=== tri_pwm_deadtime ===
### Routed clock nets over the placement, tri_pwm_deadtime

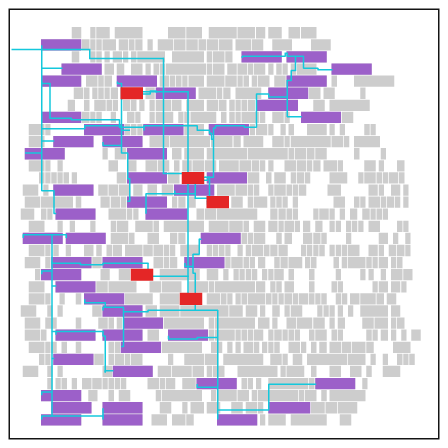

==> src/rtl/tri_pwm_deadtime.sv <==
`default_nettype none
// ============================================================================
// Module   : tri_pwm_deadtime
// Brief    : Triangle-carrier PWM comparator with peak/valley double-buffered
//            duty and complementary high/low gate drive separated by dead time.
// Revision : 1.0 - initial release
// ============================================================================
module tri_pwm_deadtime #(
  parameter int WIDTH       = 12,
  parameter int DEAD_CYCLES = 8
) (
  input  logic             clk,
  input  logic             rst,
  input  logic [WIDTH-1:0] carrier,
  input  logic             enable,
  input  logic [WIDTH-1:0] duty_in,
  input  logic             duty_valid,
  output logic             duty_ack,
  output logic             pwm_ref,
  output logic             sync_valley,
  output logic             out_hi,
  output logic             out_lo
);

  localparam logic [WIDTH-1:0] c_half    = {1'b1, {(WIDTH-1){1'b0}}};
  localparam logic [7:0]       c_dt_last = 8'(DEAD_CYCLES - 1);

  typedef enum logic [2:0] {
    S_OFF   = 3'd0,
    S_DT_HI = 3'd1,
    S_HI    = 3'd2,
    S_DT_LO = 3'd3,
    S_LO    = 3'd4
  } state_t;

  logic [WIDTH-1:0] r_carrier_q;
  logic             r_dir_up;
  logic [WIDTH-1:0] r_shadow;
  logic [WIDTH-1:0] r_active;
  logic             r_pending;
  state_t           r_state;
  logic [7:0]       r_dt_cnt;

  logic             w_gt;
  logic             w_lt;
  logic [WIDTH-1:0] w_diff;
  logic             w_wrap;
  logic             w_peak;
  logic             w_valley;
  logic             w_transfer;

  assign w_gt   = carrier > r_carrier_q;
  assign w_lt   = carrier < r_carrier_q;
  assign w_diff = w_gt ? (carrier - r_carrier_q) : (r_carrier_q - carrier);
  // A jump of more than half the range is the counter rolling over, not a slope.
  assign w_wrap = w_diff > c_half;

  assign w_peak     = w_lt & ~w_wrap &  r_dir_up;
  assign w_valley   = w_gt & ~w_wrap & ~r_dir_up;
  assign w_transfer = (w_peak | w_valley) & r_pending;

  assign pwm_ref = r_active > r_carrier_q;

  always_ff @(posedge clk or posedge rst) begin
    if (rst) begin
      r_carrier_q <= '0;
      r_dir_up    <= 1'b1;
      r_shadow    <= '0;
      r_active    <= '0;
      r_pending   <= 1'b0;
      duty_ack    <= 1'b0;
      sync_valley <= 1'b0;
    end else begin
      r_carrier_q <= carrier;
      if (!w_wrap) begin
        if (w_gt) begin
          r_dir_up <= 1'b1;
        end else if (w_lt) begin
          r_dir_up <= 1'b0;
        end
      end
      sync_valley <= w_valley;
      duty_ack    <= w_transfer;
      if (w_transfer) begin
        r_active <= r_shadow;
      end
      // A write colliding with a transfer keeps the new value pending.
      if (duty_valid) begin
        r_shadow  <= duty_in;
        r_pending <= 1'b1;
      end else if (w_transfer) begin
        r_pending <= 1'b0;
      end
    end
  end

  always_ff @(posedge clk or posedge rst) begin
    if (rst) begin
      r_state  <= S_OFF;
      r_dt_cnt <= '0;
      out_hi   <= 1'b0;
      out_lo   <= 1'b0;
    end else if (!enable) begin
      r_state  <= S_OFF;
      r_dt_cnt <= '0;
      out_hi   <= 1'b0;
      out_lo   <= 1'b0;
    end else begin
      case (r_state)
        S_OFF: begin
          r_dt_cnt <= '0;
          out_hi   <= 1'b0;
          out_lo   <= 1'b0;
          r_state  <= pwm_ref ? S_DT_HI : S_DT_LO;
        end
        S_DT_HI: begin
          // Reference dropped before the gap elapsed: low side never turned off long.
          if (!pwm_ref) begin
            r_state <= S_LO;
            out_lo  <= 1'b1;
          end else if (r_dt_cnt == c_dt_last) begin
            r_state <= S_HI;
            out_hi  <= 1'b1;
          end else begin
            r_dt_cnt <= r_dt_cnt + 8'd1;
          end
        end
        S_HI: begin
          if (!pwm_ref) begin
            r_state  <= S_DT_LO;
            r_dt_cnt <= '0;
            out_hi   <= 1'b0;
          end
        end
        S_DT_LO: begin
          if (pwm_ref) begin
            r_state <= S_HI;
            out_hi  <= 1'b1;
          end else if (r_dt_cnt == c_dt_last) begin
            r_state <= S_LO;
            out_lo  <= 1'b1;
          end else begin
            r_dt_cnt <= r_dt_cnt + 8'd1;
          end
        end
        S_LO: begin
          if (pwm_ref) begin
            r_state  <= S_DT_HI;
            r_dt_cnt <= '0;
            out_lo   <= 1'b0;
          end
        end
        default: begin
          r_state  <= S_OFF;
          r_dt_cnt <= '0;
          out_hi   <= 1'b0;
          out_lo   <= 1'b0;
        end
      endcase
    end
  end

endmodule
`default_nettype wire

==> config.mk <==
export PLATFORM = sky130hd
export DESIGN_NAME = tri_pwm_deadtime
export DESIGN_NICKNAME = d
export VERILOG_FILES = /design/src/rtl/tri_pwm_deadtime.sv
export SDC_FILE = /design/constraint.sdc
export NUM_CORES = 1
export LEC_CHECK = 0
export ABC_AREA = 1
export CORE_MARGIN = 2
export CORE_UTILIZATION = 47
export DETAILED_ROUTE_END_ITERATION = 6
export PLACE_DENSITY = 0.69
export SETUP_SLACK_MARGIN = 0.02
export SLEW_MARGIN = 30
export SYNTH_ARGS = -nofsm -noshare
export SYNTH_HDL_FRONTEND = slang
export SYNTH_SLANG_ARGS = --single-unit
==> constraint.sdc <==
create_clock -name clk -period 2.2 [get_ports clk]
set_input_delay 0.44 -clock clk [delete_from_list [all_inputs] [get_ports clk]]
set_output_delay 0.44 -clock clk [all_outputs]
set_load 0.01 [all_outputs]
=== nmr_bstrm_loop_cnt ===
[config.mk]
export PLATFORM = sky130hd
export DESIGN_NAME = nmr_bstrm_loop_cnt
export DESIGN_NICKNAME = d
export VERILOG_FILES = /design/src/rtl/nmr_bstrm_pkg.sv /design/src/rtl/nmr_loop_stack.sv /design/src/rtl/nmr_bstrm_loop_cnt.sv
export SDC_FILE = /design/constraint.sdc
export NUM_CORES = 1
export LEC_CHECK = 0
export CORE_ASPECT_RATIO = 1.2
export CORE_MARGIN = 2
export CORE_UTILIZATION = 45
export CTS_CLUSTER_SIZE = 8
export DETAILED_ROUTE_END_ITERATION = 10
export SLEW_MARGIN = 20
export SYNTH_ARGS = -nofsm -noshare
export SYNTH_HDL_FRONTEND = slang
export SYNTH_SLANG_ARGS = --single-unit
[constraint.sdc]
create_clock -name clk_i -period 8.5 [get_ports clk_i]
set_input_delay 0.85 -clock clk_i [delete_from_list [all_inputs] [get_ports clk_i]]
set_output_delay 0.85 -clock clk_i [all_outputs]
set_load 0.01 [all_outputs]
[src/rtl/nmr_bstrm_pkg.sv]
//------------------------------------------------------------------------------
// nmr_bstrm_pkg : shared constants and state encoding for the NMR bitstream
//                 loop counter. Revision 1.0
//------------------------------------------------------------------------------
`default_nettype none

package nmr_bstrm_pkg;

  // Flag positions, counted down from the command word MSB
  localparam int C_SEQ_END_OFS  = 0;
  localparam int C_LOOP_STA_OFS = 1;
  localparam int C_LOOP_STO_OFS = 2;
  localparam int C_FLAG_BITS    = 3;

  localparam int C_MIN_DWELL     = 3;
  localparam int C_CTRL_OVERHEAD = 2;

  typedef enum logic [2:0] {
    ST_IDLE  = 3'd0,
    ST_FETCH = 3'd1,
    ST_LATCH = 3'd2,
    ST_RUN   = 3'd3,
    ST_FIN   = 3'd4
  } state_e;

endpackage

`default_nettype wire

[src/rtl/nmr_loop_stack.sv]
//------------------------------------------------------------------------------
// nmr_loop_stack : LIFO of {return address, remaining iterations} for nested
//                  hardware loops. Revision 1.0
//------------------------------------------------------------------------------
`default_nettype none

module nmr_loop_stack #(
  parameter int DEPTH = 4,
  parameter int AW    = 8,
  parameter int CW    = 24
) (
  input  logic          clk_i,
  input  logic          rst_ni,
  input  logic          clear_i,
  input  logic          push_i,
  input  logic          pop_i,
  input  logic          dec_i,
  input  logic [AW-1:0] push_addr_i,
  input  logic [CW-1:0] push_cnt_i,
  output logic [AW-1:0] top_addr_o,
  output logic [CW-1:0] top_cnt_o,
  output logic          full_o,
  output logic          empty_o
);

  localparam int C_PW = $clog2(DEPTH + 1);
  localparam int C_IW = (DEPTH > 1) ? $clog2(DEPTH) : 1;

  logic [AW-1:0]   addr_q [DEPTH];
  logic [CW-1:0]   cnt_q  [DEPTH];
  logic [C_PW-1:0] ptr_q;

  logic [C_PW-1:0] w_top_ptr;
  logic [C_IW-1:0] w_top_idx;
  logic [C_IW-1:0] w_wr_idx;

  assign w_top_ptr  = ptr_q - C_PW'(1);
  assign w_top_idx  = w_top_ptr[C_IW-1:0];
  assign w_wr_idx   = ptr_q[C_IW-1:0];
  assign empty_o    = (ptr_q == '0);
  assign full_o     = (ptr_q == C_PW'(DEPTH));
  assign top_addr_o = empty_o ? '0 : addr_q[w_top_idx];
  assign top_cnt_o  = empty_o ? '0 : cnt_q[w_top_idx];

  // Callers guarantee push only when not full and pop/dec only when not empty
  always_ff @(posedge clk_i or negedge rst_ni) begin
    if (!rst_ni) begin
      ptr_q <= '0;
      for (int i = 0; i < DEPTH; i++) begin
        addr_q[i] <= '0;
        cnt_q[i]  <= '0;
      end
    end else if (clear_i) begin
      ptr_q <= '0;
    end else if (push_i) begin
      addr_q[w_wr_idx] <= push_addr_i;
      cnt_q[w_wr_idx]  <= push_cnt_i;
      ptr_q            <= ptr_q + C_PW'(1);
    end else if (pop_i) begin
      ptr_q <= w_top_ptr;
    end else if (dec_i) begin
      cnt_q[w_top_idx] <= cnt_q[w_top_idx] - CW'(1);
    end
  end

endmodule

`default_nettype wire

[src/rtl/nmr_bstrm_loop_cnt.sv]
//------------------------------------------------------------------------------
// nmr_bstrm_loop_cnt : multi-channel NMR pulse-sequence bitstream generator
//                      with nested hardware loops. Revision 1.0
//------------------------------------------------------------------------------
`default_nettype none

module nmr_bstrm_loop_cnt
  import nmr_bstrm_pkg::*;
#(
  parameter int              N_CH            = 5,
  parameter int              CNT_WIDTH       = 24,
  parameter int              LOOP_DEPTH      = 4,
  parameter int              SRAM_ADDR_WIDTH = 8,
  parameter int              SRAM_DAT_WIDTH  = 32,
  parameter logic [N_CH-1:0] IDLE_VAL        = '0
) (
  input  logic                       clk_i,
  input  logic                       rst_ni,
  input  logic                       start_i,
  input  logic                       abort_i,
  output logic [N_CH-1:0]            out_o,
  output logic                       busy_o,
  output logic                       done_o,
  output logic                       err_o,
  output logic [SRAM_ADDR_WIDTH-1:0] sram_addr_o,
  output logic                       sram_cs_o,
  input  logic [SRAM_DAT_WIDTH-1:0]  sram_rd_dat_i
);

  localparam int C_BIT_END = SRAM_DAT_WIDTH - 1 - C_SEQ_END_OFS;
  localparam int C_BIT_STA = SRAM_DAT_WIDTH - 1 - C_LOOP_STA_OFS;
  localparam int C_BIT_STO = SRAM_DAT_WIDTH - 1 - C_LOOP_STO_OFS;
  localparam logic [CNT_WIDTH-1:0] C_ONE   = CNT_WIDTH'(1);
  localparam logic [CNT_WIDTH-1:0] C_MIN   = CNT_WIDTH'(C_MIN_DWELL);
  localparam logic [CNT_WIDTH-1:0] C_OVHD  = CNT_WIDTH'(C_CTRL_OVERHEAD);

  state_e                     state_q;
  logic [SRAM_ADDR_WIDTH-1:0] addr_q;
  logic [CNT_WIDTH-1:0]       cnt_q;
  logic [N_CH-1:0]            out_q;
  logic                       busy_q, done_q, err_q, cs_q, last_q;

  logic                       w_is_end, w_is_sta, w_is_sto;
  logic [N_CH-1:0]            w_chan;
  logic [CNT_WIDTH-1:0]       w_count, w_dwell, w_iter, w_top_cnt;
  logic [SRAM_ADDR_WIDTH-1:0] w_addr_inc, w_top_addr;
  logic                       w_latch, w_fault, w_full, w_empty, w_repeat;
  logic                       w_push, w_pop, w_dec, w_clear;

  assign w_is_end   = sram_rd_dat_i[C_BIT_END];
  assign w_is_sta   = sram_rd_dat_i[C_BIT_STA];
  assign w_is_sto   = sram_rd_dat_i[C_BIT_STO];
  assign w_chan     = sram_rd_dat_i[CNT_WIDTH +: N_CH];
  assign w_count    = sram_rd_dat_i[CNT_WIDTH-1:0];
  assign w_dwell    = (w_count < C_MIN) ? C_MIN : w_count;
  assign w_iter     = (w_count == '0) ? C_ONE : w_count;
  assign w_addr_inc = addr_q + SRAM_ADDR_WIDTH'(1);

  // Stack actions only happen on a non-aborted decode; abort wins everything
  assign w_latch  = (state_q == ST_LATCH) && !abort_i;
  assign w_fault  = w_latch && (w_is_sta ? w_full : (w_is_sto && w_empty));
  assign w_repeat = (w_top_cnt > C_ONE);
  assign w_push   = w_latch && w_is_sta && !w_full;
  assign w_dec    = w_latch && !w_is_sta && w_is_sto && !w_empty && w_repeat;
  assign w_pop    = w_latch && !w_is_sta && w_is_sto && !w_empty && !w_repeat;
  assign w_clear  = abort_i || w_fault;

  nmr_loop_stack #(
    .DEPTH (LOOP_DEPTH),
    .AW    (SRAM_ADDR_WIDTH),
    .CW    (CNT_WIDTH)
  ) u_stack (
    .clk_i       (clk_i),
    .rst_ni      (rst_ni),
    .clear_i     (w_clear),
    .push_i      (w_push),
    .pop_i       (w_pop),
    .dec_i       (w_dec),
    .push_addr_i (w_addr_inc),
    .push_cnt_i  (w_iter),
    .top_addr_o  (w_top_addr),
    .top_cnt_o   (w_top_cnt),
    .full_o      (w_full),
    .empty_o     (w_empty)
  );

  always_ff @(posedge clk_i or negedge rst_ni) begin
    if (!rst_ni) begin
      state_q <= ST_IDLE;
      addr_q  <= '0;
      cnt_q   <= '0;
      out_q   <= IDLE_VAL;
      busy_q  <= 1'b0;
      done_q  <= 1'b0;
      err_q   <= 1'b0;
      cs_q    <= 1'b0;
      last_q  <= 1'b0;
    end else begin
      done_q <= 1'b0;
      if (abort_i) begin
        state_q <= ST_IDLE;
        out_q   <= IDLE_VAL;
        cs_q    <= 1'b0;
        busy_q  <= 1'b0;
      end else begin
        case (state_q)
          ST_IDLE: begin
            if (start_i) begin
              addr_q  <= '0;
              err_q   <= 1'b0;
              cs_q    <= 1'b1;
              busy_q  <= 1'b1;
              state_q <= ST_FETCH;
            end
          end
          ST_FETCH: begin
            cs_q    <= 1'b0;
            state_q <= ST_LATCH;
          end
          ST_LATCH: begin
            if (w_fault) begin
              err_q   <= 1'b1;
              out_q   <= IDLE_VAL;
              busy_q  <= 1'b0;
              state_q <= ST_IDLE;
            end else if (w_is_sta || w_is_sto) begin
              addr_q  <= (w_is_sto && !w_is_sta && w_repeat) ? w_top_addr : w_addr_inc;
              cs_q    <= 1'b1;
              state_q <= ST_FETCH;
            end else begin
              // Non-final dwell is shortened by the next word's fetch/latch
              out_q   <= w_chan;
              last_q  <= w_is_end;
              cnt_q   <= w_is_end ? w_dwell : (w_dwell - C_OVHD);
              if (!w_is_end) addr_q <= w_addr_inc;
              state_q <= ST_RUN;
            end
          end
          ST_RUN: begin
            if (cnt_q == C_ONE) begin
              if (last_q) begin
                out_q   <= IDLE_VAL;
                done_q  <= 1'b1;
                busy_q  <= 1'b0;
                state_q <= ST_FIN;
              end else begin
                cs_q    <= 1'b1;
                state_q <= ST_FETCH;
              end
            end else begin
              cnt_q <= cnt_q - C_ONE;
            end
          end
          ST_FIN: state_q <= ST_IDLE;
          default: state_q <= ST_IDLE;
        endcase
      end
    end
  end

  assign out_o       = out_q;
  assign busy_o      = busy_q;
  assign done_o      = done_q;
  assign err_o       = err_q;
  assign sram_addr_o = addr_q;
  assign sram_cs_o   = cs_q;

endmodule

`default_nettype wire

=== win_scanner ===
### src/rtl/gobang_pkg.sv
// rtl/gobang_pkg.sv - shared colours, direction encodings, step tables and FSM states for the win scanner
package gobang_pkg;

  // Cell / stone colours
  localparam logic [1:0] C_EMPTY = 2'b00;
  localparam logic [1:0] C_P1    = 2'b01;
  localparam logic [1:0] C_P2    = 2'b10;

  // Scan directions, checked in this order
  typedef enum logic [1:0] {DIR_H, DIR_V, DIR_D, DIR_A} dir_t;

  // Unit steps per direction; the anti-diagonal walks +x,-y
  localparam logic signed [1:0] DX [4] = '{2'sd1, 2'sd0, 2'sd1,  2'sd1};
  localparam logic signed [1:0] DY [4] = '{2'sd0, 2'sd1, 2'sd1, -2'sd1};

  typedef enum logic [1:0] {S_IDLE, S_ISSUE, S_COMPARE, S_DONE} state_t;
  typedef enum logic {PH_FWD, PH_BWD} phase_t;

endpackage

### src/rtl/win_step_gen.sv
// rtl/win_step_gen.sv - next-cell coordinate, bounds check and board address for one scan step
module win_step_gen
  import gobang_pkg::*;
#(
  parameter int BOARD_W = 15,
  parameter int BOARD_H = 15,
  parameter int ADDR_W  = $clog2(BOARD_W * BOARD_H),
  parameter int XW      = $clog2(BOARD_W),
  parameter int YW      = $clog2(BOARD_H)
) (
  input  logic [XW-1:0]     cur_x,
  input  logic [YW-1:0]     cur_y,
  input  logic [1:0]        dir,
  input  logic              bwd,
  output logic [XW-1:0]     nxt_x,
  output logic [YW-1:0]     nxt_y,
  output logic              in_bounds,
  output logic [ADDR_W-1:0] addr
);

  // One sign bit beyond what BOARD_W/BOARD_H need, so -1 and W/H are both representable
  localparam int SXW = $clog2(BOARD_W + 1) + 1;
  localparam int SYW = $clog2(BOARD_H + 1) + 1;
  localparam logic signed [SXW-1:0] LIM_X = SXW'(BOARD_W);
  localparam logic signed [SYW-1:0] LIM_Y = SYW'(BOARD_H);
  localparam logic [ADDR_W-1:0]     ROW_A = ADDR_W'(BOARD_W);

  logic signed [1:0]     dx, dy;
  logic signed [SXW-1:0] sx, px;
  logic signed [SYW-1:0] sy, py;

  // Step the cursor (negated on the backward phase) and flag anything off the board
  always_comb begin
    dx = DX[dir];
    dy = DY[dir];
    sx = {{(SXW-2){dx[1]}}, dx};
    sy = {{(SYW-2){dy[1]}}, dy};
    if (bwd) begin
      sx = -sx;
      sy = -sy;
    end
    px = $signed({{(SXW-XW){1'b0}}, cur_x}) + sx;
    py = $signed({{(SYW-YW){1'b0}}, cur_y}) + sy;
    in_bounds = !px[SXW-1] && (px < LIM_X) && !py[SYW-1] && (py < LIM_Y);
    nxt_x = px[XW-1:0];
    nxt_y = py[YW-1:0];
    addr  = ADDR_W'(nxt_y) * ROW_A + ADDR_W'(nxt_x);
  end

endmodule

### src/rtl/win_scanner.sv
// rtl/win_scanner.sv - sequential line-of-WIN_LEN detector around the last move; RENJU_EXACT_EN selects the exact-length rule
module win_scanner
  import gobang_pkg::*;
#(
  parameter int BOARD_W = 15,
  parameter int BOARD_H = 15,
  parameter int WIN_LEN = 5,
  parameter int ADDR_W  = $clog2(BOARD_W * BOARD_H)
) (
  input  logic                       clk,
  input  logic                       resetn,
  input  logic                       start,
  input  logic [$clog2(BOARD_W)-1:0] move_x,
  input  logic [$clog2(BOARD_H)-1:0] move_y,
  input  logic [1:0]                 move_color,
  output logic                       rd_en,
  output logic [ADDR_W-1:0]          rd_addr,
  input  logic [1:0]                 rd_data,
  output logic                       busy,
  output logic                       done,
  output logic [1:0]                 winner,
  output logic [1:0]                 win_dir
);

  localparam int XW = $clog2(BOARD_W);
  localparam int YW = $clog2(BOARD_H);
  localparam int CW = $clog2(WIN_LEN + 2);
`ifdef RENJU_EXACT_EN
  localparam logic [CW-1:0] STOP_C = CW'(WIN_LEN + 1);
`else
  localparam logic [CW-1:0] STOP_C = CW'(WIN_LEN);
`endif
  localparam logic [CW-1:0] WIN_C = CW'(WIN_LEN);

  state_t          state;
  phase_t          phase;
  dir_t            dir;
  logic [XW-1:0]   mx, cx, nx;
  logic [YW-1:0]   my, cy, ny;
  logic [1:0]      color;
  logic [CW-1:0]   count, cnt_nxt, ev_cnt;
  logic            inb, match, end_ph, stop_hit, eval_dir, flip, won;
  logic [ADDR_W-1:0] step_addr;

  win_step_gen #(
    .BOARD_W(BOARD_W), .BOARD_H(BOARD_H), .ADDR_W(ADDR_W), .XW(XW), .YW(YW)
  ) u_step (
    .cur_x(cx), .cur_y(cy), .dir(dir), .bwd(phase == PH_BWD),
    .nxt_x(nx), .nxt_y(ny), .in_bounds(inb), .addr(step_addr)
  );

  // Read strobe is decoded from the ISSUE state so the RAM data lands in COMPARE
  assign rd_en   = (state == S_ISSUE) && inb;
  assign rd_addr = rd_en ? step_addr : '0;

  // Phase-end and direction-evaluation decisions for the current cycle
  always_comb begin
    match    = (rd_data == color);
    cnt_nxt  = count + CW'(1);
    ev_cnt   = (state == S_COMPARE && match) ? cnt_nxt : count;
    end_ph   = (state == S_ISSUE && !inb) || (state == S_COMPARE && !match);
    stop_hit = (state == S_COMPARE) && match && (cnt_nxt == STOP_C);
    eval_dir = (end_ph && phase == PH_BWD) || stop_hit;
    flip     = end_ph && (phase == PH_FWD);
`ifdef RENJU_EXACT_EN
    won      = (ev_cnt == WIN_C);
`else
    won      = (ev_cnt >= WIN_C);
`endif
  end

  // Scan FSM: later assignments (phase flip, direction evaluation) override the per-state defaults
  always_ff @(posedge clk or negedge resetn) begin
    if (!resetn) begin
      state   <= S_IDLE;
      phase   <= PH_FWD;
      dir     <= DIR_H;
      mx      <= '0;
      my      <= '0;
      cx      <= '0;
      cy      <= '0;
      color   <= C_EMPTY;
      count   <= '0;
      busy    <= 1'b0;
      done    <= 1'b0;
      winner  <= C_EMPTY;
      win_dir <= DIR_H;
    end else begin
      case (state)
        S_IDLE: begin
          if (start) begin
            mx      <= move_x;
            my      <= move_y;
            cx      <= move_x;
            cy      <= move_y;
            color   <= move_color;
            count   <= CW'(1);
            dir     <= DIR_H;
            phase   <= PH_FWD;
            winner  <= C_EMPTY;
            win_dir <= DIR_H;
            if (move_color == C_P1 || move_color == C_P2) begin
              state <= S_ISSUE;
              busy  <= 1'b1;
            end else begin
              state <= S_DONE;
              done  <= 1'b1;
            end
          end
        end
        S_ISSUE: begin
          if (inb) begin
            cx    <= nx;
            cy    <= ny;
            state <= S_COMPARE;
          end
        end
        S_COMPARE: begin
          if (match) begin
            count <= cnt_nxt;
            if (!stop_hit) state <= S_ISSUE;
          end
        end
        S_DONE: begin
          done  <= 1'b0;
          state <= S_IDLE;
        end
        default: state <= S_IDLE;
      endcase

      if (flip) begin
        phase <= PH_BWD;
        cx    <= mx;
        cy    <= my;
        state <= S_ISSUE;
      end

      if (eval_dir) begin
        if (won) begin
          winner  <= color;
          win_dir <= dir;
          state   <= S_DONE;
          busy    <= 1'b0;
          done    <= 1'b1;
        end else if (dir != DIR_A) begin
          dir   <= dir_t'(dir + 2'd1);
          count <= CW'(1);
          phase <= PH_FWD;
          cx    <= mx;
          cy    <= my;
          state <= S_ISSUE;
        end else begin
          state <= S_DONE;
          busy  <= 1'b0;
          done  <= 1'b1;
        end
      end
    end
  end

endmodule

### config.mk
export PLATFORM = sky130hd
export DESIGN_NAME = win_scanner
export DESIGN_NICKNAME = d
export VERILOG_FILES = /design/src/rtl/gobang_pkg.sv /design/src/rtl/win_step_gen.sv /design/src/rtl/win_scanner.sv
export SDC_FILE = /design/constraint.sdc
export NUM_CORES = 1
export LEC_CHECK = 0
export CORE_AREA = 2 2 99 101
export DETAILED_ROUTE_END_ITERATION = 12
export DIE_AREA = 0 0 101 103
export SYNTH_ARGS = -nofsm -noshare
export SYNTH_HDL_FRONTEND = slang
export SYNTH_SLANG_ARGS = --single-unit
### constraint.sdc
create_clock -name clk -period 8.5 [get_ports clk]
set_input_delay 1.7 -clock clk [delete_from_list [all_inputs] [get_ports clk]]
set_output_delay 1.7 -clock clk [all_outputs]
set_load 0.1 [all_outputs]

==> layout pictures side by side <==
Gate-type map.
picture 1
The bar under the picture is 50 microns long.
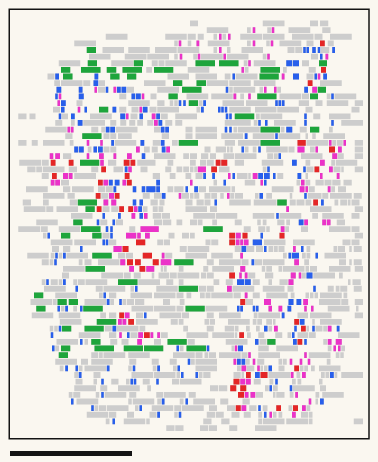
picture 2
The bar under the picture is 20 microns long.
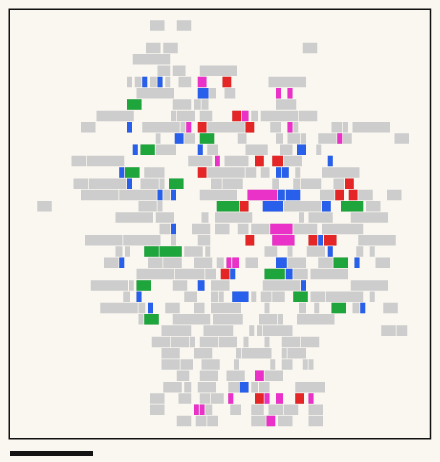
picture 3
The bar under the picture is 20 microns long.
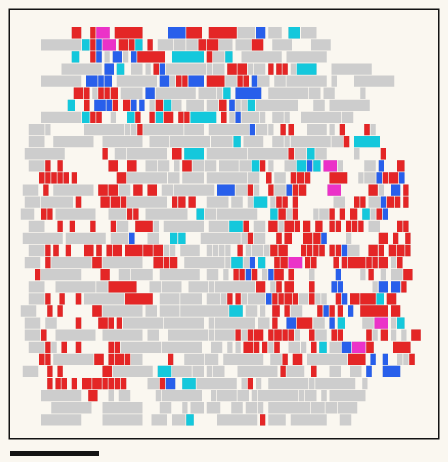
nmr_bstrm_loop_cnt is picture 1.
win_scanner is picture 2.
tri_pwm_deadtime is picture 3.

### Routed metal per tile, win_scanner

The die is cut into 20 by 21 equal tiles; black is low, pale yellow is high, scaled to the fullest tile. Values are wire area over tile area, all layers added.
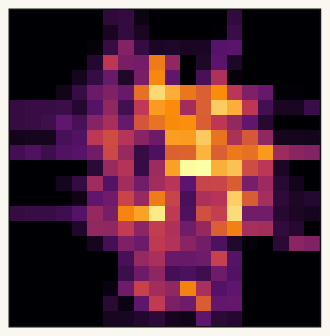
fullest tile: 0.39
densest ninth of the die: center
emptiest ninth of the die: south-west
mean over tiles: 0.086

### Layout detail, win_scanner

The bar under the picture is 10 microns long. Region (38, 18) to (63, 43) microns. Cells in gray, sequential cells in the stronger gray; small squares are vias.
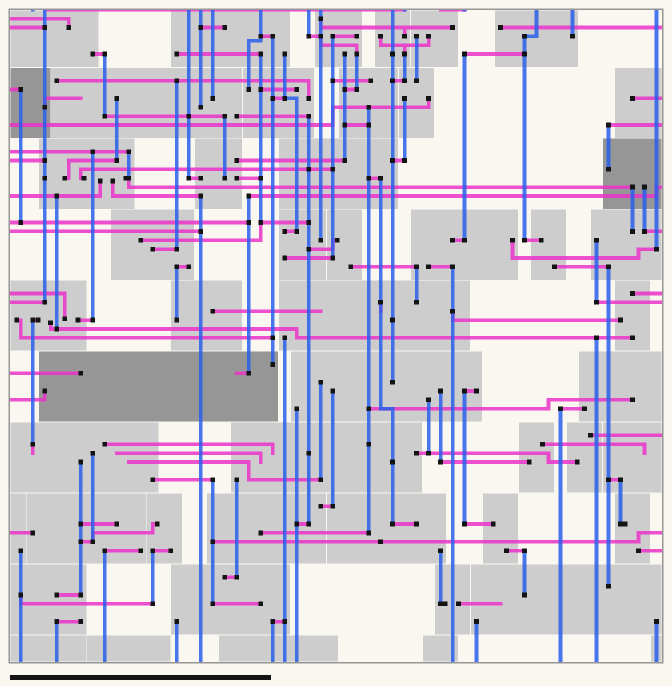
[blue] M2
[magenta] M1
most frequent: ha_1 (9), inv_1 (8), fa_1 (6)
sequential cells in the window: 1
cells with their middle in the window: 40
netlist names of flops here include: cy (1)

==> CHANGELOG.md, win_scanner <==
## Flow update

- Status: complete, no violations
- Io pins: 30
- GRT met1 Usage: 16.09%
- Drt pass-1 iters: 4
- Worst slew margin relative to its limit: 34.70%
- CP Class: reg -> out
- HPWL after detailed placement: 4375 microns
- Die width: about 100 microns
- Simple-Gate Fraction of Synth Area: 15.24%
- Post-synthesis compound-gate area fraction: 16.81%
- Worst Setup End Kind: output port
- Final Cell Area: 0.003181 sq mm
- Reg clk slew, reported paths: about 0.07 ns
- Synth async-reset ratio: 100.0%
- Site row count: 36
- Yosys adder share: 20.69%
- Diodes inserted: 0
- Crit path top cell by count: fa_1
- Post-synthesis xor/xnor area fraction: 4.480%
- Filler Cells Inserted: ~980
- Mean Syn Cell Area: 9.923 sq um
- Post-CTS Resized: 0
- Total CTS buffers: 5
- Die ar.: around 0.010 sq mm
- Cells after Synth: roughly 270
### Routed clock nets over the placement, nmr_bstrm_loop_cnt

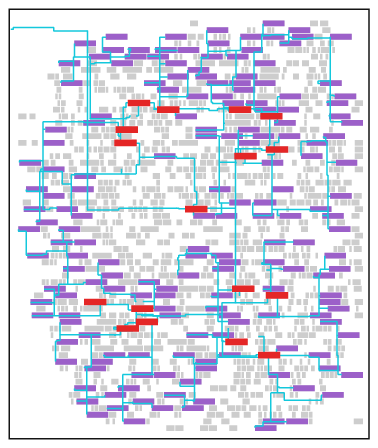
[red] clock-net drivers | count: 17
[purple] flip-flops | count: 176
[cyan] clock wires | length: 2390 microns
flops lie: widely spread
routed clock nets: 18

==> CHANGELOG.md, nmr_bstrm_loop_cnt <==
## Flow update

- Most flop-heavy register: u_stack.cnt_q
- Final worst slack: around 3.1 ns
- Floorplan Nets: about 1200
- CTS tree: yes
- Tool Warnings: 31
- Crit path top cell by count: buf_4
- YS chip area: 0.01103 sq mm
- Status: complete, no violations
- Flop share of the area: 35.55%
- Gr busiest metal: met2
- Top logic family: AND-OR/OR-AND gates
- Total track usage: a little over a quarter
- Slew Viols, Final: 0
- Critical path peak fanout: 37
- Warnings, synthesis: 0
- Routability Congestion: 0.8625
- Worst slew margin relative to its limit: between 20% and 30%
- Critical Path Stages: 11
- Simple-Gate Fraction of Synth Area: 18.65%
- Mux frac, synth: 9.652%
- Main flop type: dfrtp_1
- Core Util, Final: approximately half
- RSZ-0062 raised after global routing: no
### Layout detail, tri_pwm_deadtime

The bar under the picture is 10 microns long. Region (36, 16) to (61, 41) microns. Cells in gray, sequential cells in the stronger gray; small squares are vias.
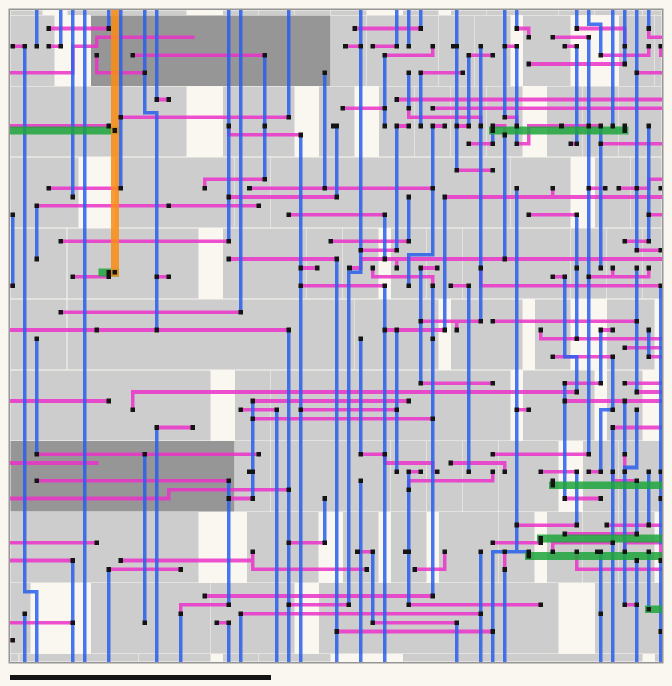
[magenta] M1
[green] M3
[blue] M2
[orange] M4
netlist names of flops here include: r_carrier_q (2)
cells with their middle in the window: 68
sequential cells in the window: 2
most frequent: nand2_1 (17), inv_1 (13), ha_4 (6)

## Picture notes: 'Routed clock nets over the placement' of tri_pwm_deadtime
[purple] flip-flops | count: 53
[red] clock-net drivers | count: 5
[cyan] clock wires | length: 696 microns
routed clock nets: 6

==> CHANGELOG.md, tri_pwm_deadtime <==
## Flow update

- Status: complete, but fails checks
- Failing checks: negative setup slack
- Dpl ws: -0.9815 ns
- Grt met3 use: 2.976%
- Yosys adder share: 12.27%
- Final worst slack: -0.3571 ns
- Area Growth Syn to Fin: 42.33%
- Starting Density: 48.67%
- Critical Path Stages: 17
- Largest class: logic gates
- Gr busiest metal: met2
- Die ar.: 0.009262 sq mm
- DRT iter0 DRCs: just over 200
- Postcts setup bufs: 11
- Critical Path Start: r_carrier_q[0]
- Final count of negative-setup-slack endpoints: 29
- Sequential Area: 0.001330 sq mm
- Flops: 53
- IO buf count: 32
- Die width: roughly 96 microns
- Vias in the first global route: 3781
- Synth Seq Share: 33.20%
- Final Cell Area: 0.005692 sq mm
- Critical-path cell list: ha_4 -> fa_2 -> o21ai_1 -> a21oi_1 -> nand2_1 -> nor2_1 -> nand2_1 -> nor2_1 -> nand2_1 -> nand2_1 -> nand3_1 -> nand2_2 -> nand2_2 -> nand2_4 -> nand3_4 -> nand2_1 -> nand2_1
- Post-synth cell types: 32
- Site row count: 33
- Met1 wire length: between 4000 and 5000 microns

=== da_wavegen_flat ===
### Placed standard cells, da_wavegen_flat

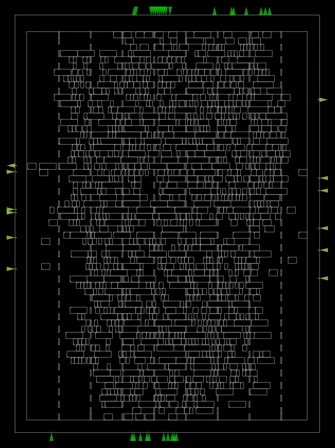

File: config.mk
export PLATFORM = sky130hd
export DESIGN_NAME = da_wavegen_flat
export DESIGN_NICKNAME = d
export VERILOG_FILES = /design/src/rtl/da_pkg.sv /design/src/rtl/da_wavegen_if.sv /design/src/rtl/da_prescaler.sv /design/src/rtl/da_wavegen.sv /design/src/flat_wrapper.sv
export SDC_FILE = /design/constraint.sdc
export NUM_CORES = 1
export LEC_CHECK = 0
export ABC_AREA = 1
export CAP_MARGIN = 20
export CORE_ASPECT_RATIO = 1.4
export CORE_MARGIN = 5
export CORE_UTILIZATION = 35
export CTS_CLUSTER_DIAMETER = 40
export DETAILED_ROUTE_END_ITERATION = 8
export SLEW_MARGIN = 20
export SYNTH_ARGS = -nofsm -noshare
export SYNTH_HDL_FRONTEND = slang
export SYNTH_SLANG_ARGS = --single-unit
File: constraint.sdc
create_clock -name clk -period 2.5 [get_ports clk]
set_input_delay 0.625 -clock clk [delete_from_list [all_inputs] [get_ports clk]]
set_output_delay 0.625 -clock clk [all_outputs]
set_load 0.01 [all_outputs]
File: src/rtl/da_pkg.sv
// Shared definitions for the da_wavegen waveform generator.
//   mode_e : waveform selection (saw up, saw down, triangle, square)
//   dir_e  : triangle sweep direction
//   cfg_t  : one configuration set (mode, prescaler divisor, square duty)
// cfg_t fields are sized for the widest supported build (WIDTH <= MAX_WIDTH,
// DIV_W <= MAX_DIV_W); narrower instances store zero-extended values.
package da_pkg;

  localparam int MAX_WIDTH = 16;
  localparam int MAX_DIV_W = 32;

  typedef enum logic [1:0] {
    MODE_SAW_UP = 2'b00,
    MODE_SAW_DN = 2'b01,
    MODE_TRI    = 2'b10,
    MODE_SQR    = 2'b11
  } mode_e;

  typedef enum logic {
    DIR_UP = 1'b0,
    DIR_DN = 1'b1
  } dir_e;

  typedef struct packed {
    mode_e                mode;
    logic [MAX_DIV_W-1:0] div;
    logic [MAX_WIDTH-1:0] duty;
  } cfg_t;

endpackage

File: src/rtl/da_wavegen_if.sv
// Control/sample bundle of da_wavegen.
//   en, restart      : run enable and synchronous restart pulse
//   cfg_we, cfg_*    : shadow configuration write (mode, divisor, duty)
//   out, sync        : registered DAC sample and period-start pulse
//   cfg_pending      : shadow configuration waiting for a period boundary
// master = controller side, slave = generator side.
interface da_wavegen_if #(
  parameter int WIDTH = 8,
  parameter int DIV_W = 16
);
  logic             en;
  logic             restart;
  logic             cfg_we;
  logic [1:0]       cfg_mode;
  logic [DIV_W-1:0] cfg_div;
  logic [WIDTH-1:0] cfg_duty;
  logic [WIDTH-1:0] out;
  logic             sync;
  logic             cfg_pending;

  modport master (
    output en, restart, cfg_we, cfg_mode, cfg_div, cfg_duty,
    input  out, sync, cfg_pending
  );

  modport slave (
    input  en, restart, cfg_we, cfg_mode, cfg_div, cfg_duty,
    output out, sync, cfg_pending
  );
endinterface

File: src/rtl/da_prescaler.sv
// Rate prescaler: pcnt runs 0..div_act while en is high and a tick is issued
// on the terminal count, giving one tick every div_act+1 enabled clocks.
//   clk, rst : clock, synchronous active-high reset
//   en       : count enable (counter holds when low)
//   restart  : clears the counter regardless of en
//   div_act  : active divisor (zero-extended to the package width)
//   tick     : phase-advance strobe
module da_prescaler
  import da_pkg::*;
#(
  parameter int DIV_W = 16
) (
  input  logic                 clk,
  input  logic                 rst,
  input  logic                 en,
  input  logic                 restart,
  input  logic [MAX_DIV_W-1:0] div_act,
  output logic                 tick
);

  logic [DIV_W-1:0] pcnt_r;
  logic             term_s;

  assign term_s = (MAX_DIV_W'(pcnt_r) == div_act);
  assign tick   = en && term_s;

  // prescaler counter with restart clear and wrap on tick
  always_ff @(posedge clk) begin
    if (rst) begin
      pcnt_r <= {DIV_W{1'b0}};
    end else if (restart) begin
      pcnt_r <= {DIV_W{1'b0}};
    end else if (tick) begin
      pcnt_r <= {DIV_W{1'b0}};
    end else if (en) begin
      pcnt_r <= pcnt_r + DIV_W'(1'b1);
    end
  end

endmodule

File: src/rtl/da_wavegen.sv
// Parametrised DAC waveform generator (saw up/down, triangle, square).
//   clk, rst : clock, synchronous active-high reset (highest priority)
//   bus      : da_wavegen_if.slave -- enable, restart, shadow config write,
//              registered sample out, sync pulse, cfg_pending flag
// Configuration writes land in a shadow register and only become active at
// a period boundary (or immediately on restart), so the output never shows
// a partial period with mixed settings.
module da_wavegen
  import da_pkg::*;
#(
  parameter int WIDTH = 8,
  parameter int DIV_W = 16
) (
  input  logic         clk,
  input  logic         rst,
  da_wavegen_if.slave  bus
);

  localparam logic [WIDTH-1:0]     MAX      = {WIDTH{1'b1}};
  localparam logic [WIDTH-1:0]     ZERO     = {WIDTH{1'b0}};
  localparam logic [WIDTH-1:0]     ONE      = WIDTH'(1'b1);
  localparam logic [MAX_WIDTH-1:0] DUTY_RST = MAX_WIDTH'(1'b1) << (WIDTH - 1);
  localparam cfg_t CFG_RST = '{mode: MODE_SAW_UP,
                               div:  {MAX_DIV_W{1'b0}},
                               duty: DUTY_RST};

  cfg_t             cfg_act_r;
  cfg_t             cfg_shd_r;
  cfg_t             cfg_wr_s;
  cfg_t             cfg_bnd_s;
  cfg_t             cfg_rs_s;
  logic [WIDTH-1:0] ph_r;
  logic [WIDTH-1:0] ph_nxt_s;
  dir_e             dir_r;
  dir_e             dir_nxt_s;
  logic             pend_r;
  logic [WIDTH-1:0] out_r;
  logic             sync_r;
  logic             tick_s;
  logic             boundary_s;

  // Sample for a given mode/duty at phase ph.
  function automatic logic [WIDTH-1:0] sample_of(input mode_e mode,
                                                 input logic [MAX_WIDTH-1:0] duty,
                                                 input logic [WIDTH-1:0] ph);
    logic [WIDTH-1:0] s;
    case (mode)
      MODE_SAW_UP: s = ph;
      MODE_SAW_DN: s = MAX - ph;
      MODE_TRI:    s = ph;
      MODE_SQR:    s = (MAX_WIDTH'(ph) < duty) ? MAX : ZERO;
      default:     s = ph;
    endcase
    return s;
  endfunction

  da_prescaler #(
    .DIV_W (DIV_W)
  ) u_presc (
    .clk     (clk),
    .rst     (rst),
    .en      (bus.en),
    .restart (bus.restart),
    .div_act (cfg_act_r.div),
    .tick    (tick_s)
  );

  // configuration candidates: incoming write, boundary target, restart target
  always_comb begin
    cfg_wr_s = '{mode: mode_e'(bus.cfg_mode),
                 div:  MAX_DIV_W'(bus.cfg_div),
                 duty: MAX_WIDTH'(bus.cfg_duty)};
    if (pend_r) begin
      cfg_bnd_s = cfg_shd_r;
    end else begin
      cfg_bnd_s = cfg_act_r;
    end
    // a write in the restart cycle is the newest shadow and wins
    if (bus.cfg_we) begin
      cfg_rs_s = cfg_wr_s;
    end else begin
      cfg_rs_s = cfg_bnd_s;
    end
  end

  // next phase/direction for one tick under the active mode
  always_comb begin
    ph_nxt_s  = ph_r;
    dir_nxt_s = dir_r;
    if (cfg_act_r.mode == MODE_TRI) begin
      if (dir_r == DIR_UP) begin
        if (ph_r == MAX) begin
          ph_nxt_s  = MAX - ONE;
          dir_nxt_s = DIR_DN;
        end else begin
          ph_nxt_s  = ph_r + ONE;
          dir_nxt_s = DIR_UP;
        end
      end else begin
        if (ph_r == ZERO) begin
          ph_nxt_s  = ONE;
          dir_nxt_s = DIR_UP;
        end else begin
          ph_nxt_s  = ph_r - ONE;
          dir_nxt_s = DIR_DN;
        end
      end
    end else begin
      ph_nxt_s  = ph_r + ONE;
      dir_nxt_s = dir_r;
    end
  end

  assign boundary_s = tick_s && (ph_nxt_s == ZERO);

  // phase, direction, config shadowing and registered sample output
  always_ff @(posedge clk) begin
    if (rst) begin
      ph_r      <= ZERO;
      dir_r     <= DIR_UP;
      cfg_act_r <= CFG_RST;
      cfg_shd_r <= CFG_RST;
      pend_r    <= 1'b0;
      out_r     <= ZERO;
      sync_r    <= 1'b0;
    end else if (bus.restart) begin
      ph_r      <= ZERO;
      dir_r     <= DIR_UP;
      cfg_act_r <= cfg_rs_s;
      cfg_shd_r <= cfg_rs_s;
      pend_r    <= 1'b0;
      out_r     <= sample_of(cfg_rs_s.mode, cfg_rs_s.duty, ZERO);
      sync_r    <= 1'b1;
    end else begin
      if (bus.cfg_we) begin
        cfg_shd_r <= cfg_wr_s;
        pend_r    <= 1'b1;
      end
      if (boundary_s) begin
        // the shadow held before this edge goes live; a same-cycle write
        // stays pending for the following boundary
        ph_r      <= ZERO;
        dir_r     <= DIR_UP;
        cfg_act_r <= cfg_bnd_s;
        out_r     <= sample_of(cfg_bnd_s.mode, cfg_bnd_s.duty, ZERO);
        sync_r    <= 1'b1;
        if (!bus.cfg_we) begin
          pend_r <= 1'b0;
        end
      end else if (tick_s) begin
        ph_r   <= ph_nxt_s;
        dir_r  <= dir_nxt_s;
        out_r  <= sample_of(cfg_act_r.mode, cfg_act_r.duty, ph_nxt_s);
        sync_r <= 1'b0;
      end else begin
        sync_r <= 1'b0;
      end
    end
  end

  assign bus.out         = out_r;
  assign bus.sync        = sync_r;
  assign bus.cfg_pending = pend_r;

endmodule
File: src/flat_wrapper.sv
// flat-port wrapper written by rule: the top's interface ports become plain ports
module da_wavegen_flat import da_pkg::*;
#(
  parameter int WIDTH = 8,
  parameter int DIV_W = 16
)
  (clk, rst, bus_en, bus_restart, bus_cfg_we, bus_cfg_mode, bus_cfg_div, bus_cfg_duty, bus_out, bus_sync, bus_cfg_pending);
  da_wavegen_if #(.WIDTH(WIDTH), .DIV_W(DIV_W)) bus_i ();
  input  logic clk;
  input  logic rst;
  input wire logic [$bits(bus_i.en)-1:0] bus_en;
  input wire logic [$bits(bus_i.restart)-1:0] bus_restart;
  input wire logic [$bits(bus_i.cfg_we)-1:0] bus_cfg_we;
  input wire logic [$bits(bus_i.cfg_mode)-1:0] bus_cfg_mode;
  input wire logic [$bits(bus_i.cfg_div)-1:0] bus_cfg_div;
  input wire logic [$bits(bus_i.cfg_duty)-1:0] bus_cfg_duty;
  output wire logic [$bits(bus_i.out)-1:0] bus_out;
  output wire logic [$bits(bus_i.sync)-1:0] bus_sync;
  output wire logic [$bits(bus_i.cfg_pending)-1:0] bus_cfg_pending;
  assign bus_i.en = bus_en;
  assign bus_i.restart = bus_restart;
  assign bus_i.cfg_we = bus_cfg_we;
  assign bus_i.cfg_mode = bus_cfg_mode;
  assign bus_i.cfg_div = bus_cfg_div;
  assign bus_i.cfg_duty = bus_cfg_duty;
  assign bus_out = bus_i.out;
  assign bus_sync = bus_i.sync;
  assign bus_cfg_pending = bus_i.cfg_pending;
  da_wavegen #(.WIDTH(WIDTH), .DIV_W(DIV_W)) u_core (.clk(clk), .rst(rst), .bus(bus_i));
endmodule
=== bus_edge_stretcher ===
[config.mk]
export PLATFORM = sky130hd
export DESIGN_NAME = bus_edge_stretcher
export DESIGN_NICKNAME = d
export VERILOG_FILES = /design/src/rtl/bus_edge_stretcher.sv
export SDC_FILE = /design/constraint.sdc
export NUM_CORES = 1
export LEC_CHECK = 0
export CORE_MARGIN = 2
export CORE_UTILIZATION = 35
export CTS_CLUSTER_DIAMETER = 120
export DETAILED_ROUTE_END_ITERATION = 10
export GPL_TIMING_DRIVEN = 0
export PLACE_DENSITY = 0.54
export SLEW_MARGIN = 10
export SYNTH_ARGS = -nofsm -noshare
export SYNTH_HDL_FRONTEND = slang
export SYNTH_SLANG_ARGS = --single-unit
[constraint.sdc]
create_clock -name i_clk -period 3.6 [get_ports i_clk]
set_input_delay 0.36 -clock i_clk [delete_from_list [all_inputs] [get_ports i_clk]]
set_output_delay 0.36 -clock i_clk [all_outputs]
set_load 0.05 [all_outputs]
[src/rtl/bus_edge_stretcher.sv]
// Multi-channel edge-triggered pulse stretcher for 6809 bus strobes: sync, edge detect,
// programmable hold with retrigger, optional post-pulse guard lockout and sticky overrun.
//
// state | meaning
// IDLE  | waiting for a qualifying edge, o_active low
// HOLD  | stretched pulse running, counter counts down to zero
// GUARD | lockout after a pulse, edges dropped and flagged as overrun
module bus_edge_stretcher #(
    parameter int   CHANNELS    = 4,
    parameter int   CNT_W       = 4,
    parameter int   SYNC_STAGES = 2,
    parameter int   GUARD_CYC   = 0,
    parameter logic IDLE_LEVEL  = 1'b1
) (
    input  logic                      i_clk,
    input  logic                      i_rst_n,
    input  logic [CHANNELS-1:0]       i_sig,
    input  logic [2*CHANNELS-1:0]     i_edge_sel,
    input  logic [CNT_W*CHANNELS-1:0] i_hold_cnt,
    input  logic [CHANNELS-1:0]       i_retrig,
    input  logic [CHANNELS-1:0]       i_clr_ovr,
    output logic [CHANNELS-1:0]       o_active,
    output logic [CHANNELS-1:0]       o_active_n,
    output logic [CHANNELS-1:0]       o_overrun,
    output logic                      o_busy
);

    localparam int GCNT_W = (GUARD_CYC > 1) ? $clog2(GUARD_CYC) : 1;
    localparam logic [GCNT_W-1:0] GUARD_LOAD = GCNT_W'((GUARD_CYC > 0) ? GUARD_CYC - 1 : 0);

    typedef enum logic [1:0] {
        ST_IDLE  = 2'd0,
        ST_HOLD  = 2'd1,
        ST_GUARD = 2'd2
    } state_e;

    logic [CHANNELS-1:0] busy_d;
    logic                busy_q;

    for (genvar c = 0; c < CHANNELS; c++) begin : g_ch
        logic [SYNC_STAGES-1:0] sync_q;
        logic                   prev_q;
        logic                   rise_q;
        logic                   fall_q;
        state_e                 state_q, state_d;
        logic [CNT_W-1:0]       cnt_q, cnt_d;
        logic [GCNT_W-1:0]      gcnt_q, gcnt_d;
        logic                   act_q, act_d;
        logic                   act_n_q;
        logic                   ovr_q, ovr_d;
        logic [1:0]             sel;
        logic [CNT_W-1:0]       hold;
        logic                   qual;

        assign sel  = i_edge_sel[2*c +: 2];
        assign hold = i_hold_cnt[CNT_W*c +: CNT_W];
        // Edge pulses are registered, so qualification sees the select value current at the FSM edge.
        assign qual = (sel[0] & rise_q) | (sel[1] & fall_q);

        always_comb begin
            state_d = state_q;
            cnt_d   = cnt_q;
            gcnt_d  = gcnt_q;
            act_d   = act_q;
            ovr_d   = ovr_q & ~i_clr_ovr[c];
            unique case (state_q)
                ST_IDLE: begin
                    if (qual) begin
                        state_d = ST_HOLD;
                        cnt_d   = hold;
                        act_d   = 1'b1;
                    end
                end
                ST_HOLD: begin
                    if (sel == 2'b00) begin
                        state_d = ST_IDLE;
                        cnt_d   = '0;
                        act_d   = 1'b0;
                    end else if (qual && i_retrig[c]) begin
                        cnt_d = hold;
                    end else begin
                        if (qual) begin
                            ovr_d = 1'b1;
                        end
                        if (cnt_q == '0) begin
                            act_d = 1'b0;
                            if (GUARD_CYC > 0) begin
                                state_d = ST_GUARD;
                                gcnt_d  = GUARD_LOAD;
                            end else begin
                                state_d = ST_IDLE;
                            end
                        end else begin
                            cnt_d = cnt_q - 1'b1;
                        end
                    end
                end
                ST_GUARD: begin
                    act_d = 1'b0;
                    if (sel == 2'b00) begin
                        state_d = ST_IDLE;
                        cnt_d   = '0;
                        gcnt_d  = '0;
                    end else begin
                        if (qual) begin
                            ovr_d = 1'b1;
                        end
                        if (gcnt_q == '0) begin
                            state_d = ST_IDLE;
                        end else begin
                            gcnt_d = gcnt_q - 1'b1;
                        end
                    end
                end
                default: begin
                    state_d = ST_IDLE;
                    cnt_d   = '0;
                    gcnt_d  = '0;
                    act_d   = 1'b0;
                end
            endcase
        end

        always_ff @(posedge i_clk) begin
            if (!i_rst_n) begin
                sync_q  <= {SYNC_STAGES{IDLE_LEVEL}};
                prev_q  <= IDLE_LEVEL;
                rise_q  <= 1'b0;
                fall_q  <= 1'b0;
                state_q <= ST_IDLE;
                cnt_q   <= '0;
                gcnt_q  <= '0;
                act_q   <= 1'b0;
                act_n_q <= 1'b1;
                ovr_q   <= 1'b0;
            end else begin
                sync_q[0] <= i_sig[c];
                for (int i = 1; i < SYNC_STAGES; i++) begin
                    sync_q[i] <= sync_q[i-1];
                end
                prev_q  <= sync_q[SYNC_STAGES-1];
                rise_q  <= sync_q[SYNC_STAGES-1] & ~prev_q;
                fall_q  <= ~sync_q[SYNC_STAGES-1] & prev_q;
                state_q <= state_d;
                cnt_q   <= cnt_d;
                gcnt_q  <= gcnt_d;
                act_q   <= act_d;
                act_n_q <= ~act_d;
                ovr_q   <= ovr_d;
            end
        end

        assign busy_d[c]     = (state_d != ST_IDLE);
        assign o_active[c]   = act_q;
        assign o_active_n[c] = act_n_q;
        assign o_overrun[c]  = ovr_q;
    end

    always_ff @(posedge i_clk) begin
        if (!i_rst_n) begin
            busy_q <= 1'b0;
        end else begin
            busy_q <= |busy_d;
        end
    end

    assign o_busy = busy_q;

endmodule

=== register_pipe ===
$ cat config.mk
export PLATFORM = sky130hd
export DESIGN_NAME = register_pipe
export DESIGN_NICKNAME = d
export VERILOG_FILES = /design/src/rtl/register_pipe.sv
export SDC_FILE = /design/constraint.sdc
export NUM_CORES = 1
export LEC_CHECK = 0
export ABC_AREA = 1
export CAP_MARGIN = 20
export CELL_PAD_IN_SITES_DETAIL_PLACEMENT = 0
export CELL_PAD_IN_SITES_GLOBAL_PLACEMENT = 2
export CORE_MARGIN = 5
export CORE_UTILIZATION = 34
export CTS_CLUSTER_DIAMETER = 150
export DETAILED_ROUTE_END_ITERATION = 7
export GPL_ROUTABILITY_DRIVEN = 0
export GPL_TIMING_DRIVEN = 0
export PLACE_DENSITY_LB_ADDON = 0.08
export SKIP_LAST_GASP = 1
export SYNTH_ARGS = -nofsm -noshare
export SYNTH_HDL_FRONTEND = slang
export SYNTH_SLANG_ARGS = --single-unit
$ cat constraint.sdc
create_clock -name clock -period 2.17 [get_ports clock]
set_clock_uncertainty 0.1 [all_clocks]
set_input_delay 0.434 -clock clock [delete_from_list [all_inputs] [get_ports clock]]
set_output_delay 0.434 -clock clock [all_outputs]
set_load 0.01 [all_outputs]
$ cat src/rtl/register_pipe.sv
// register_pipe: DEPTH chained two-entry skid stages with registered ready on every link.
// Define REGISTER_PIPE_COUNT_EN to add the registered occupancy output.
module register_pipe #(
  parameter int                    WORD_WIDTH  = 8,
  parameter int                    DEPTH       = 2,
  parameter logic [WORD_WIDTH-1:0] RESET_VALUE = '0
) (
  input  logic                  clock,
  input  logic                  resetn,
  input  logic                  clear,
  input  logic                  s_valid,
  output logic                  s_ready,
  input  logic [WORD_WIDTH-1:0] s_data,
  output logic                  m_valid,
  input  logic                  m_ready,
  output logic [WORD_WIDTH-1:0] m_data
`ifdef REGISTER_PIPE_COUNT_EN
  ,
  output logic [((DEPTH == 0) ? 1 : $clog2(2 * DEPTH + 1))-1:0] occupancy
`endif
);

  generate
    if (DEPTH == 0) begin : g_wire
      assign s_ready = m_ready;
      assign m_valid = s_valid;
      assign m_data  = s_data;
    end else begin : g_pipe
      // Link k feeds stage k; link DEPTH is the pipe output.
      logic [DEPTH:0]          link_valid;
      logic [DEPTH:0]          link_ready;
      logic [WORD_WIDTH-1:0]   link_data [DEPTH+1];

      assign link_valid[0]     = s_valid;
      assign link_data[0]      = s_data;
      assign link_ready[DEPTH] = m_ready;
      assign s_ready           = link_ready[0];
      assign m_valid           = link_valid[DEPTH];
      assign m_data            = link_data[DEPTH];

      for (genvar k = 0; k < DEPTH; k++) begin : g_stage
        logic                  valid_m;
        logic                  valid_s;
        logic [WORD_WIDTH-1:0] data_m;
        logic [WORD_WIDTH-1:0] data_s;
        logic                  in_xfer;
        logic                  out_xfer;

        assign in_xfer  = link_valid[k] & ~valid_s;
        assign out_xfer = valid_m & link_ready[k+1];

        // Skid always drains into main first so order is kept.
        always_ff @(posedge clock or negedge resetn) begin
          if (!resetn) begin
            valid_m <= 1'b0;
            valid_s <= 1'b0;
            data_m  <= RESET_VALUE;
            data_s  <= RESET_VALUE;
          end else if (clear) begin
            valid_m <= 1'b0;
            valid_s <= 1'b0;
            data_m  <= RESET_VALUE;
            data_s  <= RESET_VALUE;
          end else if (!valid_m || out_xfer) begin
            if (valid_s) begin
              valid_m <= 1'b1;
              data_m  <= data_s;
              valid_s <= in_xfer;
              if (in_xfer) begin
                data_s <= link_data[k];
              end
            end else begin
              valid_m <= in_xfer;
              if (in_xfer) begin
                data_m <= link_data[k];
              end
            end
          end else if (in_xfer) begin
            valid_s <= 1'b1;
            data_s  <= link_data[k];
          end
        end

        assign link_valid[k+1] = valid_m;
        assign link_data[k+1]  = data_m;
        assign link_ready[k]   = ~valid_s;
      end
    end
  endgenerate

`ifdef REGISTER_PIPE_COUNT_EN
  localparam int OCC_W = (DEPTH == 0) ? 1 : $clog2(2 * DEPTH + 1);

  logic count_up;
  logic count_down;

  assign count_up   = s_valid & s_ready;
  assign count_down = m_valid & m_ready;

  // Simultaneous accept and deliver leave the count unchanged.
  always_ff @(posedge clock or negedge resetn) begin
    if (!resetn) begin
      occupancy <= '0;
    end else if (clear) begin
      occupancy <= '0;
    end else if (count_up && !count_down) begin
      occupancy <= occupancy + OCC_W'(1);
    end else if (!count_up && count_down) begin
      occupancy <= occupancy - OCC_W'(1);
    end
  end
`endif

endmodule

=== calc_req_arbiter ===
File: src/rtl/calc_req_arbiter_pkg.sv
// calc_req_arbiter_pkg: shared op and FSM state encodings for the calculator request arbiter
package calc_req_arbiter_pkg;

    localparam int OP_W = 2;

    typedef enum logic [OP_W-1:0] {
        OP_ADD = 2'b00,
        OP_SUB = 2'b01,
        OP_MUL = 2'b10,
        OP_DIV = 2'b11
    } op_e;

    typedef enum logic [1:0] {
        ST_IDLE  = 2'b00,
        ST_ISSUE = 2'b01,
        ST_WAIT  = 2'b10,
        ST_RESP  = 2'b11
    } state_e;

endpackage

File: src/rtl/calc_req_arbiter_rr.sv
// rr_arbiter: combinational round-robin pick of the first request after the pointer, wrapping
module rr_arbiter
    import calc_req_arbiter_pkg::*;
#(
    parameter int N = 4
) (
    input  logic [N-1:0]         req,
    input  logic [$clog2(N)-1:0] ptr,
    output logic [N-1:0]         grant,
    output logic                 any_grant
);

    logic [N-1:0] mask;
    logic [N-1:0] hi;
    logic [N-1:0] sel;

    // prefer requests above the pointer, otherwise wrap to the lowest; isolate lowest set bit
    always_comb begin
        mask = '0;
        for (int i = 0; i < N; i++) mask[i] = i > int'(ptr);
        hi        = req & mask;
        sel       = (|hi) ? hi : req;
        grant     = sel & (~sel + N'(1));
        any_grant = |req;
    end

endmodule

File: src/rtl/calc_req_arbiter.sv
// calc_req_arbiter: shares one sequential calculator among N_REQ requesters (optional watchdog: CALC_ARB_TIMEOUT_EN)
module calc_req_arbiter
    import calc_req_arbiter_pkg::*;
#(
    parameter int N_REQ          = 4,
    parameter int DW             = 16,
    parameter int TIMEOUT_CYCLES = 64
) (
    input  logic                clk,
    input  logic                rst_n,
    input  logic [N_REQ-1:0]    req_valid,
    output logic [N_REQ-1:0]    req_ready,
    input  logic [2*N_REQ-1:0]  req_op,
    input  logic [DW*N_REQ-1:0] req_a,
    input  logic [DW*N_REQ-1:0] req_b,
    output logic [N_REQ-1:0]    rsp_valid,
    input  logic [N_REQ-1:0]    rsp_ready,
    output logic [DW-1:0]       rsp_result,
    output logic                rsp_overflow,
    output logic                rsp_error,
    output logic                rsp_timeout,
    output logic                calc_start,
    output logic [1:0]          calc_op,
    output logic [DW-1:0]       calc_a,
    output logic [DW-1:0]       calc_b,
    input  logic [DW-1:0]       calc_result,
    input  logic                calc_overflow,
    input  logic                calc_done,
    input  logic                calc_error
);

    localparam int PW = $clog2(N_REQ);

    if (N_REQ < 2 || N_REQ > 8 || TIMEOUT_CYCLES < 1) begin : g_cfg_err
        $error("calc_req_arbiter: N_REQ must be 2..8 and TIMEOUT_CYCLES >= 1");
    end

    state_e           state;
    logic [PW-1:0]    ptr;
    logic [PW-1:0]    gi;
    logic [N_REQ-1:0] grant;
    logic [N_REQ-1:0] owner;
    logic             any_grant;
    logic             to_hit;

    rr_arbiter #(.N(N_REQ)) u_rr (
        .req       (req_valid),
        .ptr       (ptr),
        .grant     (grant),
        .any_grant (any_grant)
    );

    // encode the one-hot grant as an index for operand muxing and the pointer update
    always_comb begin
        gi = '0;
        for (int i = 0; i < N_REQ; i++) if (grant[i]) gi = PW'(i);
    end

`ifdef CALC_ARB_TIMEOUT_EN
    localparam int CW = $clog2(TIMEOUT_CYCLES + 1);
    logic [CW-1:0] wd_cnt;

    // watchdog counts cycles spent in WAIT, restarting from 0 on each entry
    always_ff @(posedge clk or negedge rst_n) begin
        if (!rst_n) wd_cnt <= '0;
        else        wd_cnt <= (state == ST_WAIT) ? wd_cnt + 1'b1 : '0;
    end

    assign to_hit = (state == ST_WAIT) && (wd_cnt == CW'(TIMEOUT_CYCLES - 1));
`else
    assign to_hit = 1'b0;
`endif

    // job FSM: grant and latch, one start pulse, capture first done (or abort), hold response until owner accepts
    always_ff @(posedge clk or negedge rst_n) begin
        if (!rst_n) begin
            state        <= ST_IDLE;
            ptr          <= PW'(N_REQ - 1);
            owner        <= '0;
            req_ready    <= '0;
            calc_start   <= 1'b0;
            calc_op      <= '0;
            calc_a       <= '0;
            calc_b       <= '0;
            rsp_valid    <= '0;
            rsp_result   <= '0;
            rsp_overflow <= 1'b0;
            rsp_error    <= 1'b0;
            rsp_timeout  <= 1'b0;
        end else begin
            req_ready  <= '0;
            calc_start <= 1'b0;
            case (state)
                ST_IDLE: if (any_grant && !calc_done) begin
                    req_ready  <= grant;
                    owner      <= grant;
                    ptr        <= gi;
                    calc_op    <= req_op[gi*2 +: 2];
                    calc_a     <= req_a[gi*DW +: DW];
                    calc_b     <= req_b[gi*DW +: DW];
                    calc_start <= 1'b1;
                    state      <= ST_ISSUE;
                end
                ST_ISSUE: state <= ST_WAIT;
                ST_WAIT: if (calc_done || to_hit) begin
                    rsp_valid    <= owner;
                    rsp_result   <= calc_done ? calc_result : '0;
                    rsp_overflow <= calc_done && calc_overflow;
                    rsp_error    <= calc_done ? calc_error : 1'b1;
                    rsp_timeout  <= !calc_done;
                    state        <= ST_RESP;
                end
                ST_RESP: if (|(rsp_ready & rsp_valid)) begin
                    rsp_valid <= '0;
                    state     <= ST_IDLE;
                end
                default: state <= ST_IDLE;
            endcase
        end
    end

endmodule
File: config.mk
export PLATFORM = sky130hd
export DESIGN_NAME = calc_req_arbiter
export DESIGN_NICKNAME = d
export VERILOG_FILES = /design/src/rtl/calc_req_arbiter_pkg.sv /design/src/rtl/calc_req_arbiter_rr.sv /design/src/rtl/calc_req_arbiter.sv
export SDC_FILE = /design/constraint.sdc
export NUM_CORES = 1
export LEC_CHECK = 0
export ABC_AREA = 1
export CORE_ASPECT_RATIO = 2
export CORE_MARGIN = 10
export CORE_UTILIZATION = 35
export CTS_BUF_LIST = sky130_fd_sc_hd__clkbuf_8
export DETAILED_ROUTE_END_ITERATION = 12
export PLACE_DENSITY = 0.75
export REMOVE_ABC_BUFFERS = 1
export SYNTH_ARGS = -nofsm -noshare
export SYNTH_HDL_FRONTEND = slang
export SYNTH_HIERARCHICAL = 1
export SYNTH_SLANG_ARGS = --single-unit
File: constraint.sdc
create_clock -name clk -period 1.87 [get_ports clk]
set_input_delay 0.374 -clock clk [delete_from_list [all_inputs] [get_ports clk]]
set_output_delay 0.374 -clock clk [all_outputs]
set_load 0.03 [all_outputs]
### Routed clock nets over the placement, bus_edge_stretcher

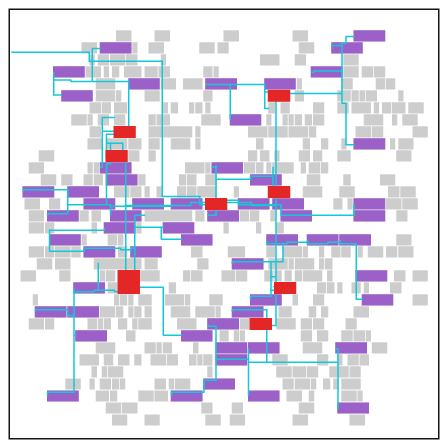
[purple] flip-flops | count: 57
[red] clock-net drivers | count: 9
[cyan] clock wires | length: 837 microns
flops lie: widely spread
Skew-Pair Late Insertion Delay: 0.33 ns
clock power share: 43.9%
Clk. pwr: 685 uW
setup skew after layout: 0.005105 ns

==> CHANGELOG.md, bus_edge_stretcher <==
## Flow update

- Status: complete, no violations
- Mux frac, synth: 0%
- Net switching power: 376.2 uW
- Met3 routed WL: approximately 260 microns
- Terminus of the critical flop-to-flop path: g_ch[2].cnt_q[2]
- Wirelength per Cell: 13.17 microns
- GRT overflow: 0
- Yosys adder share: about a tenth
- Via Count: 2472
- Clk sinks: 57
- Worst Setup End Kind: flop
- Total track usage: ~14%
- Comb area share: 42.79%
- Drt pass-1 iters: 4
- CORE AREA: 0.008299 sq mm
- Leading registers by flop count: g_ch.cnt_q: 16 flops, g_ch.state_q: 8 flops, g_ch.sync_q: 8 flops
- Site row count: 33
- Starting Density: 36.45%
### Routed metal per tile, da_wavegen_flat

The die is cut into 26 by 36 equal tiles; black is low, pale yellow is high, scaled to the fullest tile. Values are wire area over tile area, all layers added.
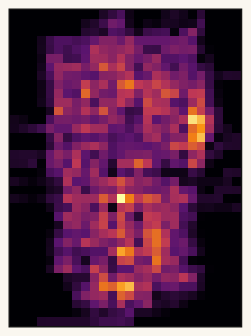
tiles over half the peak: 7.3%
nearly empty tiles: 29%
mean over tiles: 0.13
fullest tile: 0.65
emptiest ninth of the die: south-west

### Layout detail, da_wavegen_flat

The bar under the picture is 10 microns long. Region (54, 42) to (79, 67) microns. Cells in gray, sequential cells in the stronger gray; small squares are vias.
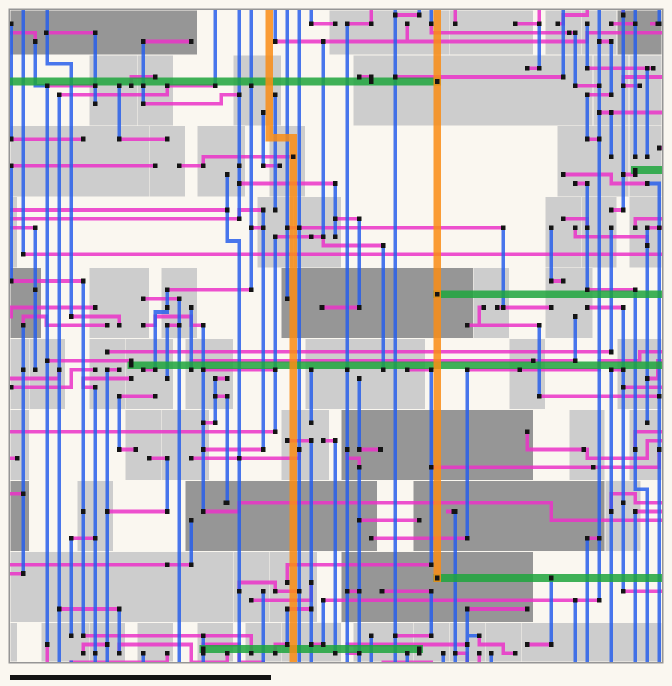
[green] M3
[orange] M4
[magenta] M1
[blue] M2
sequential cells in the window: 6
cells with their middle in the window: 60
netlist names of flops here include: u_core.cfg_act_r (4), u_core.cfg_shd_r (2)
most frequent: nand2_1 (16), inv_1 (8), o21ai_0 (7)

About 'Placed standard cells' of da_wavegen_flat:
Core Util, Final: 46.91%
Filler Cells Inserted: 2029

==> CHANGELOG.md, da_wavegen_flat <==
## Flow update

- Reg clk slew, reported paths: 0.06 ns
- Synth Seq Share: 36.85%
- Final worst slack: between 0.05 and 0.06 ns
- Worst Setup End Kind: flop
- Slew Viols, Final: 0
- R2R cell count: 17
- Layout cells sized above 1: a little over a fifth
- FF-to-FF Start: u_core.ph_r[1]
- Site row count: between 60 and 70
- Placed insts: 1423
- Met2 Use GR: 29.66%
- HPWL after detailed placement: 14540 microns
- Most frequent logic cells in the routed design: 309 x nand2_1, 128 x dfxtp_1, 108 x inv_1
- Io pins: 41
- Main power group: clock
- Switching Share: around 27%
- Final hold vios: 0
- Net switching power: 1.591 mW
- Routability Congestion: 0.8920
- Drt pass-1 iters: 4
- Status: complete, no violations
- Terminus of the critical flop-to-flop path: u_core.bus.out[4]
### Placed standard cells, calc_req_arbiter

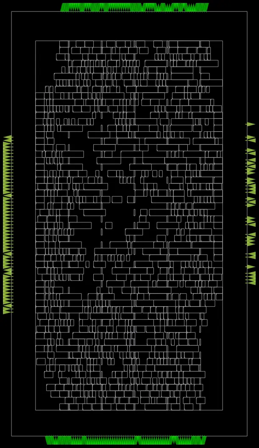
Tap Cells: 147
Flops: 70
Core Util, Final: 61.94%
final std cells w/o fill: 1072

### Routed metal per tile, calc_req_arbiter

The die is cut into 20 by 36 equal tiles; black is low, pale yellow is high, scaled to the fullest tile. Values are wire area over tile area, all layers added.
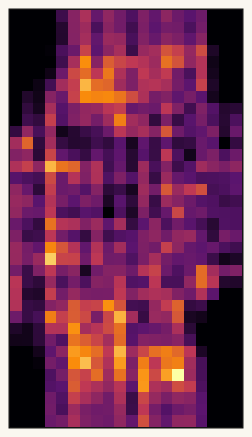
mean over tiles: 0.16
nearly empty tiles: 15%
densest ninth of the die: south
fullest tile: 0.55
tiles over half the peak: 15%

==> CHANGELOG.md, calc_req_arbiter <==
## Flow update

- Status: complete, but fails checks
- Failing checks: negative setup slack
- Final count of negative-setup-slack endpoints: 34
- DRT iter0 DRCs: 201
- Final worst slack: -0.1168 ns
- IO buf count: 226
- Multi-In Gates: just over 500
- Final period utilization: 106.2%
- CP arrival: 2.24 ns
- Sequential group power: 2.58 mW
- Post-layout min period: 1.987 ns
- Critical Path Stages: 14
- FF-to-FF Start: ptr[1]
- Met3 routed WL: 852 microns
- Wirelength per Cell: 16.72 microns
- P_leak: between 3 and 4 nW
- WHS Endpoint: calc_b[4]
- Grt met3 use: between 3 and 4%
- R2R cell count: 14
- CP required: 2.12 ns
- Sequential Power Share: 24.0%
### Placed standard cells, register_pipe

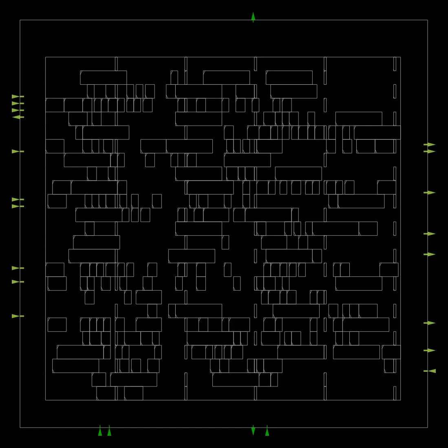
Filler Cells Inserted: 510
final std cells w/o fill: 312
Tap Cells: 67
site row count: 25

==> CHANGELOG.md, register_pipe <==
## Flow update

- Post-CTS Resized: 0
- Seq cells post-synth: 36
- Postcts setup bufs: 0
- First-pass GRT wire length: about 7000 microns
- Antenna Nets Post-Route: 0
- Cell Pwr Density: 632.8 mW/mm^2
- Sequential Area: 900.9 sq um
- Floorplan Nets: approximately 230
- Synth async-reset ratio: 100.0%
- Total CTS buffers: 5
- Status: complete, no violations
- Most frequent logic cells in the routed design: 85 x nand2_1, 56 x nand3_1, 36 x dfrtp_1
- Largest register FFs: 16
- Gr busiest metal: met2
- Reg clk slew, reported paths: 0.07 ns
- Comb area share: 35.09%
- Root Driver: clkbuf_8
- Final worst slack: 0.1091 ns
- Largest class: registers
- Diodes inserted: 0
- Post-synth EDFFs: 0
- CP Class: reg -> out

==> layout pictures side by side <==
Gate-type map.
shot_01.png
The bar under the picture is 20 microns long.
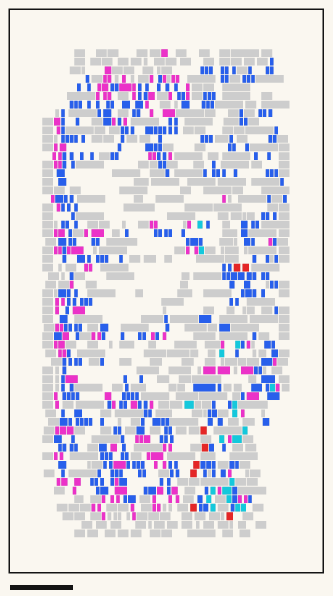
shot_02.png
The bar under the picture is 50 microns long.
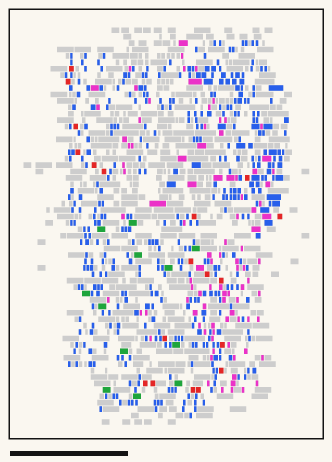
shot_03.png
The bar under the picture is 20 microns long.
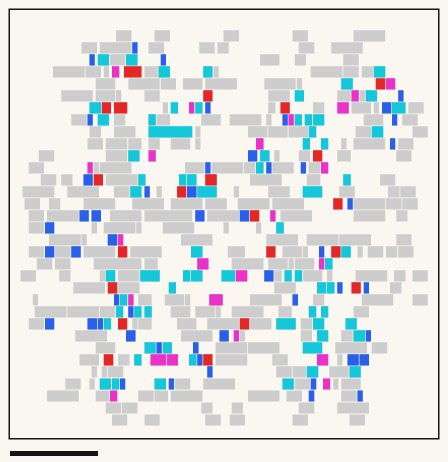
shot_04.png
The bar under the picture is 20 microns long.
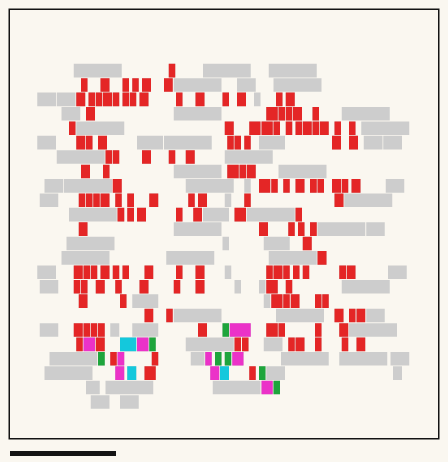
shot_03.png is bus_edge_stretcher.
shot_02.png is da_wavegen_flat.
shot_04.png is register_pipe.
shot_01.png is calc_req_arbiter.
Of these, largest die: shot_02.png
Of these, smallest die: shot_04.png



==> gallery <==
Layout detail.
(a)
The bar under the picture is 10 microns long. Region (61, 40) to (86, 65) microns. Cells in gray, sequential cells in the stronger gray; small squares are vias.
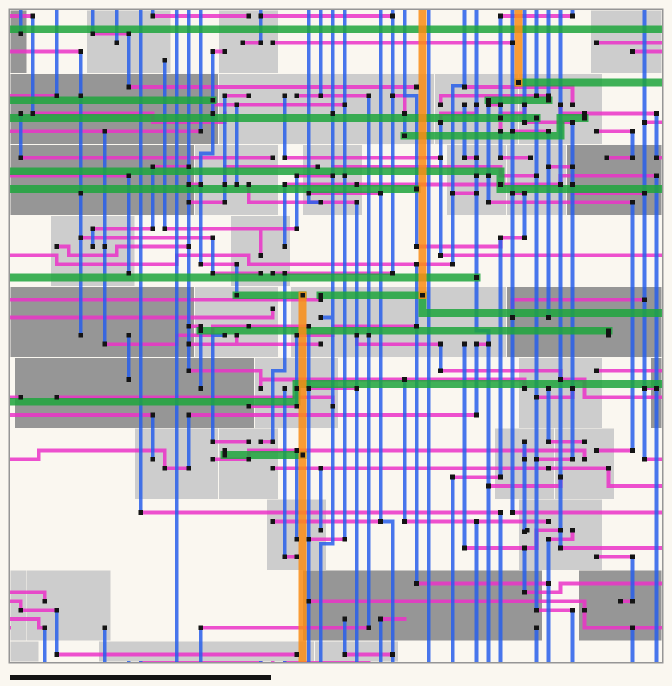
(b)
The bar under the picture is 10 microns long. Region (28, 12) to (53, 37) microns. Cells in gray, sequential cells in the stronger gray; small squares are vias.
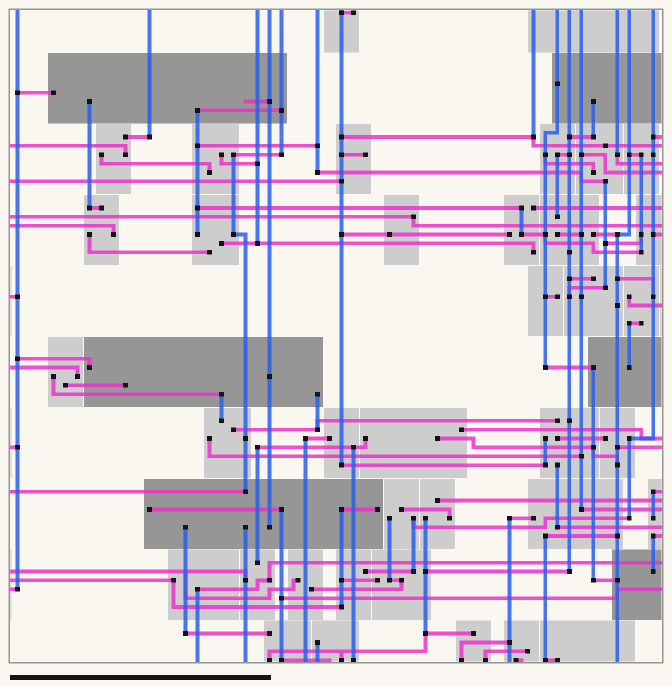
(c)
The bar under the picture is 10 microns long. Region (37, 41) to (62, 66) microns. Cells in gray, sequential cells in the stronger gray; small squares are vias.
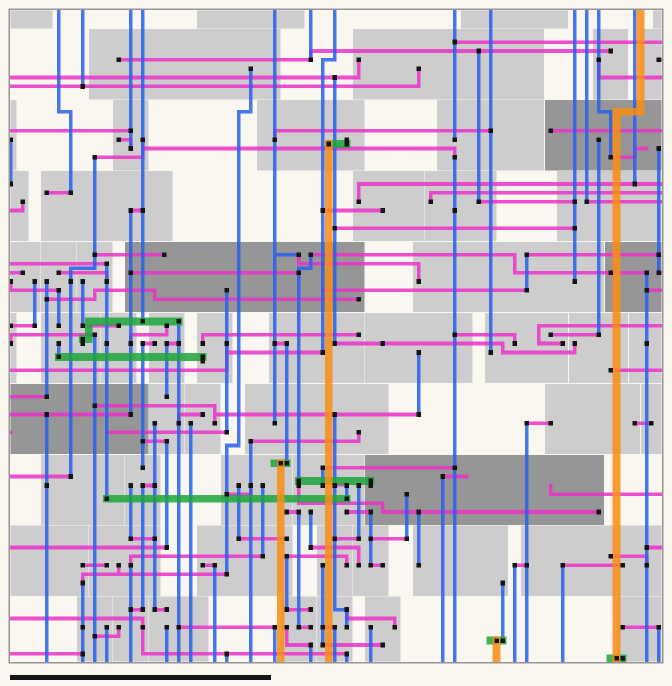
(d)
The bar under the picture is 10 microns long. Region (36, 17) to (61, 42) microns. Cells in gray, sequential cells in the stronger gray; small squares are vias.
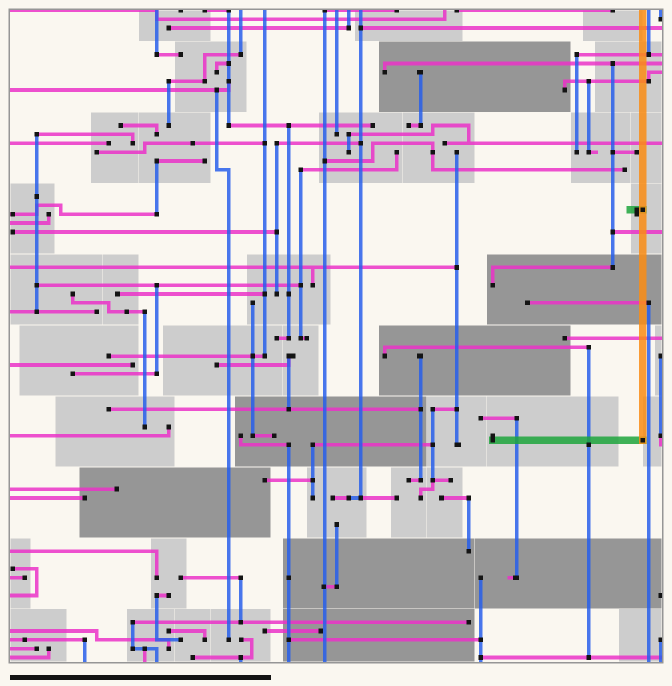
Of these, smallest die: (b)
- (d) = bus_edge_stretcher
- (b) = register_pipe
- (a) = nmr_bstrm_loop_cnt
- (c) = calc_req_arbiter


==> gallery <==
Routed clock nets over the placement.
panel A
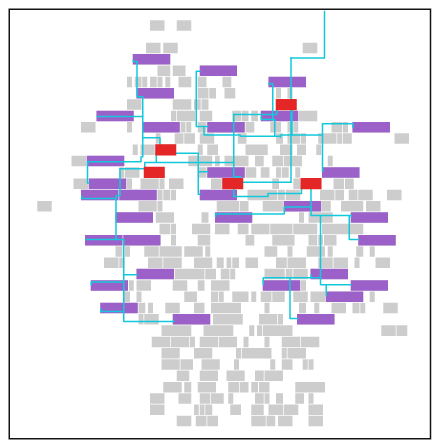
panel B
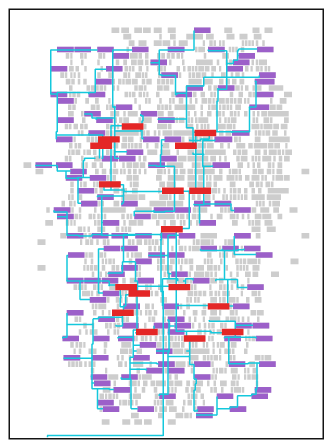
panel C
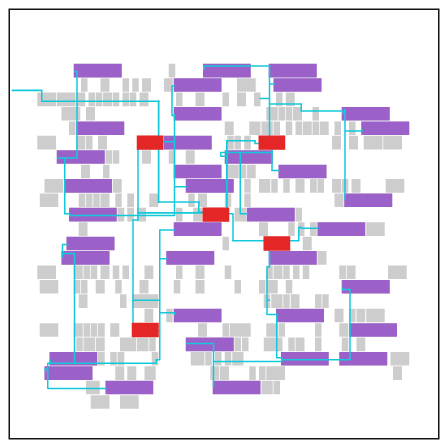
panel D
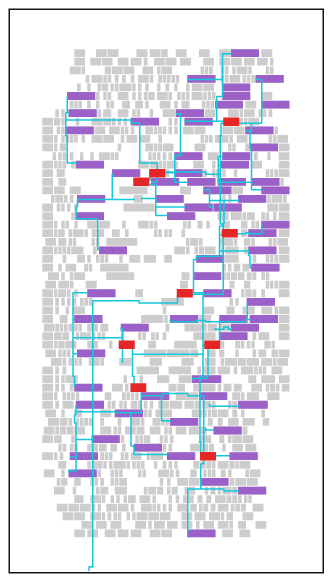
Of these, most sequential cells: panel B
- calc_req_arbiter = panel D
- register_pipe = panel C
- da_wavegen_flat = panel B
- win_scanner = panel A

No activity file was given, so power comes from the tool's default toggle rates.
